# ---- ftoi_pipe_flat ----
Figure 1. I/O pins on the die edge (ftoi_pipe_flat).
Drawn at 4 px/um. Pins as bars across the die edge, other pins in gray.
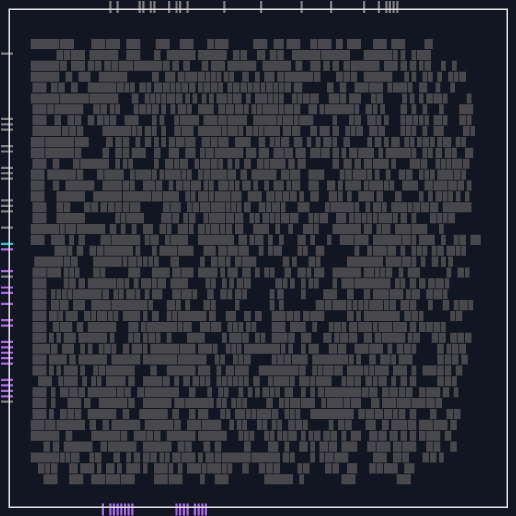

**src/rtl/ftoi_if.sv**
```systemverilog
// Operand/result handshake between the FPU execute slot and the float-to-int unit.
interface ftoi_if;
  logic [31:0] a;
  logic        en;
  logic [31:0] res;
  logic        ready;

  // Issuer: drives the operand and the valid pulse, receives the result.
  modport master (
    output a,
    output en,
    input  res,
    input  ready
  );

  // Converter: consumes the operand, produces the registered result.
  modport slave (
    input  a,
    input  en,
    output res,
    output ready
  );
endinterface

```
**src/rtl/ftoi_pipe.sv**
```systemverilog
// Two-stage IEEE-754 single to signed 32-bit integer converter.
// Stage 1 decodes and classifies the operand. Stage 2 shifts, rounds,
// saturates and negates. It accepts one operation per cycle, with no stalls.
module ftoi_pipe #(
  parameter int ROUND_MODE = 0  // 0: nearest, ties away from zero; 1: truncate
) (
  input  logic   clk,
  input  logic   rst,
  ftoi_if.slave  bus
);

  // Stage 1 state
  logic               v1_reg;
  logic               sign1_reg;
  logic signed [8:0]  e1_reg;
  logic [23:0]        m1_reg;
  logic               zero1_reg;
  logic               inf1_reg;
  logic               nan1_reg;

  // Stage 2 state
  logic               ready_reg;
  logic [31:0]        res_reg;

  // Stage 2 combinational values
  logic [4:0]         shift_r;
  logic [2:0]         shift_l;
  logic [24:0]        ext;
  logic [31:0]        mag;
  logic [31:0]        res_next;

  // Stage 1: capture the decoded operand; the valid bit is cleared by reset,
  // and an en that arrives during reset is dropped.
  always_ff @(posedge clk) begin
    if (rst) begin
      v1_reg    <= 1'b0;
      sign1_reg <= 1'b0;
      e1_reg    <= '0;
      m1_reg    <= '0;
      zero1_reg <= 1'b0;
      inf1_reg  <= 1'b0;
      nan1_reg  <= 1'b0;
    end else begin
      v1_reg <= bus.en;
      if (bus.en) begin
        sign1_reg <= bus.a[31];
        e1_reg    <= $signed({1'b0, bus.a[30:23]} - 9'd127);
        m1_reg    <= {1'b1, bus.a[22:0]};
        zero1_reg <= (bus.a[30:23] == 8'd0);
        inf1_reg  <= (bus.a[30:23] == 8'hFF) && (bus.a[22:0] == 23'd0);
        nan1_reg  <= (bus.a[30:23] == 8'hFF) && (bus.a[22:0] != 23'd0);
      end
    end
  end

  // Stage 2 datapath: compute the magnitude, then select a saturated or signed result.
  always_comb begin
    // Right-shift path for exponents 0..22. The mantissa is widened with one
    // extra LSB, so bit 0 of ext is the bit just below the integer point.
    shift_r  = 5'd23 - e1_reg[4:0];
    ext      = {m1_reg, 1'b0} >> shift_r;
    // Left-shift path for exponents 23..30: (e - 23) mod 8 equals e[2:0] + 1.
    shift_l  = e1_reg[2:0] + 3'd1;
    mag      = 32'd0;
    res_next = 32'd0;

    if (e1_reg < -9'sd1) begin
      mag = 32'd0;
    end else if (e1_reg == -9'sd1) begin
      // The value lies in [0.5, 1), so nearest rounding always gives 1.
      mag = (ROUND_MODE == 0) ? 32'd1 : 32'd0;
    end else if (e1_reg <= 9'sd22) begin
      mag = {8'd0, ext[24:1]} + {31'd0, (ROUND_MODE == 0) && ext[0]};
    end else begin
      mag = {8'd0, m1_reg} << shift_l;
    end

    // Saturation takes priority over the magnitude path. Exactly -2^31
    // falls into the negative saturation case and gives the same encoding.
    if (nan1_reg) begin
      res_next = 32'h7FFF_FFFF;
    end else if (inf1_reg || (!zero1_reg && (e1_reg >= 9'sd31))) begin
      res_next = sign1_reg ? 32'h8000_0000 : 32'h7FFF_FFFF;
    end else if (zero1_reg) begin
      res_next = 32'd0;
    end else begin
      res_next = sign1_reg ? (32'd0 - mag) : mag;
    end
  end

  // Stage 2 registers: ready follows the stage 1 valid bit, and res holds when idle.
  always_ff @(posedge clk) begin
    if (rst) begin
      ready_reg <= 1'b0;
      res_reg   <= 32'd0;
    end else begin
      ready_reg <= v1_reg;
      if (v1_reg) begin
        res_reg <= res_next;
      end
    end
  end

  assign bus.res   = res_reg;
  assign bus.ready = ready_reg;

endmodule

```
**src/flat_wrapper.sv**
```systemverilog
// flat-port wrapper written by rule: the top's interface ports become plain ports
module ftoi_pipe_flat 
#(
  parameter int ROUND_MODE = 0                                                 
)
  (clk, rst, bus_a, bus_en, bus_res, bus_ready);
  ftoi_if bus_i ();
  input  logic clk;
  input  logic rst;
  input wire logic [$bits(bus_i.a)-1:0] bus_a;
  input wire logic [$bits(bus_i.en)-1:0] bus_en;
  output wire logic [$bits(bus_i.res)-1:0] bus_res;
  output wire logic [$bits(bus_i.ready)-1:0] bus_ready;
  assign bus_i.a = bus_a;
  assign bus_i.en = bus_en;
  assign bus_res = bus_i.res;
  assign bus_ready = bus_i.ready;
  ftoi_pipe #(.ROUND_MODE(ROUND_MODE)) u_core (.clk(clk), .rst(rst), .bus(bus_i));
endmodule
```
**config.mk**
```make
export PLATFORM = sky130hd
export DESIGN_NAME = ftoi_pipe_flat
export DESIGN_NICKNAME = d
export VERILOG_FILES = /design/src/rtl/ftoi_if.sv /design/src/rtl/ftoi_pipe.sv /design/src/flat_wrapper.sv
export SDC_FILE = /design/constraint.sdc
export NUM_CORES = 1
export LEC_CHECK = 0
export ABC_AREA = 1
export CAP_MARGIN = 20
export CORE_MARGIN = 5
export CORE_UTILIZATION = 55
export CTS_BUF_LIST = sky130_fd_sc_hd__clkbuf_8
export DETAILED_ROUTE_END_ITERATION = 10
export PLACE_DENSITY = 0.8
export SETUP_SLACK_MARGIN = 0.2
export SYNTH_ARGS = -nofsm -noshare
export SYNTH_HDL_FRONTEND = slang
export SYNTH_SLANG_ARGS = --single-unit
export TNS_END_PERCENT = 30
```
**constraint.sdc**
```tcl
create_clock -name clk -period 3.75 [get_ports clk]
set_input_delay 0.75 -clock clk [delete_from_list [all_inputs] [get_ports clk]]
set_output_delay 0.75 -clock clk [all_outputs]
set_load 0.02 [all_outputs]
```
# ---- fp_adder_arbiter_flat ----
### config.mk
export PLATFORM = sky130hd
export DESIGN_NAME = fp_adder_arbiter_flat
export DESIGN_NICKNAME = d
export VERILOG_FILES = /design/src/rtl/fp_adder_arbiter_if.sv /design/src/rtl/fp_adder_arbiter.sv /design/src/flat_wrapper.sv
export SDC_FILE = /design/constraint.sdc
export NUM_CORES = 1
export LEC_CHECK = 0
export CORE_MARGIN = 8
export CORE_UTILIZATION = 30
export CTS_BUF_LIST = sky130_fd_sc_hd__clkbuf_16
export CTS_CLUSTER_DIAMETER = 100
export CTS_CLUSTER_SIZE = 20
export DETAILED_ROUTE_END_ITERATION = 16
export GPL_ROUTABILITY_DRIVEN = 0
export MAX_ROUTING_LAYER = met4
export PLACE_DENSITY = 0.66
export SLEW_MARGIN = 0
export SYNTH_ARGS = -nofsm -noshare
export SYNTH_HDL_FRONTEND = slang
export SYNTH_SLANG_ARGS = --single-unit
### constraint.sdc
create_clock -name clock_in -period 2.1 [get_ports clock_in]
set_input_delay 0.42 -clock clock_in [delete_from_list [all_inputs] [get_ports clock_in]]
set_output_delay 0.42 -clock clock_in [all_outputs]
set_load 0.02 [all_outputs]
### src/rtl/fp_adder_arbiter_if.sv
// Bundle between the shared-adder arbiter, its two requesters and the adder instance.
// slave is the arbiter side; master is the combined client/adder side.
interface fp_adder_arbiter_if #(
  parameter int DATA_W = 32
);
  logic              req0_valid;
  logic              req1_valid;
  logic              req0_ready;
  logic              req1_ready;
  logic              req0_add_sub;
  logic              req1_add_sub;
  logic [DATA_W-1:0] req0_a;
  logic [DATA_W-1:0] req0_b;
  logic [DATA_W-1:0] req1_a;
  logic [DATA_W-1:0] req1_b;
  logic              res0_valid;
  logic              res1_valid;
  logic [DATA_W-1:0] res_data;
  logic              adder_add_sub;
  logic [DATA_W-1:0] adder_a;
  logic [DATA_W-1:0] adder_b;
  logic [DATA_W-1:0] adder_c;
  logic [4:0]        in_flight;

  modport slave (
    input  req0_valid, req1_valid, req0_add_sub, req1_add_sub,
    input  req0_a, req0_b, req1_a, req1_b, adder_c,
    output req0_ready, req1_ready, res0_valid, res1_valid, res_data,
    output adder_add_sub, adder_a, adder_b, in_flight
  );

  modport master (
    output req0_valid, req1_valid, req0_add_sub, req1_add_sub,
    output req0_a, req0_b, req1_a, req1_b, adder_c,
    input  req0_ready, req1_ready, res0_valid, res1_valid, res_data,
    input  adder_add_sub, adder_a, adder_b, in_flight
  );
endinterface

### src/rtl/fp_adder_arbiter.sv
// Round-robin scheduler sharing one pipelined single-precision adder between two
// requesters; a tag pipe matched to the adder latency routes each result home.
module fp_adder_arbiter #(
  parameter int ADDER_LATENCY = 4
) (
  input  logic               clock_in,
  input  logic               reset_n,
  fp_adder_arbiter_if.slave  bus
);
  localparam int L = ADDER_LATENCY;

  logic         r_last_grant;
  logic         r_add_sub_p0;
  logic [31:0]  r_a_p0;
  logic [31:0]  r_b_p0;
  logic [L-1:0] r_tag_vld;
  logic [L-1:0] r_tag_id;
  logic [4:0]   r_in_flight;

  logic w_grant0;
  logic w_grant1;
  logic w_accept;
  logic w_tail_vld;
  logic w_tail_id;

  // last_grant==1 means req1 won last, so req0 takes the next tie
  assign w_grant0   = bus.req0_valid & (~bus.req1_valid | r_last_grant);
  assign w_grant1   = bus.req1_valid & (~bus.req0_valid | ~r_last_grant);
  assign w_accept   = w_grant0 | w_grant1;
  assign w_tail_vld = r_tag_vld[L-1];
  assign w_tail_id  = r_tag_id[L-1];

  assign bus.req0_ready    = w_grant0;
  assign bus.req1_ready    = w_grant1;
  assign bus.adder_add_sub = r_add_sub_p0;
  assign bus.adder_a       = r_a_p0;
  assign bus.adder_b       = r_b_p0;
  assign bus.res0_valid    = w_tail_vld & ~w_tail_id;
  assign bus.res1_valid    = w_tail_vld & w_tail_id;
  assign bus.res_data      = bus.adder_c;
  assign bus.in_flight     = r_in_flight;

  always_ff @(posedge clock_in or negedge reset_n) begin
    if (!reset_n) begin
      r_last_grant <= 1'b1;
    end else if (w_accept) begin
      r_last_grant <= w_grant1;
    end
  end

  // Issue stage: operands held between acceptances feed the adder directly
  always_ff @(posedge clock_in or negedge reset_n) begin
    if (!reset_n) begin
      r_add_sub_p0 <= 1'b0;
      r_a_p0       <= 32'h0000_0000;
      r_b_p0       <= 32'h0000_0000;
    end else if (w_accept) begin
      r_add_sub_p0 <= w_grant1 ? bus.req1_add_sub : bus.req0_add_sub;
      r_a_p0       <= w_grant1 ? bus.req1_a       : bus.req0_a;
      r_b_p0       <= w_grant1 ? bus.req1_b       : bus.req0_b;
    end
  end

  // Tag pipe: one stage per adder cycle, tail aligned with outputC
  always_ff @(posedge clock_in or negedge reset_n) begin
    if (!reset_n) begin
      r_tag_vld <= '0;
    end else begin
      r_tag_vld <= {r_tag_vld[L-2:0], w_accept};
    end
  end

  always_ff @(posedge clock_in) begin
    r_tag_id <= {r_tag_id[L-2:0], w_grant1};
  end

  always_ff @(posedge clock_in or negedge reset_n) begin
    if (!reset_n) begin
      r_in_flight <= 5'd0;
    end else begin
      case ({w_accept, w_tail_vld})
        2'b10:   r_in_flight <= r_in_flight + 5'd1;
        2'b01:   r_in_flight <= r_in_flight - 5'd1;
        default: r_in_flight <= r_in_flight;
      endcase
    end
  end
endmodule

### src/flat_wrapper.sv
// flat-port wrapper written by rule: the top's interface ports become plain ports
module fp_adder_arbiter_flat 
#(
  parameter int ADDER_LATENCY = 4
)
  (clock_in, reset_n, bus_req0_valid, bus_req1_valid, bus_req0_add_sub, bus_req1_add_sub, bus_req0_a, bus_req0_b, bus_req1_a, bus_req1_b, bus_adder_c, bus_req0_ready, bus_req1_ready, bus_res0_valid, bus_res1_valid, bus_res_data, bus_adder_add_sub, bus_adder_a, bus_adder_b, bus_in_flight);
  fp_adder_arbiter_if bus_i ();
  input  logic clock_in;
  input  logic reset_n;
  input wire logic [$bits(bus_i.req0_valid)-1:0] bus_req0_valid;
  input wire logic [$bits(bus_i.req1_valid)-1:0] bus_req1_valid;
  input wire logic [$bits(bus_i.req0_add_sub)-1:0] bus_req0_add_sub;
  input wire logic [$bits(bus_i.req1_add_sub)-1:0] bus_req1_add_sub;
  input wire logic [$bits(bus_i.req0_a)-1:0] bus_req0_a;
  input wire logic [$bits(bus_i.req0_b)-1:0] bus_req0_b;
  input wire logic [$bits(bus_i.req1_a)-1:0] bus_req1_a;
  input wire logic [$bits(bus_i.req1_b)-1:0] bus_req1_b;
  input wire logic [$bits(bus_i.adder_c)-1:0] bus_adder_c;
  output wire logic [$bits(bus_i.req0_ready)-1:0] bus_req0_ready;
  output wire logic [$bits(bus_i.req1_ready)-1:0] bus_req1_ready;
  output wire logic [$bits(bus_i.res0_valid)-1:0] bus_res0_valid;
  output wire logic [$bits(bus_i.res1_valid)-1:0] bus_res1_valid;
  output wire logic [$bits(bus_i.res_data)-1:0] bus_res_data;
  output wire logic [$bits(bus_i.adder_add_sub)-1:0] bus_adder_add_sub;
  output wire logic [$bits(bus_i.adder_a)-1:0] bus_adder_a;
  output wire logic [$bits(bus_i.adder_b)-1:0] bus_adder_b;
  output wire logic [$bits(bus_i.in_flight)-1:0] bus_in_flight;
  assign bus_i.req0_valid = bus_req0_valid;
  assign bus_i.req1_valid = bus_req1_valid;
  assign bus_i.req0_add_sub = bus_req0_add_sub;
  assign bus_i.req1_add_sub = bus_req1_add_sub;
  assign bus_i.req0_a = bus_req0_a;
  assign bus_i.req0_b = bus_req0_b;
  assign bus_i.req1_a = bus_req1_a;
  assign bus_i.req1_b = bus_req1_b;
  assign bus_i.adder_c = bus_adder_c;
  assign bus_req0_ready = bus_i.req0_ready;
  assign bus_req1_ready = bus_i.req1_ready;
  assign bus_res0_valid = bus_i.res0_valid;
  assign bus_res1_valid = bus_i.res1_valid;
  assign bus_res_data = bus_i.res_data;
  assign bus_adder_add_sub = bus_i.adder_add_sub;
  assign bus_adder_a = bus_i.adder_a;
  assign bus_adder_b = bus_i.adder_b;
  assign bus_in_flight = bus_i.in_flight;
  fp_adder_arbiter #(.ADDER_LATENCY(ADDER_LATENCY)) u_core (.clock_in(clock_in), .reset_n(reset_n), .bus(bus_i));
endmodule
# ---- crack_dispatch ----
--- config.mk ---
export PLATFORM = sky130hd
export DESIGN_NAME = crack_dispatch
export DESIGN_NICKNAME = d
export VERILOG_FILES = /design/src/rtl/arc4_pkg.sv /design/src/rtl/crack_dispatch_pick.sv /design/src/rtl/crack_dispatch.sv
export SDC_FILE = /design/constraint.sdc
export NUM_CORES = 1
export LEC_CHECK = 0
export CAP_MARGIN = 20
export CORE_MARGIN = 8
export CORE_UTILIZATION = 55
export CTS_CLUSTER_SIZE = 8
export DETAILED_ROUTE_END_ITERATION = 16
export DONT_BUFFER_PORTS = 1
export GPL_TIMING_DRIVEN = 0
export PLACE_DENSITY = 0.72
export SLEW_MARGIN = 0
export SYNTH_ARGS = -nofsm -noshare
export SYNTH_HDL_FRONTEND = slang
export SYNTH_SLANG_ARGS = --single-unit
export TNS_END_PERCENT = 20
--- constraint.sdc ---
create_clock -name clk -period 6.56 [get_ports clk]
set_input_delay 0.984 -clock clk [delete_from_list [all_inputs] [get_ports clk]]
set_output_delay 0.984 -clock clk [all_outputs]
set_load 0.05 [all_outputs]
--- src/rtl/arc4_pkg.sv ---
// Shared types for the ARC4 key-cracker dispatch slice.
// Holds the default key width and the dispatcher and per-core tracker state encodings.
package arc4_pkg;

  localparam int KEY_WIDTH_DEF = 24;

  typedef enum logic [1:0] {
    IDLE     = 2'd0,
    DISPATCH = 2'd1,
    DRAIN    = 2'd2,
    DONE     = 2'd3
  } disp_state_t;

  typedef enum logic [1:0] {
    T_IDLE   = 2'd0,
    T_LAUNCH = 2'd1,
    T_RUN    = 2'd2
  } trk_state_t;

endpackage

--- src/rtl/crack_dispatch_pick.sv ---
// Lowest-index-first selector: request vector to one-hot grant, valid flag and binary index.
// Latency: combinational.
// Backpressure: none; the grant follows the request vector within the same cycle.
module crack_dispatch_pick #(
  parameter int N  = 2,
  parameter int IW = (N > 1) ? $clog2(N) : 1
) (
  input  logic [N-1:0]  req,
  output logic [N-1:0]  gnt,
  output logic          vld,
  output logic [IW-1:0] idx
);

  // Scanning downwards lets the lowest set request overwrite the others.
  always_comb begin
    gnt = '0;
    vld = 1'b0;
    idx = '0;
    for (int i = N - 1; i >= 0; i--) begin
      if (req[i]) begin
        gnt    = '0;
        gnt[i] = 1'b1;
        vld    = 1'b1;
        idx    = IW'(i);
      end
    end
  end

endmodule

--- src/rtl/crack_dispatch.sv ---
// Splits [KEY_START, KEY_END] into CHUNK-sized ranges and dispatches them to NUM_CORES crack cores.
// Latency: first core_en 2 cycles after en is accepted, then at most one launch per cycle.
// Backpressure: a range is launched only to a core that is idle and reports core_rdy; en is ignored while rdy=0.
module crack_dispatch
  import arc4_pkg::*;
#(
  parameter int                   NUM_CORES = 2,
  parameter int                   KEY_WIDTH = KEY_WIDTH_DEF,
  parameter int                   CHUNK     = 4096,
  parameter logic [KEY_WIDTH-1:0] KEY_START = '0,
  parameter logic [KEY_WIDTH-1:0] KEY_END   = '1
) (
  input  logic                           clk,
  input  logic                           rst_n,
  input  logic                           en,
  output logic                           rdy,
  output logic [KEY_WIDTH-1:0]           key,
  output logic                           key_valid,
  output logic [NUM_CORES-1:0]           core_en,
  output logic [NUM_CORES*KEY_WIDTH-1:0] core_base,
  output logic [NUM_CORES*KEY_WIDTH-1:0] core_end,
  output logic                           core_abort,
  input  logic [NUM_CORES-1:0]           core_rdy,
  input  logic [NUM_CORES-1:0]           core_found,
  input  logic [NUM_CORES*KEY_WIDTH-1:0] core_key
);

  localparam int IW = (NUM_CORES > 1) ? $clog2(NUM_CORES) : 1;
  // One extra bit so a range ending at an all-ones KEY_END cannot wrap to zero.
  localparam int AW = KEY_WIDTH + 1;
  localparam logic [AW-1:0] START_X = {1'b0, KEY_START};
  localparam logic [AW-1:0] END_X   = {1'b0, KEY_END};
  localparam logic [AW-1:0] CHUNK_X = AW'(CHUNK);

  disp_state_t state, state_nx;
  trk_state_t  trk    [NUM_CORES];
  trk_state_t  trk_nx [NUM_CORES];

  logic [AW-1:0]                         next_base;
  logic [AW-1:0]                         chunk_last;
  logic [AW-1:0]                         launch_end;
  logic [NUM_CORES-1:0][KEY_WIDTH-1:0]   base_q;
  logic [NUM_CORES-1:0][KEY_WIDTH-1:0]   end_q;
  logic [NUM_CORES-1:0][KEY_WIDTH-1:0]   core_key_a;

  logic [NUM_CORES-1:0] returning;
  logic [NUM_CORES-1:0] free_req;
  logic [NUM_CORES-1:0] found_req;
  logic [NUM_CORES-1:0] free_gnt;
  logic [NUM_CORES-1:0] found_gnt;
  logic                 free_vld;
  logic                 found_vld;
  logic [IW-1:0]        free_idx;
  logic [IW-1:0]        unused_found_idx;

  logic exhausted;
  logic all_idle;
  logic launch;
  logic hit;
  logic [KEY_WIDTH-1:0] key_sel;

  assign core_key_a = core_key;
  assign core_base  = base_q;
  assign core_end   = end_q;
  assign rdy        = (state == IDLE);

  always_comb begin
    returning = '0;
    free_req  = '0;
    core_en   = '0;
    all_idle  = 1'b1;
    for (int n = 0; n < NUM_CORES; n++) begin
      returning[n] = (trk[n] == T_RUN) && core_rdy[n];
      free_req[n]  = (trk[n] == T_IDLE) && core_rdy[n];
      core_en[n]   = (trk[n] == T_LAUNCH);
      if (trk[n] != T_IDLE) all_idle = 1'b0;
    end
  end

  assign found_req = returning & core_found;

  crack_dispatch_pick #(.N(NUM_CORES), .IW(IW)) u_pick_free (
    .req (free_req),
    .gnt (free_gnt),
    .vld (free_vld),
    .idx (free_idx)
  );

  crack_dispatch_pick #(.N(NUM_CORES), .IW(IW)) u_pick_found (
    .req (found_req),
    .gnt (found_gnt),
    .vld (found_vld),
    .idx (unused_found_idx)
  );

  // One-hot mux of the winning core's key.
  always_comb begin
    key_sel = '0;
    for (int n = 0; n < NUM_CORES; n++) begin
      if (found_gnt[n]) key_sel = key_sel | core_key_a[n];
    end
  end

  assign exhausted  = (next_base > END_X);
  assign chunk_last = next_base + CHUNK_X - AW'(1);
  assign launch_end = (chunk_last > END_X) ? END_X : chunk_last;
  // A hit wins over a launch in the same cycle.
  assign hit        = (state == DISPATCH) && found_vld;
  assign launch     = (state == DISPATCH) && !found_vld && free_vld && !exhausted;

  always_comb begin
    state_nx = state;
    case (state)
      IDLE:     if (en) state_nx = DISPATCH;
      DISPATCH: begin
        if (found_vld)                  state_nx = DRAIN;
        else if (exhausted && all_idle) state_nx = DONE;
      end
      DRAIN:    if (all_idle) state_nx = DONE;
      DONE:     state_nx = IDLE;
      default:  state_nx = IDLE;
    endcase
  end

  always_comb begin
    for (int n = 0; n < NUM_CORES; n++) begin
      trk_nx[n] = trk[n];
      case (trk[n])
        T_IDLE:   if (launch && free_gnt[n]) trk_nx[n] = T_LAUNCH;
        T_LAUNCH: trk_nx[n] = T_RUN;
        T_RUN:    if (core_rdy[n]) trk_nx[n] = T_IDLE;
        default:  trk_nx[n] = T_IDLE;
      endcase
    end
  end

  always_ff @(posedge clk or negedge rst_n) begin
    if (!rst_n) begin
      state      <= IDLE;
      next_base  <= '0;
      key        <= '0;
      key_valid  <= 1'b0;
      core_abort <= 1'b0;
      base_q     <= '0;
      end_q      <= '0;
      for (int n = 0; n < NUM_CORES; n++) trk[n] <= T_IDLE;
    end else begin
      state      <= state_nx;
      core_abort <= hit;
      for (int n = 0; n < NUM_CORES; n++) trk[n] <= trk_nx[n];
      if ((state == IDLE) && en) begin
        key_valid <= 1'b0;
        next_base <= START_X;
      end
      if (launch) begin
        base_q[free_idx] <= next_base[KEY_WIDTH-1:0];
        end_q[free_idx]  <= launch_end[KEY_WIDTH-1:0];
        next_base        <= next_base + CHUNK_X;
      end
      if (hit) begin
        key       <= key_sel;
        key_valid <= 1'b1;
      end
    end
  end

endmodule

==> screenshots <==
M2 wires.
(a)
Drawn at 4 px/um.
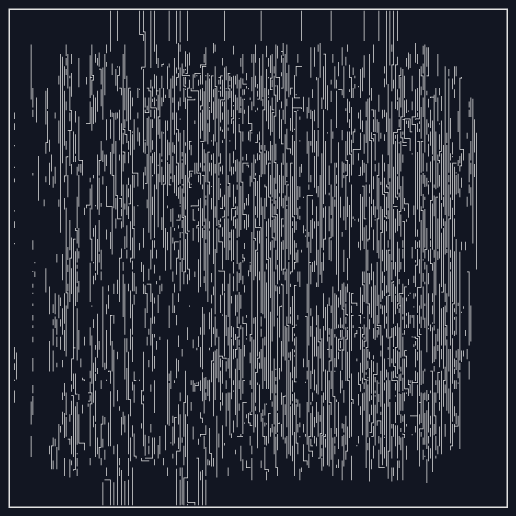
(b)
Drawn at 4 px/um.
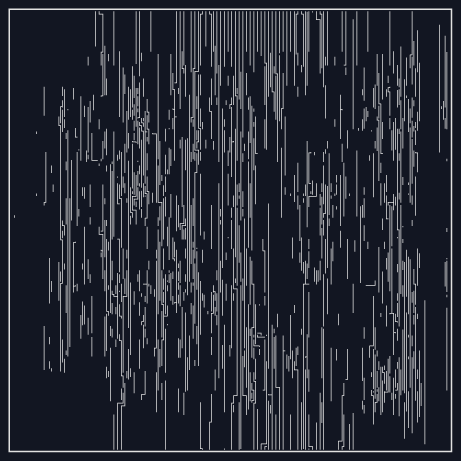
(c)
Drawn at 3 px/um.
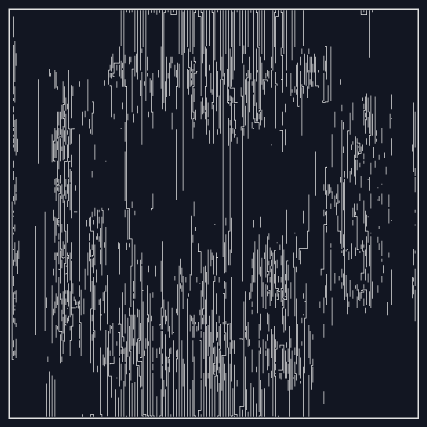
- (b) = crack_dispatch
- (a) = ftoi_pipe_flat
- (c) = fp_adder_arbiter_flat

Key to (a):
share of all routed wire: 42%
wire length on this layer: 10700 um
main direction: vertical
longest straight run: 44.5 um
nets with wire on the layer: 1101

Figure 2. I/O pins on the die edge (fp_adder_arbiter_flat).
Drawn at 3 px/um. Pins as bars across the die edge, other pins in gray.
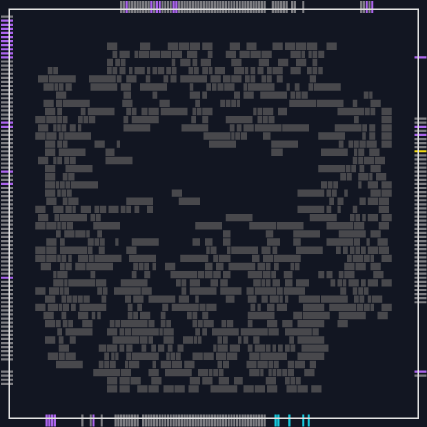
[cyan] `bus_in_flight` | pins: 5 | direction: output | edge: south
[yellow] `bus_req1_add_sub` | pins: 1 | direction: input | edge: east
[purple] `bus_res_data` | pins: 32 | direction: output | edge: 15 west, 8 north, 5 south, 4 east

==> qor.rpt, fp_adder_arbiter_flat <==
STATUS
-------------------------------------------------------------------
Run status                                                completed

PLACED DESIGN
-------------------------------------------------------------------
Cell count after placement                                      847

POWER AND IR DROP
-------------------------------------------------------------------
Power per unit of standard cell area                     791 nW/um2
Total power                                                 5230 uW

GRT
-------------------------------------------------------------------
Pin count of the biggest net entering global routing             86
Grt met1 use                                                  17.3%
First-pass GRT wire length                                 23400 um

SETUP PATH
-------------------------------------------------------------------
Critical path's slowest cell                           sky130_fd_sc_hd__clkdlybuf4s50_1

FLOORPLAN
-------------------------------------------------------------------
Core utilization before placement                             30.9%

HOLD PATH
-------------------------------------------------------------------
Worst min-delay path class                             input pin to asynchronous set/reset pin

FINAL TIMING
-------------------------------------------------------------------
Number of max-slew violations in the final report                 0

SYNTH
-------------------------------------------------------------------
Distinct cell type count after synthesis                         33
Floorplan Nets                                                  684

CLOCK TREE
-------------------------------------------------------------------
Clock net sink count                                             79

ROUTE
-------------------------------------------------------------------
First-iteration detailed-routing DRC count                      213

==> fp_adder_arbiter_flat: power by group <==
part,internal (uW),leakage (uW),switching (uW)
Sequential,1750,0.000923,161
Combinational,926,0.00157,907
Clock,812,0.000130,671
Total,3490,0.00263,1740
==> fp_adder_arbiter_flat: final cells by class <==
cell class              instances  area (um2)  share of cell area, %
repair buffers                223        2190                   33.2
multi-input cells             360        1930                   29.3
clock buffers                   9         225                   3.41
flip-flops and latches         79        1960                   29.6
inverters                       5        18.8                  0.284
well taps                     180         225                   3.41
clock inverters                 7        56.3                  0.852
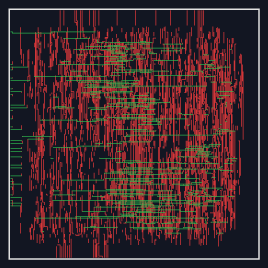
Figure 3: ftoi_pipe_flat, metal layers overlaid.
Drawn at 2 px/um. Only two layers are drawn.
[red] metal 2 | wire length: 10700 um
[green] metal 3 | wire length: 2590 um

Notes on Figure 1 above:
[purple] `bus_a` | pins: 32 | direction: input | edge: 16 south, 16 west
[cyan] `bus_ready` | pins: 1 | direction: output | edge: west

==> qor.rpt, ftoi_pipe_flat <==
STATUS
----------------------------------------------------------------------------------------
Run status                                                                     completed

ROUTE
----------------------------------------------------------------------------------------
Via-to-Cell Ratio                                                                   5.94

FINISH
----------------------------------------------------------------------------------------
Area occupied by registers                                                      1430 um2
Logic share of the area                                                            60.9%
Share of post-route cells with drive strength above 1                              20.9%

CLOCK TREE
----------------------------------------------------------------------------------------
CTS-repair resized insts                                                               3
Number of levels in the clock H-tree                                                   3
Maximum number of buffers from clock root to sink                                      2
Clock root buffer master                                                    sky130_fd_sc_hd__clkbuf_8
Insertion delay at the late pin of the worst-skew pair                            360 ps
Clock transition at the registers of the reported paths                            90 ps

SYNTH
----------------------------------------------------------------------------------------
Leading cell type by number of instances after synthesis                    sky130_fd_sc_hd__nand2_1
Most frequent cells after synthesis                                         306 x sky130_fd_sc_hd__nand2_1, 196 x sky130_fd_sc_hd__nand3_1, 122 x sky130_fd_sc_hd__nor2_1

FLOW RUN
----------------------------------------------------------------------------------------
Tool warning count                                                                    30

FLOORPLAN
----------------------------------------------------------------------------------------
Die area                                                                       15400 um2
Number of placement rows                                                              41
Die outline width                                                                 124 um
Die boundary height                                                               124 um
Total I/O pin count                                                                   68

FINAL TIMING
----------------------------------------------------------------------------------------
Fin Hold WS                                                                       484 ps
Total negative setup slack                                                          0 ps
Portion of the clock cycle consumed by the worst path in the final layout          93.4%

SETUP PATH
----------------------------------------------------------------------------------------
Gate family responsible for the most delay along the worst path             simple AND/OR/NAND/NOR gates
Worst r2r path cells                                                                  25

HOLD PATH
----------------------------------------------------------------------------------------
Worst min-delay path class                                                  flip-flop to flip-flop
Capture endpoint of the worst hold path                                     u_core.e1_reg[6]$_SDFFE_PP0P_

==> ftoi_pipe_flat: power breakdown <==
group / internal (uW) / total [uW] / switching [uW]
logic: 572 / 1620 / 1050
clock network: 241 / 546 / 305
registers: 807 / 869 / 62.1
==> ftoi_pipe_flat: cell families (layout without fill, tap and decap cells) <==
kind of cell	after synthesis	count (layout)
AOI/OAI and AO/OA	233	233
xor gates and xnor gates	6	6
adders and majority gates	10	10
buffers and inverters	191	262
DFF	71	71
muxes	5	5
and+or+nand+nor	733	734
Figure 4. I/O pins on the die edge (crack_dispatch).
Drawn at 4 px/um. Pins as bars across the die edge, other pins in gray.
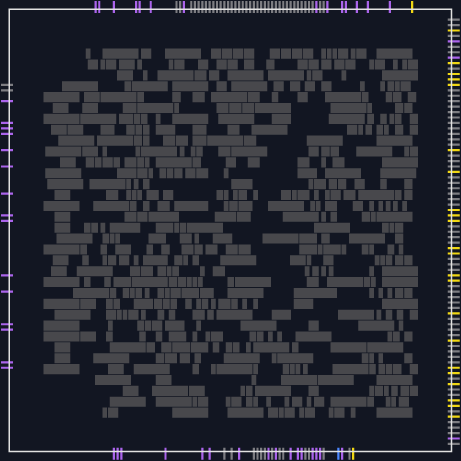
[blue] `core_abort` | pins: 1 | direction: output | edge: south
[purple] `core_base` | pins: 48 | direction: output | edge: 16 south, 15 west, 14 north, 3 east
[yellow] `key` | pins: 24 | direction: output | edge: 22 east, 1 south, 1 north
all pins by edge: 79 east, 53 north, 31 south, 17 west

Figure 5. Port wiring (crack_dispatch).
Drawn at 2 px/um.
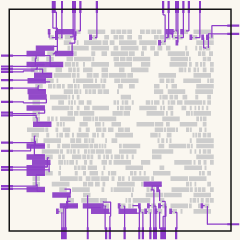
[purple] `core_base` | direction: output | edge: 16 south, 15 west, 14 north, 3 east | end cells: 48 | buffers: 24 | wire: 894 um

==> qor.rpt, crack_dispatch <==
STATUS
----------------------------------------------------------------------------
Run status                                                         completed

FINISH
----------------------------------------------------------------------------
Share of post-route cells with drive strength above 1                  21.9%

PLACED DESIGN
----------------------------------------------------------------------------
Worst slack, placed                                                  3450 ps

SYNTH
----------------------------------------------------------------------------
Share of the yosys chip area belonging to registers                    48.7%
Register bit total from synthesis                                         95
# Cells Yosys                                                            481
Area fraction in compound gates                                        14.7%
Share of synthesized registers carrying an async set or reset           100%
Post-synthesis area per instance                                    10.1 um2

FINAL TIMING
----------------------------------------------------------------------------
Fin Hold WS                                                           300 ps
Fin worst setup slack                                                3740 ps

CLOCK TREE
----------------------------------------------------------------------------
Clock net sink count                                                      95
CTS-repair resized insts                                                   0
Number of buffers inserted to repair setup after CTS                       0
Maximum number of buffers from clock root to sink                          2

SETUP PATH
----------------------------------------------------------------------------
Capturing element type of the critical path                        flip-flop
Worst r2r dst                                                   core_end[21]$_DFFE_PN0P_
CP peak stage delay                                                   470 ps
Critical R2R Launch                                             next_base[12]$_DFFE_PN0P_
Reg-to-reg slack, setup                                              3740 ps
Critical Path AT                                                     3080 ps

GRT
----------------------------------------------------------------------------
Antenna violations before repair                                           0
Global routing met3 resource utilization                               5.23%
Met2 Usage GRT                                                         35.1%

FLOW RUN
----------------------------------------------------------------------------
Tool warning count                                                        31

POWER AND IR DROP
----------------------------------------------------------------------------
Share of total power in combinational logic                            31.4%
Clk network pwr share                                                  13.8%

ROUTE
----------------------------------------------------------------------------
Routed wire length                                                  12200 um
Via-to-Cell Ratio                                                       5.67

==> crack_dispatch: cell type report <==
| class | instances | area, um2 | area share (%) |
|---|---|---|---|
| clock buffers | 10 | 128 | 2.41 |
| clock inverters | 6 | 68.8 | 1.30 |
| inverters | 12 | 45.0 | 0.850 |
| plain buffers | 78 | 499 | 9.43 |
| flip-flops and latches | 95 | 2380 | 44.9 |
| well taps | 108 | 135 | 2.55 |
| multi-input cells | 319 | 2040 | 38.6 |
==> crack_dispatch: flip-flops by register name, indices dropped and copies added, names as in the netlist <==
name,cells
next_base,13
state,2
core_abort,1
key,24
core_base,24
key_valid,1
trk,4
core_end,26

# ---- input_conditioner ----
Figure 6. Port wiring (input_conditioner).
Drawn at 2 px/um.
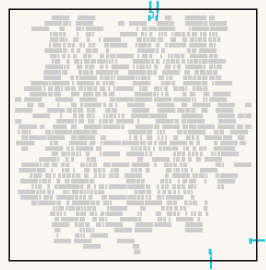

## src/rtl/input_conditioner.sv

```systemverilog
// N-channel input conditioner. Each channel has a synchroniser, a stable-count debounce
// filter, one-cycle rise/fall pulses and an optional hold-to-repeat pulse train.
module input_conditioner #(
  parameter int NUM_CH        = 4,
  parameter int SYNC_STAGES   = 2,
  parameter int STABLE_CYCLES = 1000000,
  parameter int REPEAT_EN     = 0,
  parameter int REPEAT_DELAY  = 50000000,
  parameter int REPEAT_RATE   = 10000000
) (
  input  logic              clk,
  input  logic              reset,
  input  logic [NUM_CH-1:0] btn_in,
  output logic [NUM_CH-1:0] level,
  output logic [NUM_CH-1:0] rise_pulse,
  output logic [NUM_CH-1:0] fall_pulse,
  output logic [NUM_CH-1:0] repeat_pulse,
  output logic              any_active
);

  localparam int MAX_SR = (STABLE_CYCLES > REPEAT_RATE) ? STABLE_CYCLES : REPEAT_RATE;
  localparam int MAX_ALL = (MAX_SR > REPEAT_DELAY) ? MAX_SR : REPEAT_DELAY;
  localparam int CNT_W = $clog2(MAX_ALL + 1);

  localparam logic [CNT_W-1:0] CNT_ONE   = CNT_W'(1);
  localparam logic [CNT_W-1:0] CNT_MAX   = '1;
  localparam logic [CNT_W-1:0] STABLE_M1 = CNT_W'(STABLE_CYCLES - 1);
  localparam logic [CNT_W-1:0] DELAY_M1  = CNT_W'(REPEAT_DELAY - 1);
  localparam logic [CNT_W-1:0] RATE_M1   = CNT_W'(REPEAT_RATE - 1);

  typedef enum logic [1:0] {
    RP_IDLE  = 2'd0,
    RP_DELAY = 2'd1,
    RP_RATE  = 2'd2
  } rp_state_e;

  // Reset asserts asynchronously but releases only on a clock edge.
  logic [1:0] r_rst_pipe;
  logic       w_rst;

  // NOTE: sequential state uses non-blocking (<=) so every flop samples pre-edge values.
  always_ff @(posedge clk or posedge reset) begin
    if (reset) begin
      r_rst_pipe <= 2'b11;
    end else begin
      r_rst_pipe <= {r_rst_pipe[0], 1'b0};
    end
  end

  assign w_rst = r_rst_pipe[1];

  for (genvar i = 0; i < NUM_CH; i++) begin : g_ch
    logic [SYNC_STAGES-1:0] r_sync;
    logic                   w_s;
    logic [CNT_W-1:0]       r_cnt;
    logic [CNT_W-1:0]       w_cnt_nxt;
    logic                   r_lvl;
    logic                   w_lvl_nxt;
    logic                   w_rise;
    logic                   w_fall;
    logic                   r_rise;
    logic                   r_fall;

    assign w_s = r_sync[SYNC_STAGES-1];

    // NOTE: every always_comb output gets a default first so no path infers a latch.
    always_comb begin
      w_cnt_nxt = r_cnt;
      w_lvl_nxt = r_lvl;
      w_rise    = 1'b0;
      w_fall    = 1'b0;
      if (w_s == r_lvl) begin
        w_cnt_nxt = '0;
      end else if (r_cnt == STABLE_M1) begin
        w_lvl_nxt = w_s;
        w_cnt_nxt = '0;
        w_rise    = w_s;
        w_fall    = ~w_s;
      end else if (r_cnt != CNT_MAX) begin
        w_cnt_nxt = r_cnt + CNT_ONE;
      end
    end

    always_ff @(posedge clk or posedge w_rst) begin
      if (w_rst) begin
        r_sync <= '0;
        r_cnt  <= '0;
        r_lvl  <= 1'b0;
        r_rise <= 1'b0;
        r_fall <= 1'b0;
      end else begin
        r_sync <= {r_sync[SYNC_STAGES-2:0], btn_in[i]};
        r_cnt  <= w_cnt_nxt;
        r_lvl  <= w_lvl_nxt;
        r_rise <= w_rise;
        r_fall <= w_fall;
      end
    end

    assign level[i]      = r_lvl;
    assign rise_pulse[i] = r_rise;
    assign fall_pulse[i] = r_fall;

    if (REPEAT_EN != 0) begin : g_rep
      rp_state_e        r_state;
      rp_state_e        w_state_nxt;
      logic [CNT_W-1:0] r_rcnt;
      logic [CNT_W-1:0] w_rcnt_nxt;
      logic             r_rep;
      logic             w_rep_nxt;

      // A fall aborts the train before any repeat decision on the same edge.
      always_comb begin
        w_state_nxt = r_state;
        w_rcnt_nxt  = r_rcnt;
        w_rep_nxt   = 1'b0;
        if (w_fall) begin
          w_state_nxt = RP_IDLE;
          w_rcnt_nxt  = '0;
        end else begin
          case (r_state)
            RP_IDLE: begin
              if (w_rise) begin
                w_state_nxt = RP_DELAY;
                w_rcnt_nxt  = '0;
              end
            end
            RP_DELAY: begin
              if (r_rcnt == DELAY_M1) begin
                w_rep_nxt   = 1'b1;
                w_state_nxt = RP_RATE;
                w_rcnt_nxt  = '0;
              end else begin
                w_rcnt_nxt = r_rcnt + CNT_ONE;
              end
            end
            RP_RATE: begin
              if (r_rcnt == RATE_M1) begin
                w_rep_nxt  = 1'b1;
                w_rcnt_nxt = '0;
              end else begin
                w_rcnt_nxt = r_rcnt + CNT_ONE;
              end
            end
            default: begin
              w_state_nxt = RP_IDLE;
              w_rcnt_nxt  = '0;
            end
          endcase
        end
      end

      always_ff @(posedge clk or posedge w_rst) begin
        if (w_rst) begin
          r_state <= RP_IDLE;
          r_rcnt  <= '0;
          r_rep   <= 1'b0;
        end else begin
          r_state <= w_state_nxt;
          r_rcnt  <= w_rcnt_nxt;
          r_rep   <= w_rep_nxt;
        end
      end

      assign repeat_pulse[i] = r_rep;
    end else begin : g_no_rep
      assign repeat_pulse[i] = 1'b0;
    end
  end

  logic r_any;

  always_ff @(posedge clk or posedge w_rst) begin
    if (w_rst) begin
      r_any <= 1'b0;
    end else begin
      r_any <= |level;
    end
  end

  assign any_active = r_any;

endmodule

```

## config.mk

```make
export PLATFORM = sky130hd
export DESIGN_NAME = input_conditioner
export DESIGN_NICKNAME = d
export VERILOG_FILES = /design/src/rtl/input_conditioner.sv
export SDC_FILE = /design/constraint.sdc
export NUM_CORES = 1
export LEC_CHECK = 0
export CORE_AREA = 2 2 121 123
export DETAILED_ROUTE_END_ITERATION = 12
export DIE_AREA = 0 0 123 125
export PLACE_DENSITY = 0.72
export SLEW_MARGIN = 0
export SYNTH_ARGS = -nofsm -noshare
export SYNTH_HDL_FRONTEND = slang
export SYNTH_SLANG_ARGS = --single-unit
```

## constraint.sdc

```tcl
create_clock -name clk -period 3.3 [get_ports clk]
set_input_delay 0.495 -clock clk [delete_from_list [all_inputs] [get_ports clk]]
set_output_delay 0.495 -clock clk [all_outputs]
set_load 0.01 [all_outputs]
```

# ---- toggle_handshake_rx ----
--- src/rtl/toggle_hs_pkg.sv ---
// Shared types and default sizes for the two-phase toggle handshake receiver.
// Optional build macro: EVENT_COUNT_EN adds the accepted-event counter.
package toggle_hs_pkg;

   localparam int DEF_WIDTH       = 4;
   localparam int DEF_SYNC_STAGES = 2;
   localparam int DEF_CNT_W       = 8;

   typedef enum logic [1:0] {
      ST_WARM = 2'd0,
      ST_IDLE = 2'd1,
      ST_HOLD = 2'd2
   } state_e;

endpackage

--- src/rtl/toggle_handshake_rx_sync.sv ---
// Request-toggle synchroniser with a previous-level register and edge output.
// The edge is a level change of the synchronised request since the last cycle.
module toggle_sync
   import toggle_hs_pkg::*;
#(
   parameter int SYNC_STAGES = DEF_SYNC_STAGES
) (
   input  logic clk_i,
   input  logic rst_i,
   input  logic req_i,
   output logic edge_o
);

   logic [SYNC_STAGES-1:0] s_q;
   logic                   prev_q;

   always_ff @(posedge clk_i or posedge rst_i) begin
      if (rst_i) begin
         s_q    <= '0;
         prev_q <= 1'b0;
      end else begin
         s_q    <= {s_q[SYNC_STAGES-2:0], req_i};
         prev_q <= s_q[SYNC_STAGES-1];
      end
   end

   assign edge_o = s_q[SYNC_STAGES-1] ^ prev_q;

endmodule

--- src/rtl/toggle_handshake_rx.sv ---
// Receiving end of a two-phase toggle handshake with valid/ready output.
// Optional build macro: EVENT_COUNT_EN adds the count port and counter.
module toggle_handshake_rx
   import toggle_hs_pkg::*;
#(
   parameter int WIDTH       = DEF_WIDTH,
   parameter int SYNC_STAGES = DEF_SYNC_STAGES,
   parameter int CNT_W       = DEF_CNT_W
) (
   input  logic             clock,
   input  logic             reset,
   input  logic             req_tgl,
   input  logic [WIDTH-1:0] data_in,
   input  logic             ready,
   input  logic             clr_ovr,
   output logic [WIDTH-1:0] dout,
   output logic             valid,
   output logic             ack_tgl,
   output logic             overrun
`ifdef EVENT_COUNT_EN
   ,
   output logic [CNT_W-1:0] count
`endif
);

   localparam int WARM_W = $clog2(SYNC_STAGES + 1) + 1;

   state_e            state_q, state_d;
   logic [WIDTH-1:0]  dout_q, dout_d;
   logic              valid_q, valid_d;
   logic              ack_q, ack_d;
   logic              ovr_q, ovr_d;
   logic [WARM_W-1:0] warm_q, warm_d;
   logic              cap;
   logic              edge_det;

   toggle_sync #(
      .SYNC_STAGES(SYNC_STAGES)
   ) u_sync (
      .clk_i (clock),
      .rst_i (reset),
      .req_i (req_tgl),
      .edge_o(edge_det)
   );

   always_ff @(posedge clock or posedge reset) begin
      if (reset) begin
         state_q <= ST_WARM;
         dout_q  <= '0;
         valid_q <= 1'b0;
         ack_q   <= 1'b0;
         ovr_q   <= 1'b0;
         warm_q  <= '0;
      end else begin
         state_q <= state_d;
         dout_q  <= dout_d;
         valid_q <= valid_d;
         ack_q   <= ack_d;
         ovr_q   <= ovr_d;
         warm_q  <= warm_d;
      end
   end

   always_comb begin
      state_d = state_q;
      dout_d  = dout_q;
      valid_d = valid_q;
      ack_d   = ack_q;
      ovr_d   = ovr_q & ~clr_ovr;
      warm_d  = warm_q;
      cap     = 1'b0;
      unique case (state_q)
         ST_WARM: begin
            if (warm_q == WARM_W'(SYNC_STAGES)) begin
               state_d = ST_IDLE;
            end else begin
               warm_d = warm_q + 1'b1;
            end
         end
         ST_IDLE: begin
            if (edge_det) begin
               cap     = 1'b1;
               dout_d  = data_in;
               valid_d = 1'b1;
               state_d = ST_HOLD;
            end
         end
         ST_HOLD: begin
            if (ready) begin
               ack_d = ~ack_q;
               if (edge_det) begin
                  // back-to-back: hand off and refill in one cycle
                  cap    = 1'b1;
                  dout_d = data_in;
               end else begin
                  valid_d = 1'b0;
                  state_d = ST_IDLE;
               end
            end else if (edge_det) begin
               ovr_d = 1'b1;
            end
         end
         default: begin
            state_d = ST_WARM;
         end
      endcase
   end

   assign dout    = dout_q;
   assign valid   = valid_q;
   assign ack_tgl = ack_q;
   assign overrun = ovr_q;

`ifdef EVENT_COUNT_EN
   logic [CNT_W-1:0] cnt_q;

   always_ff @(posedge clock or posedge reset) begin
      if (reset) begin
         cnt_q <= '0;
      end else if (cap) begin
         cnt_q <= cnt_q + 1'b1;
      end
   end

   assign count = cnt_q;
`endif

endmodule
--- config.mk ---
export PLATFORM = sky130hd
export DESIGN_NAME = toggle_handshake_rx
export DESIGN_NICKNAME = d
export VERILOG_FILES = /design/src/rtl/toggle_hs_pkg.sv /design/src/rtl/toggle_handshake_rx_sync.sv /design/src/rtl/toggle_handshake_rx.sv
export SDC_FILE = /design/constraint.sdc
export NUM_CORES = 1
export LEC_CHECK = 0
export CAP_MARGIN = 10
export CELL_PAD_IN_SITES_DETAIL_PLACEMENT = 0
export CELL_PAD_IN_SITES_GLOBAL_PLACEMENT = 1
export CORE_UTILIZATION = 36
export DETAILED_ROUTE_END_ITERATION = 10
export PLACE_DENSITY_LB_ADDON = 0.08
export SLEW_MARGIN = 20
export SYNTH_ARGS = -nofsm -noshare
export SYNTH_HDL_FRONTEND = slang
export SYNTH_SLANG_ARGS = --single-unit
--- constraint.sdc ---
create_clock -name clock -period 1.9 [get_ports clock]
set_input_delay 0.19 -clock clock [delete_from_list [all_inputs] [get_ports clock]]
set_output_delay 0.19 -clock clock [all_outputs]
set_load 0.01 [all_outputs]
# ---- drive_endpoint_tx ----
--- config.mk ---
export PLATFORM = sky130hd
export DESIGN_NAME = drive_endpoint_tx
export DESIGN_NICKNAME = d
export VERILOG_FILES = /design/src/rtl/drive_endpoint_tx_pkg.sv /design/src/rtl/lfsr16.sv /design/src/rtl/drive_endpoint_tx.sv
export SDC_FILE = /design/constraint.sdc
export NUM_CORES = 1
export LEC_CHECK = 0
export CORE_ASPECT_RATIO = 1.2
export CORE_MARGIN = 10
export CORE_UTILIZATION = 45
export DETAILED_ROUTE_END_ITERATION = 10
export PLACE_DENSITY = 0.69
export SLEW_MARGIN = 10
export SYNTH_ARGS = -nofsm -noshare
export SYNTH_HDL_FRONTEND = slang
export SYNTH_SLANG_ARGS = --single-unit
--- constraint.sdc ---
create_clock -name i_clk -period 4.3 [get_ports i_clk]
set_clock_uncertainty 0.15 [all_clocks]
set_input_delay 1.075 -clock i_clk [delete_from_list [all_inputs] [get_ports i_clk]]
set_output_delay 1.075 -clock i_clk [all_outputs]
set_load 0.005 [all_outputs]
--- src/rtl/drive_endpoint_tx_pkg.sv ---
// Shared definitions for the endpoint stimulus drivers: transaction encodings,
// LFSR taps and the transmit FSM state type.
package drive_endpoint_tx_pkg;

    localparam logic [2:0] TXN_NONE  = 3'b000;
    localparam logic [2:0] TXN_SETUP = 3'b100;
    localparam logic [2:0] TXN_OUT   = 3'b010;
    localparam logic [2:0] TXN_IN    = 3'b001;

    localparam logic [15:0] LFSR_TAPS = 16'hB400;

    typedef enum logic {
        ST_IDLE  = 1'b0,
        ST_OFFER = 1'b1
    } ep_tx_state_t;

    // One step of the right-shifting Galois LFSR.
    function automatic logic [15:0] lfsr_next(input logic [15:0] state);
        return state[0] ? ((state >> 1) ^ LFSR_TAPS) : (state >> 1);
    endfunction

endpackage

--- src/rtl/lfsr16.sv ---
// 16-bit Galois LFSR with a seed parameter and enable; shared by the
// transmit, receive and transaction stimulus drivers.
module lfsr16
    import drive_endpoint_tx_pkg::*;
#(
    parameter logic [15:0] SEED = 16'hACE1
) (
    input  logic        i_clk,
    input  logic        i_rst_n,
    input  logic        i_en,
    output logic [15:0] o_state
);

    // An all-zero state would lock the LFSR, so a zero seed becomes 1.
    localparam logic [15:0] SEED_NZ = (SEED == 16'h0000) ? 16'h0001 : SEED;

    logic [15:0] r_state;

    always_ff @(posedge i_clk or negedge i_rst_n) begin
        if (!i_rst_n) begin
            r_state <= SEED_NZ;
        end else if (i_en) begin
            r_state <= lfsr_next(r_state);
        end
    end

    assign o_state = r_state;

endmodule

--- src/rtl/drive_endpoint_tx.sv ---
// Transmit endpoint stimulus generator: offers pseudo-random length packets with
// an incrementing byte pattern and drives a stall that only moves between transactions.
module drive_endpoint_tx
    import drive_endpoint_tx_pkg::*;
#(
    parameter int          MAX_PKT  = 8,
    parameter logic [15:0] SEED     = 16'hACE1,
    parameter bit          STALL_EN = 1'b0,
    localparam int         DATA_W   = 8 * MAX_PKT,
    localparam int         NBYTES_W = $clog2(MAX_PKT) + 1
) (
    input  logic                i_clk,
    input  logic                i_rst,
    output logic                o_etStall,
    input  logic                i_etReady,
    output logic                o_etValid,
    output logic [DATA_W-1:0]   o_etData,
    output logic [NBYTES_W-1:0] o_etData_nBytes,
    input  logic [2:0]          i_txnType
);

    logic [15:0]         w_lfsr;
    logic                w_unused_lfsr;
    logic                w_txn_active;
    logic [NBYTES_W-1:0] w_nbytes;
    logic [DATA_W-1:0]   w_data;

    ep_tx_state_t        r_state;
    logic [2:0]          r_gap;
    logic [7:0]          r_seq;
    logic                r_valid;
    logic [DATA_W-1:0]   r_data;
    logic [NBYTES_W-1:0] r_nbytes;
    logic [7:0]          r_stall_cnt;
    logic                r_stall;

    lfsr16 #(
        .SEED(SEED)
    ) u_lfsr (
        .i_clk  (i_clk),
        .i_rst_n(i_rst),
        .i_en   (1'b1),
        .o_state(w_lfsr)
    );

    assign w_unused_lfsr = ^w_lfsr;

    // Any set bit, including illegal multi-hot codes, counts as a transaction in flight.
    assign w_txn_active = |(i_txnType & (TXN_SETUP | TXN_OUT | TXN_IN));

    always_comb begin
        w_nbytes = w_lfsr[NBYTES_W-1:0];
        if (w_nbytes > NBYTES_W'(MAX_PKT)) begin
            w_nbytes = NBYTES_W'(MAX_PKT);
        end
        w_data = '0;
        for (int k = 0; k < MAX_PKT; k++) begin
            if (k < int'(w_nbytes)) begin
                w_data[8*k +: 8] = r_seq + 8'(k);
            end
        end
    end

    always_ff @(posedge i_clk or negedge i_rst) begin
        if (!i_rst) begin
            r_state  <= ST_IDLE;
            r_gap    <= '0;
            r_seq    <= '0;
            r_valid  <= 1'b0;
            r_data   <= '0;
            r_nbytes <= '0;
        end else begin
            case (r_state)
                ST_IDLE: begin
                    if (r_gap == 3'd0) begin
                        r_data   <= w_data;
                        r_nbytes <= w_nbytes;
                        r_valid  <= 1'b1;
                        r_state  <= ST_OFFER;
                    end else begin
                        r_gap <= r_gap - 3'd1;
                    end
                end
                ST_OFFER: begin
                    // Payload and length stay frozen until the transactor takes them.
                    if (i_etReady) begin
                        r_seq   <= r_seq + 8'(r_nbytes);
                        r_gap   <= w_lfsr[2:0];
                        r_valid <= 1'b0;
                        r_state <= ST_IDLE;
                    end
                end
                default: begin
                    r_valid <= 1'b0;
                    r_state <= ST_IDLE;
                end
            endcase
        end
    end

    always_ff @(posedge i_clk or negedge i_rst) begin
        if (!i_rst) begin
            r_stall_cnt <= '0;
            r_stall     <= 1'b0;
        end else begin
            r_stall_cnt <= r_stall_cnt + 8'd1;
            if (!w_txn_active) begin
                r_stall <= STALL_EN && (r_stall_cnt[7:4] == 4'hF);
            end
        end
    end

    assign o_etValid       = r_valid;
    assign o_etData        = r_data;
    assign o_etData_nBytes = r_nbytes;
    assign o_etStall       = r_stall;

endmodule

Figure 7. Metal layers overlaid (drive_endpoint_tx).
Drawn at 2 px/um. Only two layers are drawn.
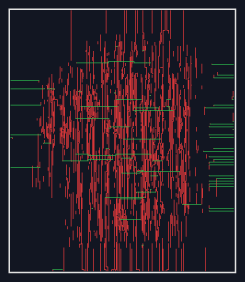
[green] metal 3 | wire length: 669 um
[red] metal 2 | wire length: 6040 um

==> qor.rpt, drive_endpoint_tx <==
FINAL TIMING
----------------------------------------------------------------------------------------
Total negative setup slack                                                          0 ps
Number of max-slew violations in the final report                                      0

STATUS
----------------------------------------------------------------------------------------
Run status                                                                     completed

CLOCK TREE
----------------------------------------------------------------------------------------
CTS-repair resized insts                                                               0
Maximum number of buffers from clock root to sink                                      2
Clock net sink count                                                                  97
Clock tree from TritonCTS                                                           done

ROUTE
----------------------------------------------------------------------------------------
Metal-1 WL                                                                       4800 um
Number of nets with antenna violations after routing                                   0
Routed wire length                                                              11800 um

PLACED DESIGN
----------------------------------------------------------------------------------------
Total half-perimeter wirelength after legalization and detailed placement        8150 um
Cell count after placement                                                           611

SYNTH
----------------------------------------------------------------------------------------
Count of yosys warnings during synthesis                                               0
Top non-seq family                                                          AND-OR/OR-AND gates

FINISH
----------------------------------------------------------------------------------------
Count of filler cells inserted in the layout                                         888
Layout Area Growth over Synthesis                                                  22.4%
Area share of buffers outside the clock network                                    13.4%

SETUP PATH
----------------------------------------------------------------------------------------
CP peak stage delay                                                               540 ps
Critical Path AT                                                                 1300 ps

FLOORPLAN
----------------------------------------------------------------------------------------
Number of placement rows                                                              40

POWER AND IR DROP
----------------------------------------------------------------------------------------
Switch Pwr                                                                        603 uW
Flip-flop and latch power                                                         970 uW
Clk network pwr share                                                              37.2%
Sw frac                                                                            29.6%

GRT
----------------------------------------------------------------------------------------
Antenna violations before repair                                                       0
Met2 Usage GRT                                                                     28.2%

[drive_endpoint_tx: path summary, 6_finish.rpt]
| check | end | slack [ps] | depth (start not counted) |
|---|---|---|---|
| worst max register to register | o_etData[15]$_DFFE_PN0P_ | 1860 | 5 |
| worst max-delay path | o_etData_nBytes[1] | 1770 | 1 |
| min in group asynchronous | o_etData[3]$_DFFE_PN0P_ | 490 | 1 |
| max in group asynchronous | o_etData[20]$_DFFE_PN0P_ | 2700 | 2 |
| worst min-delay path | u_lfsr.o_state[3]$_DFF_PN0_ | 190 | 0 |
| worst min register to register | u_lfsr.o_state[3]$_DFF_PN0_ | 190 | 0 |
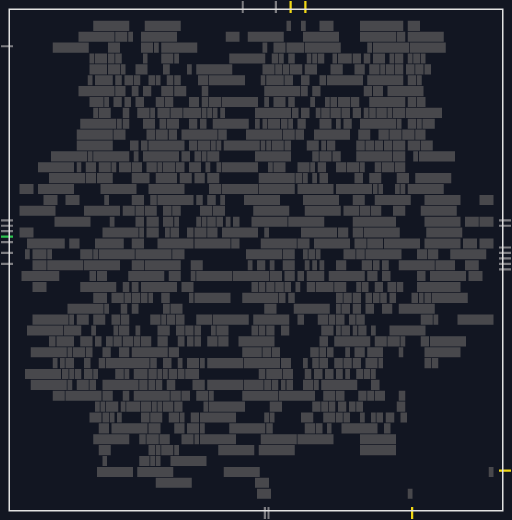
Figure 8: input_conditioner, I/O pins on the die edge.
Drawn at 4 px/um. Pins as bars across the die edge, other pins in gray.
[yellow] `repeat_pulse` | pins: 4 | direction: output | edge: 2 north, 1 east, 1 south
[green] `reset` | pins: 1 | direction: input | edge: west
all pins by edge: 8 east, 8 west, 4 north, 3 south

## Picture notes: Figure 6
[cyan] `repeat_pulse` | direction: output | edge: 2 north, 1 east, 1 south | end cells: 4 | buffers: 0 | wire: 15.7 um

==> qor.rpt, input_conditioner <==
SYNTH
----------------------------------------------------------------------------
Share of the yosys chip area belonging to registers                    46.0%
Leading cell type by number of instances after synthesis        sky130_fd_sc_hd__dfrtp_1
Netlist area before placement                                       6910 um2
Most frequent cells after synthesis                             125 x sky130_fd_sc_hd__dfrtp_1, 88 x sky130_fd_sc_hd__nor2_1, 45 x sky130_fd_sc_hd__a21oi_1
Count of yosys warnings during synthesis                                   0
Ranking of synthesized cells by area                            sky130_fd_sc_hd__dfrtp_1 45%, sky130_fd_sc_hd__xnor2_1 4.9%, sky130_fd_sc_hd__nor2_1 4.8%
# Cells Yosys                                                            735
Share of synthesized registers carrying an async set or reset           100%

SETUP PATH
----------------------------------------------------------------------------
Launching element type of the critical path                        flip-flop
Buffers & Inverters on Critical Path                                       0
Critical path, cell by cell                                     nor4b_1, nand3_1, or3_1, nand2_1, nor2_1
Reg-to-reg slack, setup                                               950 ps

GRT
----------------------------------------------------------------------------
Most used routing layer                                                 met2
Met2 Usage GRT                                                         31.9%

ROUTE
----------------------------------------------------------------------------
First-iteration detailed-routing DRC count                               517

FINISH
----------------------------------------------------------------------------
Number of signal-net inverters in the final layout                        11
Logic share of the area                                                44.3%
Nets                                                                     747
Area occupied by registers                                          3180 um2
Final sequential cell count                                              127
Layout Area Growth over Synthesis                                      12.2%
Post-layout instance area                                           7760 um2

STATUS
----------------------------------------------------------------------------
Run status                                                         completed

POWER AND IR DROP
----------------------------------------------------------------------------
Sw frac                                                                20.8%
Share of total power in combinational logic                             2.6%
Flip-flop and latch power                                            1600 uW
Switch Pwr                                                            771 uW
Leakage power total                                               0.00307 uW

FLOORPLAN
----------------------------------------------------------------------------
Die boundary height                                                   125 um

CLOCK TREE
----------------------------------------------------------------------------
Clock tree from TritonCTS                                               done
CTS-repair resized insts                                                   0
Number of CTS-inserted buffers                                            17
Number of buffers inserted to repair setup after CTS                       0

PLACED DESIGN
----------------------------------------------------------------------------
Port Buffers                                                              18
Worst slack, placed                                                  1010 ps

FINAL TIMING
----------------------------------------------------------------------------
Pin slew with the least headroom to its limit                         980 ps
Number of max-slew violations in the final report                          0
Final setup violation count                                                0

HOLD PATH
----------------------------------------------------------------------------
Hold Path Cell Cnt                                                         0

==> input_conditioner: state kept, by name, summed over array words and instances (netlist names) <==
signal	count
g_ch.r_sync	8
g_ch.r_cnt	104
r_rst_pipe	2
g_ch.r_rise	4
g_ch.r_lvl	4
g_ch.r_fall	4
any_active	1
==> input_conditioner: cells by family after synthesis <==
group                    count (synthesis)  synth area share (%)
AND-OR/OR-AND                          115                  10.5
XOR/XNOR                                72                  9.12
adder cells (fa/ha/maj)                  8                  1.45
buffers and inverters                   59                  4.47
flip-flops                             127                  46.0
multiplexers                             8                  1.23
other                                    1                0.0543
AND/OR/NAND/NOR                        345                  27.2
Figure 9. Metal layers overlaid (toggle_handshake_rx).
Drawn at 6 px/um. Only two layers are drawn.
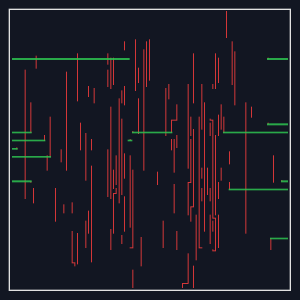
[red] metal 2 | wire length: 619 um
[green] metal 3 | wire length: 74.2 um

Figure 10. I/O pins on the die edge (toggle_handshake_rx).
Drawn at 10 px/um. Pins as bars across the die edge, other pins in gray.
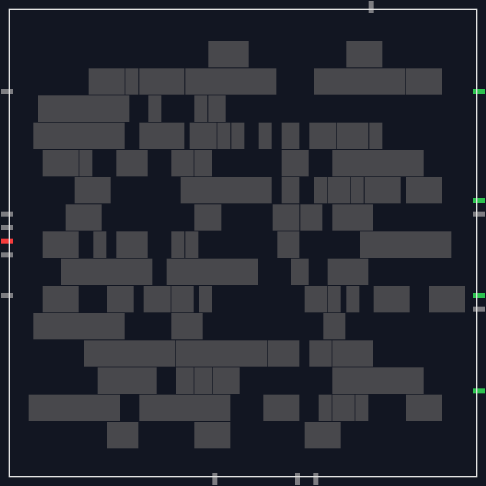
[green] `dout` | pins: 4 | direction: output | edge: east
[red] `overrun` | pins: 1 | direction: output | edge: west
all pins by edge: 6 west, 6 east, 3 south, 1 north

==> qor.rpt, toggle_handshake_rx <==
SETUP PATH
----------------------------------------------------------------------
CP peak stage delay                                             540 ps
Capturing element type of the critical path                  flip-flop
Reg-to-reg slack, setup                                         510 ps
Timing startpoint of the critical path                    state_q[0]$_DFFE_PP0P_
Worst r2r dst                                             dout[2]$_DFFE_PP0P_
End point of the critical path                            dout[2]$_DFFE_PP0P_
Buffers & Inverters on Critical Path                                 0

CLOCK TREE
----------------------------------------------------------------------
Clock root buffer master                                  sky130_fd_sc_hd__clkbuf_4
Clock transition at the registers of the reported paths          90 ps
Insertion delay at the late pin of the worst-skew pair          280 ps
Clock tree from TritonCTS                                         done

POWER AND IR DROP
----------------------------------------------------------------------
Share of power burned in registers                               45.6%
Leakage power total                                        0.000408 uW
Clk network pwr share                                            15.8%
Max VDD drop                                                    564 uV

SYNTH
----------------------------------------------------------------------
Yosys-reported design area after synthesis                     716 um2
Synthesized instance count                                          68
Count of library flops with an enable pin                            0
Count of yosys warnings during synthesis                             0

PLACED DESIGN
----------------------------------------------------------------------
Gpl congestion                                                   0.726

STATUS
----------------------------------------------------------------------
Run status                                                   completed

FLOW RUN
----------------------------------------------------------------------
Max capacitance violation total                                      0

FINISH
----------------------------------------------------------------------
Number of antenna cells inserted                                     0
Leading cell kind                                            registers
Number of logic gates                                               42
Nets                                                                98

ROUTE
----------------------------------------------------------------------
Average routed wire per standard cell                          12.1 um

FINAL TIMING
----------------------------------------------------------------------
Clock tree skew after final layout                             2.97 ps
Final tally of hold violations                                       0
Total negative setup slack                                        0 ps

## toggle_handshake_rx: metrics by stage
stage / instance area (um2) / setup WS, ps / std cells / power [uW]
floorplan: 716 / 611 / 68 / 783
global placement: 897 / 444 / 107 / 975
detailed placement: 897 / 442 / 107 / 981
CTS: 925 / 496 / 111 / 1170
global route: 925 / 399 / 111 / 1260
finish: 925 / 506 / 111 / 1160
## toggle_handshake_rx: state kept, by name, summed over array words and instances (netlist names)
signal	flops
dout	4
warm_q	3
state_q	2
u_sync.s_q	2
ack_tgl	1
overrun	1
u_sync.prev_q	1
valid	1

## Gallery

Placed standard cells.
shot_01.png
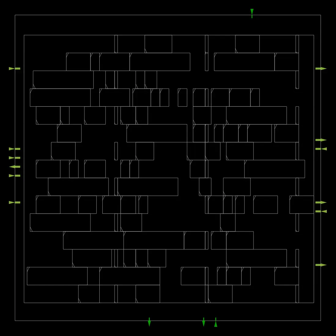
shot_02.png
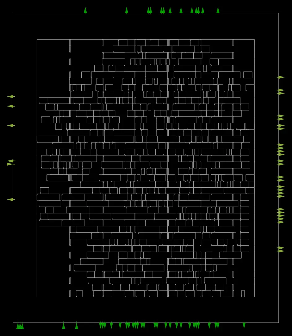
shot_03.png
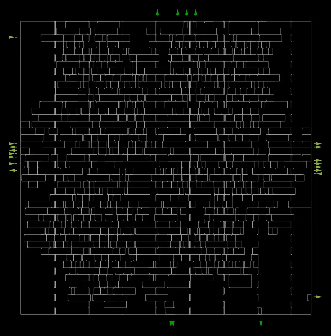
The one with the most sequential cells is shot_03.png.
The one with the fewest cells is shot_01.png.
toggle_handshake_rx -> shot_01.png
drive_endpoint_tx -> shot_02.png
input_conditioner -> shot_03.png


# ---- hopfield_sequencer ----
==> src/rtl/hopfield_sequencer.sv <==
// Training / recall controller for a 7-neuron Hopfield network: replays stored
// 4-bit patterns with learning on, or injects a cue and thresholds spike counts.
module hopfield_sequencer #(
   parameter int N_PAT         = 4,
   parameter int EPOCHS        = 8,
   parameter int TRAIN_CYCLES  = 200,
   parameter int REST_CYCLES   = 50,
   parameter int CUE_CYCLES    = 20,
   parameter int RECALL_CYCLES = 500,
   parameter int SPIKE_THRESH  = 3,
   parameter int CNT_W         = 16
) (
   input  logic                     clk,
   input  logic                     reset,
   input  logic                     pat_wr_en,
   input  logic [$clog2(N_PAT)-1:0] pat_wr_addr,
   input  logic [3:0]               pat_wr_data,
   input  logic                     train_start,
   input  logic                     recall_start,
   input  logic [3:0]               cue,
   input  logic                     abort,
   input  logic [6:0]               spikes,
   output logic                     learning_enable,
   output logic [3:0]               pattern_input,
   output logic                     busy,
   output logic                     done,
   output logic [6:0]               recall_result
);

   localparam int IW     = $clog2(N_PAT);
   localparam int EW     = (EPOCHS > 1) ? $clog2(EPOCHS) : 1;
   localparam int TMAX_A = (TRAIN_CYCLES > REST_CYCLES) ? TRAIN_CYCLES : REST_CYCLES;
   localparam int TMAX_B = (CUE_CYCLES > RECALL_CYCLES) ? CUE_CYCLES : RECALL_CYCLES;
   localparam int TMAX   = (TMAX_A > TMAX_B) ? TMAX_A : TMAX_B;
   localparam int TW     = $clog2(TMAX + 1);
   localparam logic [CNT_W-1:0] CNT_MAX = '1;

   typedef enum logic [2:0] {IDLE, T_PRESENT, T_REST, CUE, RECALL, REPORT} state_t;

   state_t           state;
   logic [3:0]       mem [N_PAT];
   logic [IW-1:0]    pat_idx;
   logic [IW-1:0]    next_idx;
   logic [EW-1:0]    epoch;
   logic [TW-1:0]    timer;
   logic [6:0]       prev;
   logic [CNT_W-1:0] cnt      [7];
   logic [CNT_W-1:0] cnt_next [7];

   assign next_idx = pat_idx + 1'b1;

   // NOTE: the report decision needs the count including the final RECALL
   // cycle, so the incremented values are formed combinationally and reused.
   always_comb begin
      for (int k = 0; k < 7; k++) begin
         cnt_next[k] = cnt[k];
         if (state == RECALL && spikes[k] && !prev[k] && cnt[k] != CNT_MAX)
            cnt_next[k] = cnt[k] + 1'b1;
      end
   end

   always_ff @(posedge clk) begin
      if (reset) begin
         state           <= IDLE;
         pat_idx         <= '0;
         epoch           <= '0;
         timer           <= '0;
         prev            <= '0;
         learning_enable <= 1'b0;
         pattern_input   <= '0;
         busy            <= 1'b0;
         done            <= 1'b0;
         recall_result   <= '0;
         // NOTE: the pattern store is only N_PAT nibbles and must read back as
         // zero after any reset, so it lives in resettable flops, not a RAM.
         for (int i = 0; i < N_PAT; i++) mem[i] <= '0;
         for (int k = 0; k < 7; k++) cnt[k] <= '0;
      end else begin
         done <= 1'b0;
         if (abort) begin
            state           <= IDLE;
            busy            <= 1'b0;
            learning_enable <= 1'b0;
            pattern_input   <= '0;
         end else begin
            case (state)
               IDLE: begin
                  if (train_start) begin
                     state           <= T_PRESENT;
                     busy            <= 1'b1;
                     pat_idx         <= '0;
                     epoch           <= '0;
                     learning_enable <= 1'b1;
                     pattern_input   <= mem[0];
                     timer           <= TW'(TRAIN_CYCLES - 1);
                  end else if (recall_start) begin
                     state           <= CUE;
                     busy            <= 1'b1;
                     learning_enable <= 1'b1;
                     pattern_input   <= cue;
                     timer           <= TW'(CUE_CYCLES - 1);
                     prev            <= '0;
                     for (int k = 0; k < 7; k++) cnt[k] <= '0;
                  end else if (pat_wr_en) begin
                     mem[pat_wr_addr] <= pat_wr_data;
                  end
               end
               T_PRESENT: begin
                  if (timer == '0) begin
                     state           <= T_REST;
                     learning_enable <= 1'b0;
                     pattern_input   <= '0;
                     timer           <= TW'(REST_CYCLES - 1);
                  end else begin
                     timer <= timer - 1'b1;
                  end
               end
               T_REST: begin
                  if (timer != '0) begin
                     timer <= timer - 1'b1;
                  end else if (pat_idx == IW'(N_PAT - 1) && epoch == EW'(EPOCHS - 1)) begin
                     state <= IDLE;
                     busy  <= 1'b0;
                     done  <= 1'b1;
                  end else begin
                     if (pat_idx == IW'(N_PAT - 1)) epoch <= epoch + 1'b1;
                     pat_idx         <= next_idx;
                     state           <= T_PRESENT;
                     learning_enable <= 1'b1;
                     pattern_input   <= mem[next_idx];
                     timer           <= TW'(TRAIN_CYCLES - 1);
                  end
               end
               CUE: begin
                  if (timer == '0) begin
                     state           <= RECALL;
                     learning_enable <= 1'b0;
                     pattern_input   <= '0;
                     prev            <= '0;
                     timer           <= TW'(RECALL_CYCLES - 1);
                  end else begin
                     timer <= timer - 1'b1;
                  end
               end
               RECALL: begin
                  cnt  <= cnt_next;
                  prev <= spikes;
                  if (timer == '0) begin
                     state <= REPORT;
                     done  <= 1'b1;
                     for (int k = 0; k < 7; k++)
                        recall_result[k] <= (cnt_next[k] >= CNT_W'(SPIKE_THRESH));
                  end else begin
                     timer <= timer - 1'b1;
                  end
               end
               REPORT: begin
                  state <= IDLE;
                  busy  <= 1'b0;
               end
               default: begin
                  state <= IDLE;
                  busy  <= 1'b0;
               end
            endcase
         end
      end
   end

endmodule

==> config.mk <==
export PLATFORM = sky130hd
export DESIGN_NAME = hopfield_sequencer
export DESIGN_NICKNAME = d
export VERILOG_FILES = /design/src/rtl/hopfield_sequencer.sv
export SDC_FILE = /design/constraint.sdc
export NUM_CORES = 1
export LEC_CHECK = 0
export CAP_MARGIN = 15
export CORE_UTILIZATION = 60
export CTS_BUF_LIST = sky130_fd_sc_hd__clkbuf_8
export DETAILED_ROUTE_END_ITERATION = 16
export PLACE_DENSITY = 0.86
export SLEW_MARGIN = 20
export SYNTH_ARGS = -nofsm -noshare
export SYNTH_HDL_FRONTEND = slang
export SYNTH_SLANG_ARGS = --single-unit
==> constraint.sdc <==
create_clock -name clk -period 3.96 [get_ports clk]
set_input_delay 0.99 -clock clk [delete_from_list [all_inputs] [get_ports clk]]
set_output_delay 0.99 -clock clk [all_outputs]
set_load 0.1 [all_outputs]
# ---- cpu_stack_engine_flat ----
`src/rtl/cpu_stack_if.sv`:
```
`default_nettype none
// ============================================================================
// Module   : cpu_stack_if
// Brief    : Request/response and byte-serial memory port bundle of the
//            stack sequencer.
// Revision : 1.0
// ============================================================================
interface cpu_stack_if #(
    parameter int ADDR_WIDTH = 16,
    parameter int DATA_WIDTH = 8,
    parameter int SP_WIDTH   = 8
);
    logic                  req_valid;
    logic                  req_ready;
    logic [1:0]            req_op;
    logic [ADDR_WIDTH-1:0] req_data;
    logic                  resp_valid;
    logic                  resp_fault;
    logic [ADDR_WIDTH-1:0] resp_data;
    logic [ADDR_WIDTH-1:0] mem_addr;
    logic [DATA_WIDTH-1:0] mem_data_out;
    logic [DATA_WIDTH-1:0] mem_data_in;
    logic                  mem_write_en;
    logic                  mem_read_en;
    logic [SP_WIDTH-1:0]   sp_out;
    logic [SP_WIDTH:0]     count_out;
    logic                  empty;
    logic                  full;

    // Engine side.
    modport slave (
        input  req_valid, req_op, req_data, mem_data_in,
        output req_ready, resp_valid, resp_fault, resp_data,
               mem_addr, mem_data_out, mem_write_en, mem_read_en,
               sp_out, count_out, empty, full
    );

    // Control unit and memory side.
    modport master (
        output req_valid, req_op, req_data, mem_data_in,
        input  req_ready, resp_valid, resp_fault, resp_data,
               mem_addr, mem_data_out, mem_write_en, mem_read_en,
               sp_out, count_out, empty, full
    );
endinterface
`default_nettype wire

```
`src/rtl/cpu_stack_engine.sv`:
```
`default_nettype none
// ============================================================================
// Module   : cpu_stack_engine
// Brief    : Multi-cycle byte/word push-pop stack sequencer with occupancy
//            tracking and overflow/underflow fault reporting.
// Revision : 1.0
// ============================================================================
module cpu_stack_engine #(
    parameter int                    ADDR_WIDTH = 16,
    parameter int                    DATA_WIDTH = 8,
    parameter int                    SP_WIDTH   = 8,
    parameter int                    SP_INIT    = 255,
    parameter logic [ADDR_WIDTH-1:0] STACK_BASE = '0
) (
    input  wire logic   clk,
    input  wire logic   rst,
    cpu_stack_if.slave  bus
);

    localparam int c_WB       = ADDR_WIDTH / DATA_WIDTH;
    localparam int c_KW       = (c_WB > 1) ? $clog2(c_WB) : 1;
    localparam int c_CW       = SP_WIDTH + 1;
    localparam int c_CAP_INT  = SP_INIT + 1;
    localparam int c_LAST_INT = c_WB - 1;

    localparam logic [SP_WIDTH-1:0] c_SPI     = SP_INIT[SP_WIDTH-1:0];
    localparam logic [c_CW-1:0]     c_CAP     = c_CAP_INT[c_CW-1:0];
    localparam logic [c_CW:0]       c_CAP_X   = c_CAP_INT[c_CW:0];
    localparam logic [c_CW:0]       c_WB_X    = c_WB[c_CW:0];
    localparam logic [c_CW:0]       c_ONE_X   = 1;
    localparam logic [c_KW-1:0]     c_LAST_K  = c_LAST_INT[c_KW-1:0];

    typedef enum logic [2:0] {
        ST_IDLE  = 3'd0,
        ST_PUSH  = 3'd1,
        ST_POP   = 3'd2,
        ST_RESP  = 3'd3,
        ST_FAULT = 3'd4
    } state_t;

    state_t                 state_q, state_d;
    logic [1:0]             op_q, op_d;
    logic [ADDR_WIDTH-1:0]  data_q, data_d;
    logic [c_KW-1:0]        k_q, k_d;
    logic [c_CW-1:0]        count_q, count_d;

    logic [SP_WIDTH-1:0]    w_sp;
    logic [SP_WIDTH-1:0]    w_slot;
    logic [c_KW-1:0]        w_k_last;
    logic                   w_last;
    logic [c_CW:0]          w_req_n;
    logic [c_CW:0]          w_count_x;
    logic                   w_strobe;

    // sp is derived from occupancy so the two can never disagree.
    assign w_sp      = c_SPI - count_q[SP_WIDTH-1:0];
    assign w_slot    = (state_q == ST_POP) ? (w_sp + SP_WIDTH'(1)) : w_sp;
    assign w_k_last  = op_q[1] ? c_LAST_K : '0;
    assign w_last    = (k_q == w_k_last);
    assign w_req_n   = bus.req_op[1] ? c_WB_X : c_ONE_X;
    assign w_count_x = {1'b0, count_q};

    always_ff @(posedge clk) begin
        if (rst) begin
            state_q <= ST_IDLE;
            op_q    <= '0;
            data_q  <= '0;
            k_q     <= '0;
            count_q <= '0;
        end else begin
            state_q <= state_d;
            op_q    <= op_d;
            data_q  <= data_d;
            k_q     <= k_d;
            count_q <= count_d;
        end
    end

    always_comb begin
        state_d = state_q;
        op_d    = op_q;
        data_d  = data_q;
        k_d     = k_q;
        count_d = count_q;
        unique case (state_q)
            ST_IDLE: begin
                if (bus.req_valid) begin
                    op_d = bus.req_op;
                    k_d  = '0;
                    if (bus.req_op[0]) begin
                        data_d  = '0;
                        state_d = (w_count_x < w_req_n) ? ST_FAULT : ST_POP;
                    end else begin
                        // Push data is left-aligned so the next byte out is always the top byte.
                        data_d  = bus.req_op[1] ? bus.req_data
                                                : (bus.req_data << (ADDR_WIDTH - DATA_WIDTH));
                        state_d = ((w_count_x + w_req_n) > c_CAP_X) ? ST_FAULT : ST_PUSH;
                    end
                end
            end
            ST_PUSH: begin
                data_d  = data_q << DATA_WIDTH;
                count_d = count_q + c_CW'(1);
                k_d     = k_q + c_KW'(1);
                if (w_last) begin
                    state_d = ST_RESP;
                end
            end
            ST_POP: begin
                for (int b = 0; b < c_WB; b++) begin
                    if (k_q == c_KW'(b)) begin
                        data_d[b*DATA_WIDTH +: DATA_WIDTH] = bus.mem_data_in;
                    end
                end
                count_d = count_q - c_CW'(1);
                k_d     = k_q + c_KW'(1);
                if (w_last) begin
                    state_d = ST_RESP;
                end
            end
            ST_RESP: begin
                state_d = ST_IDLE;
            end
            ST_FAULT: begin
                state_d = ST_IDLE;
            end
            default: begin
                state_d = ST_IDLE;
            end
        endcase
    end

    assign w_strobe         = (state_q == ST_PUSH) || (state_q == ST_POP);

    assign bus.req_ready    = (state_q == ST_IDLE);
    assign bus.resp_valid   = (state_q == ST_RESP) || (state_q == ST_FAULT);
    assign bus.resp_fault   = (state_q == ST_FAULT);
    assign bus.resp_data    = ((state_q == ST_RESP) && op_q[0]) ? data_q : '0;

    assign bus.mem_write_en = (state_q == ST_PUSH);
    assign bus.mem_read_en  = (state_q == ST_POP);
    assign bus.mem_addr     = w_strobe ? (STACK_BASE + ADDR_WIDTH'(w_slot)) : '0;
    assign bus.mem_data_out = (state_q == ST_PUSH) ? data_q[ADDR_WIDTH-1 -: DATA_WIDTH] : '0;

    assign bus.sp_out       = w_sp;
    assign bus.count_out    = count_q;
    assign bus.empty        = (count_q == '0);
    assign bus.full         = (count_q == c_CAP);

endmodule
`default_nettype wire

```
`src/flat_wrapper.sv`:
```
// flat-port wrapper written by rule: the top's interface ports become plain ports
module cpu_stack_engine_flat 
#(
    parameter int                    ADDR_WIDTH = 16,
    parameter int                    DATA_WIDTH = 8,
    parameter int                    SP_WIDTH   = 8,
    parameter int                    SP_INIT    = 255,
    parameter logic [ADDR_WIDTH-1:0] STACK_BASE = '0
)
  (clk, rst, bus_req_valid, bus_req_op, bus_req_data, bus_mem_data_in, bus_req_ready, bus_resp_valid, bus_resp_fault, bus_resp_data, bus_mem_addr, bus_mem_data_out, bus_mem_write_en, bus_mem_read_en, bus_sp_out, bus_count_out, bus_empty, bus_full);
  cpu_stack_if #(.ADDR_WIDTH(ADDR_WIDTH), .DATA_WIDTH(DATA_WIDTH), .SP_WIDTH(SP_WIDTH)) bus_i ();
  input  wire logic clk;
  input  wire logic rst;
  input wire logic [$bits(bus_i.req_valid)-1:0] bus_req_valid;
  input wire logic [$bits(bus_i.req_op)-1:0] bus_req_op;
  input wire logic [$bits(bus_i.req_data)-1:0] bus_req_data;
  input wire logic [$bits(bus_i.mem_data_in)-1:0] bus_mem_data_in;
  output wire logic [$bits(bus_i.req_ready)-1:0] bus_req_ready;
  output wire logic [$bits(bus_i.resp_valid)-1:0] bus_resp_valid;
  output wire logic [$bits(bus_i.resp_fault)-1:0] bus_resp_fault;
  output wire logic [$bits(bus_i.resp_data)-1:0] bus_resp_data;
  output wire logic [$bits(bus_i.mem_addr)-1:0] bus_mem_addr;
  output wire logic [$bits(bus_i.mem_data_out)-1:0] bus_mem_data_out;
  output wire logic [$bits(bus_i.mem_write_en)-1:0] bus_mem_write_en;
  output wire logic [$bits(bus_i.mem_read_en)-1:0] bus_mem_read_en;
  output wire logic [$bits(bus_i.sp_out)-1:0] bus_sp_out;
  output wire logic [$bits(bus_i.count_out)-1:0] bus_count_out;
  output wire logic [$bits(bus_i.empty)-1:0] bus_empty;
  output wire logic [$bits(bus_i.full)-1:0] bus_full;
  assign bus_i.req_valid = bus_req_valid;
  assign bus_i.req_op = bus_req_op;
  assign bus_i.req_data = bus_req_data;
  assign bus_i.mem_data_in = bus_mem_data_in;
  assign bus_req_ready = bus_i.req_ready;
  assign bus_resp_valid = bus_i.resp_valid;
  assign bus_resp_fault = bus_i.resp_fault;
  assign bus_resp_data = bus_i.resp_data;
  assign bus_mem_addr = bus_i.mem_addr;
  assign bus_mem_data_out = bus_i.mem_data_out;
  assign bus_mem_write_en = bus_i.mem_write_en;
  assign bus_mem_read_en = bus_i.mem_read_en;
  assign bus_sp_out = bus_i.sp_out;
  assign bus_count_out = bus_i.count_out;
  assign bus_empty = bus_i.empty;
  assign bus_full = bus_i.full;
  cpu_stack_engine #(.ADDR_WIDTH(ADDR_WIDTH), .DATA_WIDTH(DATA_WIDTH), .SP_WIDTH(SP_WIDTH), .SP_INIT(SP_INIT), .STACK_BASE(STACK_BASE)) u_core (.clk(clk), .rst(rst), .bus(bus_i));
endmodule
```
`config.mk`:
```
export PLATFORM = sky130hd
export DESIGN_NAME = cpu_stack_engine_flat
export DESIGN_NICKNAME = d
export VERILOG_FILES = /design/src/rtl/cpu_stack_if.sv /design/src/rtl/cpu_stack_engine.sv /design/src/flat_wrapper.sv
export SDC_FILE = /design/constraint.sdc
export NUM_CORES = 1
export LEC_CHECK = 0
export CAP_MARGIN = 25
export CORE_UTILIZATION = 49
export CTS_BUF_LIST = sky130_fd_sc_hd__clkbuf_16
export CTS_CLUSTER_DIAMETER = 200
export DETAILED_ROUTE_END_ITERATION = 7
export GPL_TIMING_DRIVEN = 0
export MAX_ROUTING_LAYER = met4
export PLACE_DENSITY = 0.87
export SETUP_SLACK_MARGIN = 0.02
export SYNTH_ARGS = -nofsm -noshare
export SYNTH_HDL_FRONTEND = slang
export SYNTH_SLANG_ARGS = --single-unit
export TNS_END_PERCENT = 10
```
`constraint.sdc`:
```
create_clock -name clk -period 3.65 [get_ports clk]
set_input_delay 0.5475 -clock clk [delete_from_list [all_inputs] [get_ports clk]]
set_output_delay 0.5475 -clock clk [all_outputs]
set_load 0.03 [all_outputs]
```

==> notes/layouts.md <==
Pictures saved along the way, in no particular order.

Port wiring.
image #1
Drawn at 4 px/um.
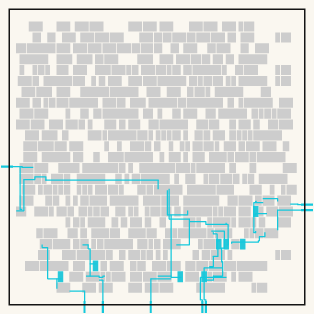
image #2
Drawn at 2 px/um.
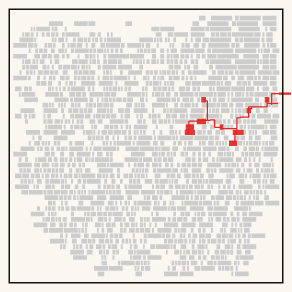
The one with the largest die is image #2.
The one with the most cells is image #2.
cpu_stack_engine_flat is image #1.
hopfield_sequencer is image #2.

Key to image #2:
[red] `abort` | direction: input | edge: east | end cells: 9 | buffers: 1 | wire: 106 um

Figure 11. Metal layers overlaid (cpu_stack_engine_flat).
Drawn at 4 px/um. Only two layers are drawn.
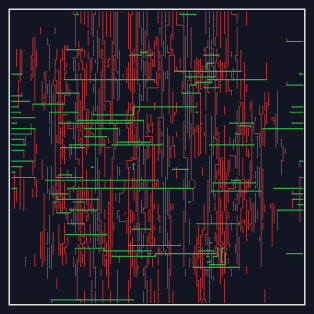
[red] metal 2 | wire length: 3630 um
[green] metal 3 | wire length: 626 um

==> qor.rpt, cpu_stack_engine_flat <==
FINAL TIMING
----------------------------------------------------------------------------------------
Final tally of hold violations                                                         0
Final critical-path required period                                              3400 ps
Number of max-slew violations in the final report                                      0
Clock tree skew after final layout                                               5.49 ps
Fmax                                                                           0.295 GHz
RSZ-0062 raised after global routing                                               false

SYNTH
----------------------------------------------------------------------------------------
Area fraction in full adders, half adders and majority gates                       7.59%
Dominant synthesized flop cell                                              sky130_fd_sc_hd__dfxtp_1
Area share of the leading cell type in the synthesized netlist                     24.8%
Ranking of synthesized cells by area                                        sky130_fd_sc_hd__dfxtp_1 25%, sky130_fd_sc_hd__nor2_1 6.3%, sky130_fd_sc_hd__ha_1 6.0%
And+or+nand+nor area frac                                                          29.1%

STATUS
----------------------------------------------------------------------------------------
Run status                                                                     completed

FLOORPLAN
----------------------------------------------------------------------------------------
Number of tap instances                                                               67
Area of the placeable core                                                      4820 um2

FINISH
----------------------------------------------------------------------------------------
Fraction of area in clock buffers and inverters                                    3.74%
Logic share of the area                                                            47.2%
Fraction of the core area covered by cells at the end of the flow                  74.3%
Nets                                                                                 462

ROUTE
----------------------------------------------------------------------------------------
DRC violation count after routing                                                      0
Routed wire length                                                               7860 um
Via-to-Cell Ratio                                                                   5.92
Number of vias after detailed routing                                               2877

CLOCK TREE
----------------------------------------------------------------------------------------
Insertion delay at the late pin of the worst-skew pair                            280 ps
Number of buffers inserted to repair setup after CTS                                   0
Clock tree from TritonCTS                                                           done
Clock root buffer master                                                    sky130_fd_sc_hd__clkbuf_16
Number of CTS-inserted buffers                                                         5

SETUP PATH
----------------------------------------------------------------------------------------
Critical path depth in cells                                                           5
Worst r2r dst                                                               u_core.bus.count_out[6]$_SDFFE_PP0N_
Gate family responsible for the most delay along the worst path             buffers and inverters
Capturing element type of the critical path                                   output pin

PLACED DESIGN
----------------------------------------------------------------------------------------
Port Buffers                                                                          83
Total half-perimeter wirelength after legalization and detailed placement        5730 um

GRT
----------------------------------------------------------------------------------------
Grt met1 use                                                                       41.4%
Number of global-route vias before repair                                           2535

HOLD PATH
----------------------------------------------------------------------------------------
Worst min-delay path class                                                  flip-flop to flip-flop
Capture endpoint of the worst hold path                                     u_core.op_q[0]$_SDFFE_PP0P_

==> cpu_stack_engine_flat: power breakdown <==
part	switching (uW)	internal, uW	total [uW]
Combinational	1230	821	2050
Sequential	161	465	626
Clock	150	245	394
Total	1540	1530	3070
==> cpu_stack_engine_flat: through the flow <==
stage	power, uW	std cells	area [um2]	setup slack, ps
after CTS	3030	486	3580	276
after floorplan	1980	329	2530	980
after detailed placement	2640	479	3450	583
final	3070	486	3580	255
after global placement	2590	479	3450	607
after global routing	3260	486	3580	43.7
Figure 12. M2 wires (hopfield_sequencer).
Drawn at 3 px/um.
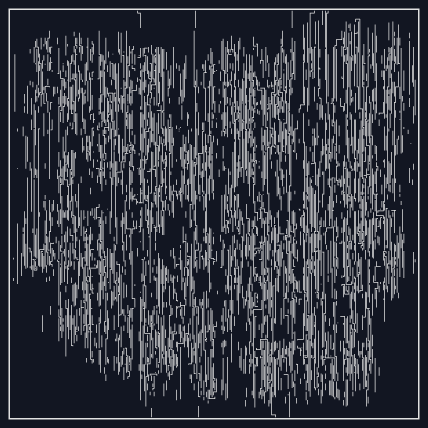
nets with wire on the layer: 1202
share of all routed wire: 47%
main direction: vertical

==> qor.rpt, hopfield_sequencer <==
STATUS
--------------------------------------------------------------------------------
Run status                                                             completed

FINISH
--------------------------------------------------------------------------------
Non-Filler Instances                                                        1659
Layout clock buffers                                                          17
Fraction of the core area covered by cells at the end of the flow          66.5%
Layout Area Growth over Synthesis                                          7.47%

SETUP PATH
--------------------------------------------------------------------------------
Critical path depth in cells                                                   8
Timing startpoint of the critical path                              cnt[64]$_SDFFE_PP0P_
Worst r2r dst                                                       recall_result[2]$_SDFFE_PP0P_
Critical path, cell by cell                                         ha_1, nand3_2, or4_1, o2111a_1, or4_1, a22o_1, nor4_1, a31oi_1
Gate family responsible for the most delay along the worst path     simple AND/OR/NAND/NOR gates

CLOCK TREE
--------------------------------------------------------------------------------
Quantity of hold-fixing buffers added after cts                                0
CTS-repair resized insts                                                       0

FINAL TIMING
--------------------------------------------------------------------------------
Final critical-path required period                                      3050 ps
Pin slew with the least headroom to its limit                             976 ps
Number of max-slew violations in the final report                              0
Fin worst setup slack                                                     905 ps

POWER AND IR DROP
--------------------------------------------------------------------------------
Leakage power total                                                   0.00372 uW
Max VDD drop                                                              241 uV

FLOORPLAN
--------------------------------------------------------------------------------
Total I/O pin count                                                           37
Die boundary height                                                       136 um
Area of the placeable core                                             17400 um2

PLACED DESIGN
--------------------------------------------------------------------------------
Area of placed instances                                               11200 um2
Gpl congestion                                                             0.905

SYNTH
--------------------------------------------------------------------------------
Share of the yosys chip area belonging to registers                        32.3%
Count of yosys warnings during synthesis                                       0
Synthesized instance count                                                  1455
Largest area contributor in the synthesized netlist                 sky130_fd_sc_hd__dfxtp_1
Share of synthesized registers carrying an async set or reset                 0%
Yosys-reported design area after synthesis                             10800 um2
Area fraction in compound gates                                            22.0%
Ranking of synthesized cells by area                                sky130_fd_sc_hd__dfxtp_1 28%, sky130_fd_sc_hd__nor2_1 6.0%, sky130_fd_sc_hd__a21oi_1 5.6%

GRT
--------------------------------------------------------------------------------
Leftover overflow at the end of global routing                                 0
Number of global-route vias before repair                                   9536

ROUTE
--------------------------------------------------------------------------------
Average routed wire per standard cell                                    16.2 um

-- hopfield_sequencer: registers in the layout, summed over array words and instances, names as in the netlist --
register and cells:
cnt 112, mem 16, timer 9, prev 7, recall_result 7, pattern_input 4
epoch 3, state 3, pat_idx 2, busy 1, done 1, learning_enable 1
-- hopfield_sequencer: where the power goes --
group | switching (uW) | total (uW) | internal (uW)
clock | 669 | 1230 | 562
combinational | 210 | 323 | 113
sequential | 16.9 | 1730 | 1710

# ---- fetch_32 ----
Figure 13. Metal layers overlaid (fetch_32).
Drawn at 2 px/um. Only two layers are drawn.
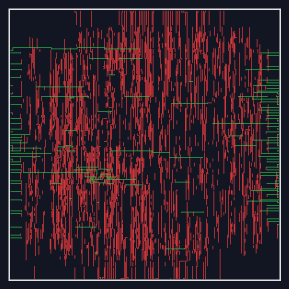

==> src/rtl/fetch_32.sv <==
// Instruction fetch stage: single-outstanding imem requests into a small head-registered FIFO.
// Optional FETCH_MISALIGN_TRAP_EN: misaligned redirect targets raise misalign_out and halt fetch.
module fetch_32 #(
   parameter logic [31:0] RESET_VECTOR = 32'h0000_0000,
   parameter int unsigned FIFO_DEPTH   = 2
) (
   input  logic        clk_in,
   input  logic        reset_in,
   input  logic        stall_in,
   input  logic        redirect_in,
   input  logic [31:0] redirect_pc_in,
   output logic        imem_req_out,
   output logic [31:0] imem_addr_out,
   input  logic        imem_ack_in,
   input  logic [31:0] imem_data_in,
   output logic [31:0] insn_out,
   output logic [31:0] insn_pc_out,
   output logic        insn_valid_out,
   output logic        misalign_out
);

   localparam int unsigned PTR_W = (FIFO_DEPTH > 2) ? 2 : 1;
   localparam int unsigned CNT_W = PTR_W + 1;
   localparam logic [CNT_W-1:0] DEPTH_C = CNT_W'(FIFO_DEPTH);

   typedef enum logic [1:0] {
      S_IDLE,
      S_WAIT,
      S_DISCARD
   } state_t;

   state_t            state_q, state_d;
   logic [31:0]       fetch_pc_q, fetch_pc_d;
   logic [31:0]       addr_q, addr_d;
   logic [PTR_W-1:0]  rd_ptr_q, rd_ptr_d;
   logic [PTR_W-1:0]  wr_ptr_q, wr_ptr_d;
   logic [CNT_W-1:0]  count_q, count_d;
   logic [31:0]       data_q [FIFO_DEPTH];
   logic [31:0]       pcbuf_q [FIFO_DEPTH];

   logic              fifo_valid;
   logic              pop;
   logic              push;
   logic              bad_tgt;
   logic              trap_block;
   logic              can_issue;
   logic [CNT_W-1:0]  count_after;
   logic [31:0]       pc_inc;
   logic [31:0]       redirect_tgt;

`ifdef FETCH_MISALIGN_TRAP_EN
   logic misalign_q;
   logic trap_q;

   assign bad_tgt = |redirect_pc_in[1:0];

   // The trap latch is only re-evaluated by a redirect, so fetch stays halted until then.
   always_ff @(posedge clk_in or negedge reset_in) begin
      if (!reset_in) begin
         misalign_q <= 1'b0;
         trap_q     <= 1'b0;
      end else begin
         misalign_q <= redirect_in & bad_tgt;
         if (redirect_in) begin
            trap_q <= bad_tgt;
         end
      end
   end

   assign misalign_out = misalign_q;
   assign trap_block   = trap_q;
`else
   logic unused_lowbits;

   assign bad_tgt        = 1'b0;
   assign unused_lowbits = ^{redirect_pc_in[1:0], bad_tgt};
   assign misalign_out   = 1'b0;
   assign trap_block     = 1'b0;
`endif

   assign redirect_tgt = {redirect_pc_in[31:2], 2'b00};
   assign fifo_valid   = (count_q != '0);
   assign pop          = fifo_valid & ~stall_in & ~redirect_in;
   assign push         = (state_q == S_WAIT) & imem_ack_in & ~redirect_in;
   assign count_after  = count_q + CNT_W'(push) - CNT_W'(pop);
   assign pc_inc       = fetch_pc_q + 32'd4;
   assign can_issue    = ~redirect_in & ~trap_block;

   always_comb begin
      state_d    = state_q;
      fetch_pc_d = fetch_pc_q;
      addr_d     = addr_q;
      count_d    = count_after;
      rd_ptr_d   = rd_ptr_q + PTR_W'(pop);
      wr_ptr_d   = wr_ptr_q + PTR_W'(push);

      unique case (state_q)
         S_IDLE: begin
            if (can_issue && (count_q < DEPTH_C)) begin
               state_d = S_WAIT;
               addr_d  = fetch_pc_q;
            end
         end
         S_WAIT: begin
            if (imem_ack_in) begin
               fetch_pc_d = pc_inc;
               // Chain the next request off the ack when the write still leaves room.
               if (can_issue && (count_after < DEPTH_C)) begin
                  addr_d = pc_inc;
               end else begin
                  state_d = S_IDLE;
               end
            end else if (redirect_in) begin
               state_d = S_DISCARD;
            end
         end
         S_DISCARD: begin
            if (imem_ack_in) begin
               state_d = S_IDLE;
            end
         end
         default: state_d = S_IDLE;
      endcase

      if (redirect_in) begin
         fetch_pc_d = redirect_tgt;
         count_d    = '0;
         rd_ptr_d   = '0;
         wr_ptr_d   = '0;
      end
   end

   always_ff @(posedge clk_in or negedge reset_in) begin
      if (!reset_in) begin
         state_q    <= S_IDLE;
         fetch_pc_q <= {RESET_VECTOR[31:2], 2'b00};
         addr_q     <= '0;
         rd_ptr_q   <= '0;
         wr_ptr_q   <= '0;
         count_q    <= '0;
      end else begin
         state_q    <= state_d;
         fetch_pc_q <= fetch_pc_d;
         addr_q     <= addr_d;
         rd_ptr_q   <= rd_ptr_d;
         wr_ptr_q   <= wr_ptr_d;
         count_q    <= count_d;
      end
   end

   always_ff @(posedge clk_in or negedge reset_in) begin
      if (!reset_in) begin
         for (int unsigned i = 0; i < FIFO_DEPTH; i++) begin
            data_q[i]  <= '0;
            pcbuf_q[i] <= '0;
         end
      end else if (push) begin
         data_q[wr_ptr_q]  <= imem_data_in;
         pcbuf_q[wr_ptr_q] <= addr_q;
      end
   end

   assign imem_req_out   = (state_q == S_WAIT);
   assign imem_addr_out  = addr_q;
   assign insn_valid_out = fifo_valid;
   assign insn_out       = fifo_valid ? data_q[rd_ptr_q]  : '0;
   assign insn_pc_out    = fifo_valid ? pcbuf_q[rd_ptr_q] : '0;

`ifndef SYNTHESIS
   a_req_stable : assert property (@(posedge clk_in) disable iff (!reset_in)
      (imem_req_out && !imem_ack_in && !redirect_in) |=> (imem_req_out && $stable(imem_addr_out)));
   a_addr_aligned : assert property (@(posedge clk_in) disable iff (!reset_in)
      imem_addr_out[1:0] == 2'b00);
   a_count_bound : assert property (@(posedge clk_in) disable iff (!reset_in)
      count_q <= DEPTH_C);
`endif

endmodule

==> config.mk <==
export PLATFORM = sky130hd
export DESIGN_NAME = fetch_32
export DESIGN_NICKNAME = d
export VERILOG_FILES = /design/src/rtl/fetch_32.sv
export SDC_FILE = /design/constraint.sdc
export NUM_CORES = 1
export LEC_CHECK = 0
export CORE_MARGIN = 5
export CORE_UTILIZATION = 59
export CTS_BUF_LIST = sky130_fd_sc_hd__clkbuf_2 sky130_fd_sc_hd__clkbuf_4 sky130_fd_sc_hd__clkbuf_8
export DETAILED_ROUTE_END_ITERATION = 8
export PLACE_DENSITY = 0.88
export SYNTH_ARGS = -nofsm -noshare
export SYNTH_HDL_FRONTEND = slang
export SYNTH_SLANG_ARGS = --single-unit
==> constraint.sdc <==
create_clock -name clk_in -period 8.6 [get_ports clk_in]
set_input_delay 1.72 -clock clk_in [delete_from_list [all_inputs] [get_ports clk_in]]
set_output_delay 1.72 -clock clk_in [all_outputs]
set_load 0.03 [all_outputs]
# ---- int2float_pipe ----
===== config.mk =====
export PLATFORM = sky130hd
export DESIGN_NAME = int2float_pipe
export DESIGN_NICKNAME = d
export VERILOG_FILES = /design/src/rtl/int2float_pipe.sv
export SDC_FILE = /design/constraint.sdc
export NUM_CORES = 1
export LEC_CHECK = 0
export ABC_AREA = 0
export CAP_MARGIN = 25
export CORE_UTILIZATION = 45
export CTS_BUF_LIST = sky130_fd_sc_hd__clkbuf_4 sky130_fd_sc_hd__clkbuf_8 sky130_fd_sc_hd__clkbuf_16
export DETAILED_ROUTE_END_ITERATION = 10
export GPL_TIMING_DRIVEN = 0
export PLACE_DENSITY = 0.65
export RECOVER_POWER = 100
export SLEW_MARGIN = 10
export SYNTH_ARGS = -nofsm -noshare
export SYNTH_HDL_FRONTEND = slang
export SYNTH_SLANG_ARGS = --single-unit

===== constraint.sdc =====
create_clock -name clk -period 4.35 [get_ports clk]
set_clock_uncertainty 0.2 [all_clocks]
set_input_delay 0.435 -clock clk [delete_from_list [all_inputs] [get_ports clk]]
set_output_delay 0.435 -clock clk [all_outputs]
set_load 0.01 [all_outputs]

===== src/rtl/int2float_pipe.sv =====
// int2float_pipe: two-stage streaming integer-to-float converter with valid/ready flow control.
// Define INT2FLOAT_ROUND_EN for round-to-nearest-even with saturation; otherwise the mantissa truncates.
module int2float_pipe #(
    parameter int IN_W   = 11,
    parameter int EXP_W  = 3,
    parameter int MAN_W  = 4,
    parameter int SIGNED = 0,
    localparam int OUT_W = SIGNED + EXP_W + MAN_W
) (
    input  logic             clk,
    input  logic             rst,
    input  logic             in_valid,
    output logic             in_ready,
    input  logic [IN_W-1:0]  in_data,
    output logic             out_valid,
    input  logic             out_ready,
    output logic [OUT_W-1:0] out_data,
    output logic             out_inexact,
    output logic             out_ovf
);
    localparam int PW = (IN_W > 1) ? $clog2(IN_W) : 1;
    localparam int FW = EXP_W + MAN_W;

    if ((2 ** EXP_W) - 1 < IN_W - MAN_W) begin : g_exp_chk
        $error("int2float_pipe: exponent field too narrow for IN_W - MAN_W");
    end
    if (MAN_W < 1 || MAN_W >= IN_W) begin : g_man_chk
        $error("int2float_pipe: MAN_W must satisfy 1 <= MAN_W < IN_W");
    end

`ifdef INT2FLOAT_ROUND_EN
    function automatic logic rne_inc(input logic lsb, input logic guard, input logic sticky);
        return guard & (sticky | lsb);
    endfunction

    // Returns {ovf, exp, mant}; an exponent carry past EXP_W bits pins the result at max magnitude.
    function automatic logic [FW:0] saturate(input logic [EXP_W:0] e, input logic [MAN_W-1:0] mt);
        if (e[EXP_W]) return {1'b1, {FW{1'b1}}};
        return {1'b0, e[EXP_W-1:0], mt};
    endfunction
`endif

    logic                   en;
    logic                   vld_p1, vld_p2;
    logic signed [IN_W-1:0] din_s, neg_s;
    logic                   sign_c;
    logic [IN_W-1:0]        mag_c;
    logic [PW-1:0]          lead_c;
    logic [IN_W-1:0]        mag_p1;
    logic [PW-1:0]          lead_p1;
    logic                   sign_p1;

    // A stalled output freezes the whole pipe, so one enable serves both stages.
    assign en        = ~vld_p2 | out_ready;
    assign in_ready  = en;
    assign out_valid = vld_p2;

    // Stage 1: sign/magnitude and leading-one detect
    always_comb begin
        din_s  = in_data;
        neg_s  = -din_s;
        sign_c = (SIGNED != 0) && in_data[IN_W-1];
        mag_c  = sign_c ? $unsigned(neg_s) : in_data;
        lead_c = '0;
        for (int i = 0; i < IN_W; i++)
            if (mag_c[i]) lead_c = PW'(i);
    end

    always_ff @(posedge clk) begin
        if (en) begin
            mag_p1  <= mag_c;
            lead_p1 <= lead_c;
            sign_p1 <= sign_c;
        end
    end

    // Stage 2: align, round, saturate, pack
    int               sh;
    logic [IN_W-1:0]  sticky_mask;
    logic             guard, sticky;
    logic [EXP_W-1:0] exp_c;
    logic [MAN_W-1:0] mant_c;
    logic [FW-1:0]    fields_c;
    logic             inexact_c, ovf_c;
    logic [OUT_W-1:0] data_c;
`ifdef INT2FLOAT_ROUND_EN
    logic             inc;
    logic [MAN_W:0]   mant_x;
    logic [MAN_W-1:0] mant_r;
    logic [EXP_W:0]   exp_x;
`endif

    always_comb begin
        sh = int'(lead_p1) - MAN_W + 1;
        if (sh < 0) sh = 0;
        mant_c      = MAN_W'(mag_p1 >> sh);
        exp_c       = EXP_W'(sh);
        guard       = 1'b0;
        sticky      = 1'b0;
        sticky_mask = '0;
        if (sh > 0) begin
            guard       = |(mag_p1 & (IN_W'(1) << (sh - 1)));
            sticky_mask = (IN_W'(1) << (sh - 1)) - IN_W'(1);
            sticky      = |(mag_p1 & sticky_mask);
        end
        inexact_c = guard | sticky;
`ifdef INT2FLOAT_ROUND_EN
        inc    = rne_inc(mant_c[0], guard, sticky);
        mant_x = {1'b0, mant_c} + {{MAN_W{1'b0}}, inc};
        exp_x  = {1'b0, exp_c};
        mant_r = mant_x[MAN_W-1:0];
        if (mant_x[MAN_W]) begin
            mant_r = MAN_W'(1) << (MAN_W - 1);
            exp_x  = exp_x + (EXP_W + 1)'(1);
        end
        {ovf_c, fields_c} = saturate(exp_x, mant_r);
`else
        ovf_c    = 1'b0;
        fields_c = {exp_c, mant_c};
`endif
        data_c = OUT_W'(fields_c);
        if (SIGNED != 0) data_c[OUT_W-1] = sign_p1;
    end

    always_ff @(posedge clk or posedge rst) begin
        if (rst) begin
            vld_p1      <= 1'b0;
            vld_p2      <= 1'b0;
            out_data    <= '0;
            out_inexact <= 1'b0;
            out_ovf     <= 1'b0;
        end else if (en) begin
            vld_p1      <= in_valid;
            vld_p2      <= vld_p1;
            out_data    <= data_c;
            out_inexact <= inexact_c;
            out_ovf     <= ovf_c;
        end
    end
endmodule


Figure 14. I/O pins on the die edge (int2float_pipe).
Drawn at 8 px/um. Pins as bars across the die edge, other pins in gray.
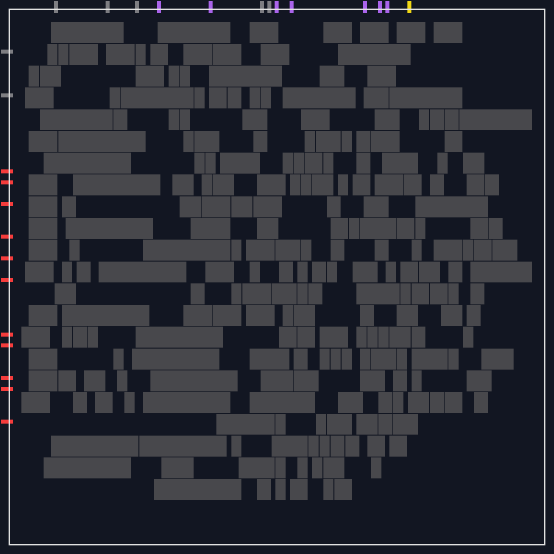
[purple] `out_data` | pins: 7 | direction: output | edge: north
[yellow] `out_inexact` | pins: 1 | direction: output | edge: north
[red] `in_data` | pins: 11 | direction: input | edge: west

==> qor.rpt, int2float_pipe <==
SETUP PATH
----------------------------------------------------------
Timing startpoint of the critical path        lead_p1[2]$_SDFFCE_PP0P_
Capturing element type of the critical path      flip-flop
CP peak stage delay                                 390 ps
Critical R2R Launch                           lead_p1[2]$_SDFFCE_PP0P_
Most used cell, CP                            sky130_fd_sc_hd__inv_1

CLOCK TREE
----------------------------------------------------------
CTS-repair resized insts                                 0
Clock tree from TritonCTS                             done

SYNTH
----------------------------------------------------------
Synthesized instance count                             215
And+or+nand+nor area frac                            21.0%
Floorplan Nets                                         234
# Cells Yosys                                          215

FINISH
----------------------------------------------------------
Final sequential cell count                             25
Most numerous logic cells after layout        30 x sky130_fd_sc_hd__nand2_1, 23 x sky130_fd_sc_hd__dlygate4sd3_1, 18 x sky130_fd_sc_hd__nor2_1, 15 x sky130_fd_sc_hd__edfxtp_1, 13 x sky130_fd_sc_hd__a21oi_1
Non-Filler Instances                                   293

ROUTE
----------------------------------------------------------
Metal-1 WL                                         2050 um
WL met2                                            2110 um
DRC violation count after routing                        0
Routed wire length                                 4660 um

FINAL TIMING
----------------------------------------------------------
Fin Hold WS                                         268 ps
Total negative setup slack                            0 ps
RSZ-0062 raised after global routing                 false

FLOW RUN
----------------------------------------------------------
Max capacitance violation total                          0

STATUS
----------------------------------------------------------
Run status                                       completed

POWER AND IR DROP
----------------------------------------------------------
Reported clock group power                          139 uW
Power per unit of standard cell area            384 nW/um2

PLACED DESIGN
----------------------------------------------------------
Cell count after placement                             289
Area of placed instances                          2190 um2
Gpl congestion                                       0.961

FLOORPLAN
----------------------------------------------------------
Total I/O pin count                                     26
Die boundary height                                66.8 um
Number of tap instances                                 50

-- int2float_pipe: how the worst min path moves through the flow --
stage	depth (start not counted)	start	slack [ps]	end
after global routing	1	vld_p1$_DFFE_PP0P_	300	out_valid$_DFFE_PP0P_
after CTS	2	rst	240	out_data[6]$_DFFE_PP0P_
after floorplan	1	rst	80	out_data[0]$_DFFE_PP0P_
after detailed placement	1	vld_p1$_DFFE_PP0P_	250	out_valid$_DFFE_PP0P_
after global placement	1	vld_p1$_DFFE_PP0P_	240	out_valid$_DFFE_PP0P_
final	1	vld_p1$_DFFE_PP0P_	270	out_valid$_DFFE_PP0P_
Figure 15. I/O pins on the die edge (fetch_32).
Drawn at 4 px/um. Pins as bars across the die edge, other pins in gray.
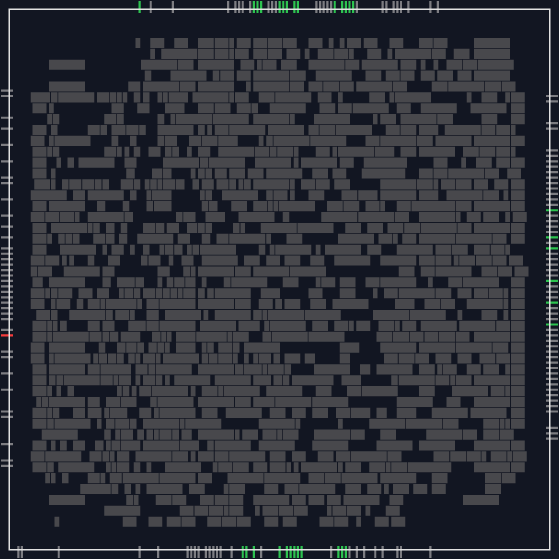
[green] `insn_pc_out` | pins: 32 | direction: output | edge: 14 north, 12 south, 6 east
[red] `imem_ack_in` | pins: 1 | direction: input | edge: west
all pins by edge: 56 east, 38 north, 37 west, 37 south

Figure 16. Placed standard cells (fetch_32).
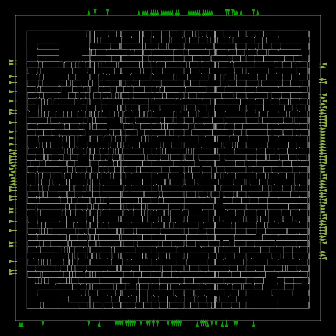
count of filler cells inserted in the layout: 1073
fraction of the core area covered by cells at the end of the flow: 74.1%

Notes on Figure 13 above:
[red] metal 2 | wire length: 10100 um
[green] metal 3 | wire length: 1040 um

==> qor.rpt, fetch_32 <==
SETUP PATH
----------------------------------------------------------------------------------------
Critical path's slowest cell                                                sky130_fd_sc_hd__clkdlybuf4s50_1
Critical Path AT                                                                 5600 ps
Timing startpoint of the critical path                                       imem_ack_in
Reg-to-reg slack, setup                                                          4750 ps
Worst r2r path cells                                                                  10
Critical path depth in cells                                                          11

STATUS
----------------------------------------------------------------------------------------
Run status                                                                     completed

GRT
----------------------------------------------------------------------------------------
Leftover overflow at the end of global routing                                         0
Pin count of the biggest net entering global routing                                 104

FINISH
----------------------------------------------------------------------------------------
Fraction of area in clock buffers and inverters                                    3.94%
Non-Filler Instances                                                                1171
Area share of buffers outside the clock network                                    14.5%
Sequential portion of the cell area                                                42.1%

FINAL TIMING
----------------------------------------------------------------------------------------
Clock tree skew after final layout                                               8.82 ps
Portion of the clock cycle consumed by the worst path in the final layout          61.4%
Final critical-path required period                                              5280 ps
Fin Hold WS                                                                       510 ps
Total negative setup slack                                                          0 ps

POWER AND IR DROP
----------------------------------------------------------------------------------------
Leakage power total                                                           0.00462 uW

FLOORPLAN
----------------------------------------------------------------------------------------
Die boundary height                                                               135 um

ROUTE
----------------------------------------------------------------------------------------
Average routed wire per standard cell                                            17.4 um
DRC violation count after routing                                                      0
1st-pass router iterations                                                             5

fetch_32: layer usage:
| layer | wire, um | vias up | GRT usage [%] |
|---|---|---|---|
| li1 | - | 3052 | - |
| met1 | 9030 | 3213 | 31.5 |
| met2 | 10100 | 173 | 38.2 |
| met3 | 1040 | 18 | 4.25 |
| met4 | 235 | 0 | 6.39 |
| met5 | 0 | - | 0 |
fetch_32: report_power, final:
part	total, uW	internal [uW]	switching [uW]
clock	642	341	300
combinational	787	393	394
sequential	1310	1130	185
total	2740	1860	880

# ---- denormalize32_seq ----
<file path="config.mk">
export PLATFORM = sky130hd
export DESIGN_NAME = denormalize32_seq
export DESIGN_NICKNAME = d
export VERILOG_FILES = /design/src/rtl/hardfloat_pkg.sv /design/src/rtl/denorm_fine_shift.sv /design/src/rtl/denormalize32_seq.sv
export SDC_FILE = /design/constraint.sdc
export NUM_CORES = 1
export LEC_CHECK = 0
export CAP_MARGIN = 20
export CORE_ASPECT_RATIO = 0.75
export CORE_MARGIN = 4
export CORE_UTILIZATION = 35
export CTS_BUF_LIST = sky130_fd_sc_hd__clkbuf_4
export CTS_CLUSTER_DIAMETER = 40
export DETAILED_ROUTE_END_ITERATION = 16
export SETUP_SLACK_MARGIN = 0.4
export SLEW_MARGIN = 10
export SYNTH_ARGS = -nofsm -noshare
export SYNTH_HDL_FRONTEND = slang
export SYNTH_SLANG_ARGS = --single-unit
</file>
<file path="constraint.sdc">
create_clock -name clk -period 2.5 [get_ports clk]
set_clock_uncertainty 0.05 [all_clocks]
set_input_delay 0.25 -clock clk [delete_from_list [all_inputs] [get_ports clk]]
set_output_delay 0.25 -clock clk [all_outputs]
set_load 0.02 [all_outputs]
</file>
<file path="src/rtl/hardfloat_pkg.sv">
`default_nettype none
// ------------------------------------------------------------------
// hardfloat_pkg: shared widths and FSM encoding for the denormalizer.
// Rev 1.0
// ------------------------------------------------------------------
package hardfloat_pkg;

  localparam int SIG_W       = 32;
  localparam int COARSE_STEP = 8;

  typedef enum logic [1:0] {
    IDLE   = 2'd0,
    SHIFT8 = 2'd1,
    SHIFT1 = 2'd2,
    DONE   = 2'd3
  } state_t;

endpackage
`default_nettype wire

</file>
<file path="src/rtl/denorm_fine_shift.sv">
`default_nettype none
// ------------------------------------------------------------------
// denorm_fine_shift: combinational 0..7 right shift with sticky OR.
// DENORM_ROUND_EN splits the last shifted-out bit into round_out. Rev 1.0
// ------------------------------------------------------------------
module denorm_fine_shift
  import hardfloat_pkg::*;
(
  input  logic [SIG_W-1:0] data_in,
  input  logic [2:0]       amt,
  output logic [SIG_W-1:0] data_out,
  output logic             sticky_out
`ifdef DENORM_ROUND_EN
  ,
  output logic             round_out
`endif
);

  // Set bits mark positions that fall off the bottom of the word.
  logic [7:0] lost_mask;

  always_comb begin
    lost_mask = (8'd1 << amt) - 8'd1;
    data_out  = data_in >> amt;
`ifdef DENORM_ROUND_EN
    round_out  = |(data_in[7:0] & (lost_mask & ~(lost_mask >> 1)));
    sticky_out = |(data_in[7:0] & (lost_mask >> 1));
`else
    sticky_out = |(data_in[7:0] & lost_mask);
`endif
  end

endmodule
`default_nettype wire

</file>
<file path="src/rtl/denormalize32_seq.sv">
`default_nettype none
// ------------------------------------------------------------------
// denormalize32_seq: iterative right-shift denormalizer (8-bit coarse
// steps, then one fine step). Macro DENORM_ROUND_EN adds a round port. Rev 1.0
// ------------------------------------------------------------------
module denormalize32_seq
  import hardfloat_pkg::*;
#(
  parameter int DIST_W = 6
) (
  input  logic              clk,
  input  logic              reset_n,
  input  logic              in_valid,
  output logic              in_ready,
  input  logic [SIG_W-1:0]  in,
  input  logic [DIST_W-1:0] distance,
  output logic              out_valid,
  input  logic              out_ready,
  output logic [SIG_W-1:0]  out,
  output logic              sticky
`ifdef DENORM_ROUND_EN
  ,
  output logic              round
`endif
);

  state_t              state_q, state_d;
  logic [SIG_W-1:0]    data_q, data_d;
  logic [DIST_W-1:0]   rem_q, rem_d;
  logic                sticky_q, sticky_d;
  logic                accept;
  logic                saturate;
  logic [SIG_W-1:0]    fine_data;
  logic                fine_sticky;
`ifdef DENORM_ROUND_EN
  logic                round_q, round_d;
  logic                fine_round;
`endif

  denorm_fine_shift u_fine (
    .data_in    (data_q),
    .amt        (rem_q[2:0]),
    .data_out   (fine_data),
    .sticky_out (fine_sticky)
`ifdef DENORM_ROUND_EN
    ,
    .round_out  (fine_round)
`endif
  );

  always_comb begin
    state_d  = state_q;
    data_d   = data_q;
    rem_d    = rem_q;
    sticky_d = sticky_q;
`ifdef DENORM_ROUND_EN
    round_d  = round_q;
`endif
    in_ready = (state_q == IDLE) || ((state_q == DONE) && out_ready);
    accept   = in_valid && in_ready;
    saturate = int'(distance) >= SIG_W;

    case (state_q)
      SHIFT8: begin
        data_d = data_q >> COARSE_STEP;
`ifdef DENORM_ROUND_EN
        // Previous round bit is now below the new round position.
        round_d  = data_q[COARSE_STEP-1];
        sticky_d = sticky_q | round_q | (|data_q[COARSE_STEP-2:0]);
`else
        sticky_d = sticky_q | (|data_q[COARSE_STEP-1:0]);
`endif
        rem_d = rem_q - DIST_W'(COARSE_STEP);
        if (rem_d[DIST_W-1:3] == '0) state_d = SHIFT1;
      end
      SHIFT1: begin
        data_d = fine_data;
`ifdef DENORM_ROUND_EN
        if (rem_q[2:0] != 3'd0) begin
          round_d  = fine_round;
          sticky_d = sticky_q | round_q | fine_sticky;
        end
`else
        sticky_d = sticky_q | fine_sticky;
`endif
        state_d = DONE;
      end
      DONE: begin
        if (out_ready) state_d = IDLE;
      end
      default: begin
      end
    endcase

    if (accept) begin
      data_d   = in;
      rem_d    = distance;
      sticky_d = 1'b0;
`ifdef DENORM_ROUND_EN
      round_d  = 1'b0;
`endif
      if (saturate) begin
        data_d  = '0;
        state_d = DONE;
`ifdef DENORM_ROUND_EN
        if (distance == DIST_W'(SIG_W)) begin
          round_d  = in[SIG_W-1];
          sticky_d = |in[SIG_W-2:0];
        end else begin
          sticky_d = |in;
        end
`else
        sticky_d = |in;
`endif
      end else if (distance[4:3] != 2'b00) begin
        state_d = SHIFT8;
      end else begin
        state_d = SHIFT1;
      end
    end
  end

  always_ff @(posedge clk or negedge reset_n) begin
    if (!reset_n) begin
      state_q  <= IDLE;
      data_q   <= '0;
      rem_q    <= '0;
      sticky_q <= 1'b0;
`ifdef DENORM_ROUND_EN
      round_q  <= 1'b0;
`endif
    end else begin
      state_q  <= state_d;
      data_q   <= data_d;
      rem_q    <= rem_d;
      sticky_q <= sticky_d;
`ifdef DENORM_ROUND_EN
      round_q  <= round_d;
`endif
    end
  end

  assign out_valid = (state_q == DONE);
  assign out       = data_q;
  assign sticky    = sticky_q;
`ifdef DENORM_ROUND_EN
  assign round     = round_q;
`endif

endmodule
`default_nettype wire

</file>
Figure 17. Port wiring (denormalize32_seq).
Drawn at 2 px/um.
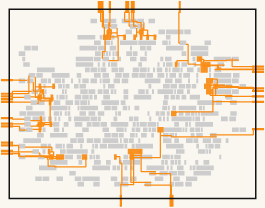
[orange] `in` | direction: input | edge: 12 west, 9 north, 8 east, 3 south | end cells: 40 | buffers: 32 | wire: 1010 um

Figure 18. M2 wires (denormalize32_seq).
Drawn at 4 px/um.
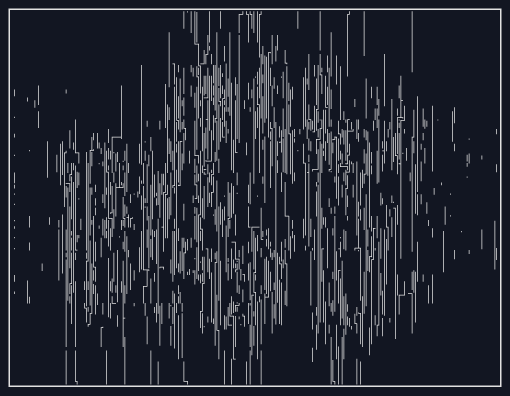
wire length on this layer: 5070 um
main direction: vertical
longest straight run: 50.5 um

Figure 19. I/O pins on the die edge (denormalize32_seq).
Drawn at 4 px/um. Pins as bars across the die edge, other pins in gray.
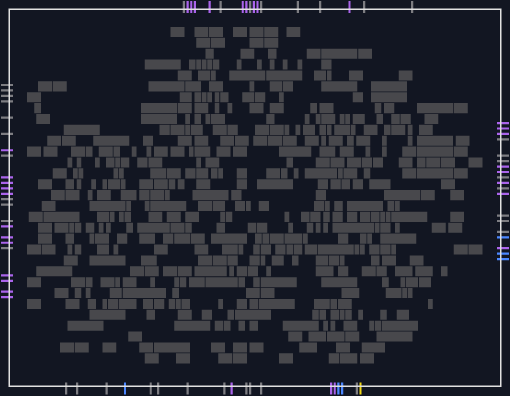
[yellow] `out_valid` | pins: 1 | direction: output | edge: south
[purple] `in` | pins: 32 | direction: input | edge: 12 west, 9 north, 8 east, 3 south
[blue] `distance` | pins: 6 | direction: input | edge: 3 east, 3 south
all pins by edge: 23 west, 19 east, 18 south, 17 north

## flip-flops by register name, indices dropped and copies added (netlist names)
signal,cells
out,32
state_q,2
rem_q,6
sticky,1
## cell type report
cell class / instances / area (um2) / share of cell area (%)
multi-input combinational: 311 / 2220 / 49.5
sequential: 41 / 1030 / 22.9
timing repair buffer: 102 / 958 / 21.3
tap: 132 / 165 / 3.68
clock inverter: 3 / 41.3 / 0.919
clock buffer: 5 / 37.5 / 0.836
inverter: 10 / 37.5 / 0.836
==> qor.rpt <==
STATUS
------------------------------------------------------------------------------
Run status                                                           completed

SETUP PATH
------------------------------------------------------------------------------
Critical path depth in cells                                                 7
Critical Path AT                                                       2240 ps
Critical path's slowest cell                                      sky130_fd_sc_hd__dfrtp_4
Gate family responsible for the most delay along the worst path   AND-OR/OR-AND gates

FLOORPLAN
------------------------------------------------------------------------------
Die outline width                                                       123 um
Core utilization before placement                                        35.8%

FINISH
------------------------------------------------------------------------------
Layout Area Growth over Synthesis                                        30.5%
Nets                                                                       521

GRT
------------------------------------------------------------------------------
Global routing met3 resource utilization                                 4.33%
Met2 Usage GRT                                                           30.7%
Number of global-route vias before repair                                 3470

ROUTE
------------------------------------------------------------------------------
Metal-1 WL                                                             5860 um
DRC violation count after routing                                            0

SYNTH
------------------------------------------------------------------------------
Floorplan Nets                                                             443
Count of library flops with an enable pin                                    0
Share of the yosys chip area belonging to registers                      29.8%
Leading cell type by number of instances after synthesis          sky130_fd_sc_hd__nand2_1

CLOCK TREE
------------------------------------------------------------------------------
Maximum number of buffers from clock root to sink                            2
Number of CTS-inserted buffers                                               5

FLOW RUN
------------------------------------------------------------------------------
Tool warning count                                                          31
Max capacitance violation total                                              0

FINAL TIMING
------------------------------------------------------------------------------
Fin worst setup slack                                                   474 ps

POWER AND IR DROP
------------------------------------------------------------------------------
Max VDD drop                                                            565 uV



==> layout pictures side by side <==
Metal layers overlaid.
Plate I
Drawn at 4 px/um. Only two layers are drawn.
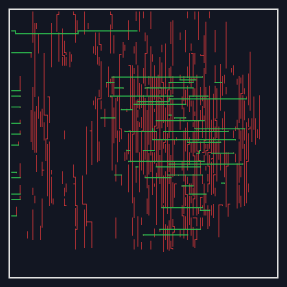
Plate II
Drawn at 2 px/um. Only two layers are drawn.
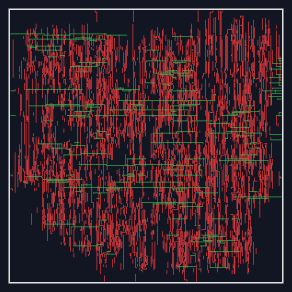
Plate III
Drawn at 2 px/um. Only two layers are drawn.
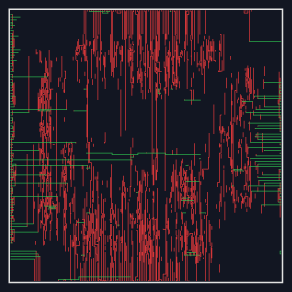
Plate IV
Drawn at 2 px/um. Only two layers are drawn.
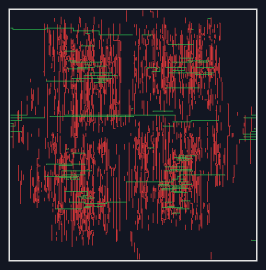
Plate V
Drawn at 2 px/um. Only two layers are drawn.
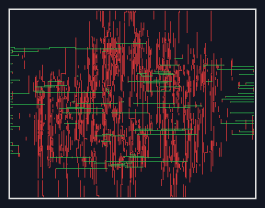
Plate VI
Drawn at 2 px/um. Only two layers are drawn.
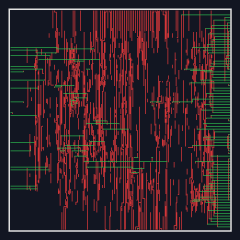
- int2float_pipe = Plate I
- input_conditioner = Plate IV
- fp_adder_arbiter_flat = Plate III
- hopfield_sequencer = Plate II
- denormalize32_seq = Plate V
- crack_dispatch = Plate VI
- smallest die: Plate I
- least wire: Plate I


==> layout pictures side by side <==
I/O pins on the die edge.
picture 1
Drawn at 3 px/um. Pins as bars across the die edge, other pins in gray.
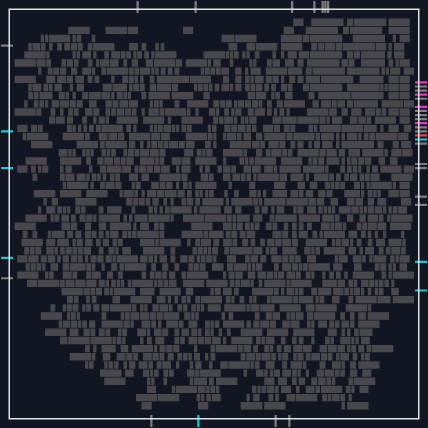
picture 2
Drawn at 6 px/um. Pins as bars across the die edge, other pins in gray.
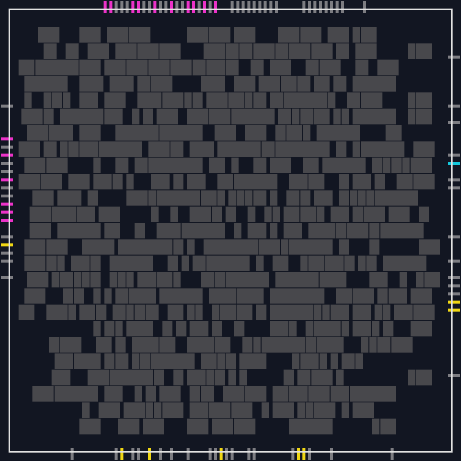
picture 3
Drawn at 4 px/um. Pins as bars across the die edge, other pins in gray.
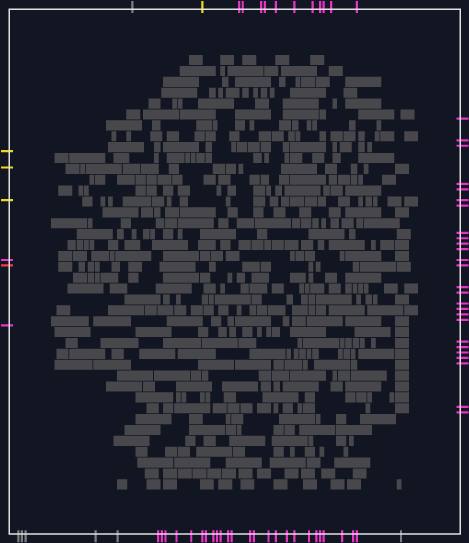
picture 2: cpu_stack_engine_flat
picture 1: hopfield_sequencer
picture 3: drive_endpoint_tx
- smallest die: picture 2
- largest die: picture 1

Key to picture 1:
[magenta] `pattern_input` | pins: 4 | direction: output | edge: east
[cyan] `spikes` | pins: 7 | direction: input | edge: 3 west, 3 east, 1 south
[red] `abort` | pins: 1 | direction: input | edge: east
all pins by edge: 21 east, 7 north, 5 west, 4 south

No activity file was given, so power comes from the tool's default toggle rates.
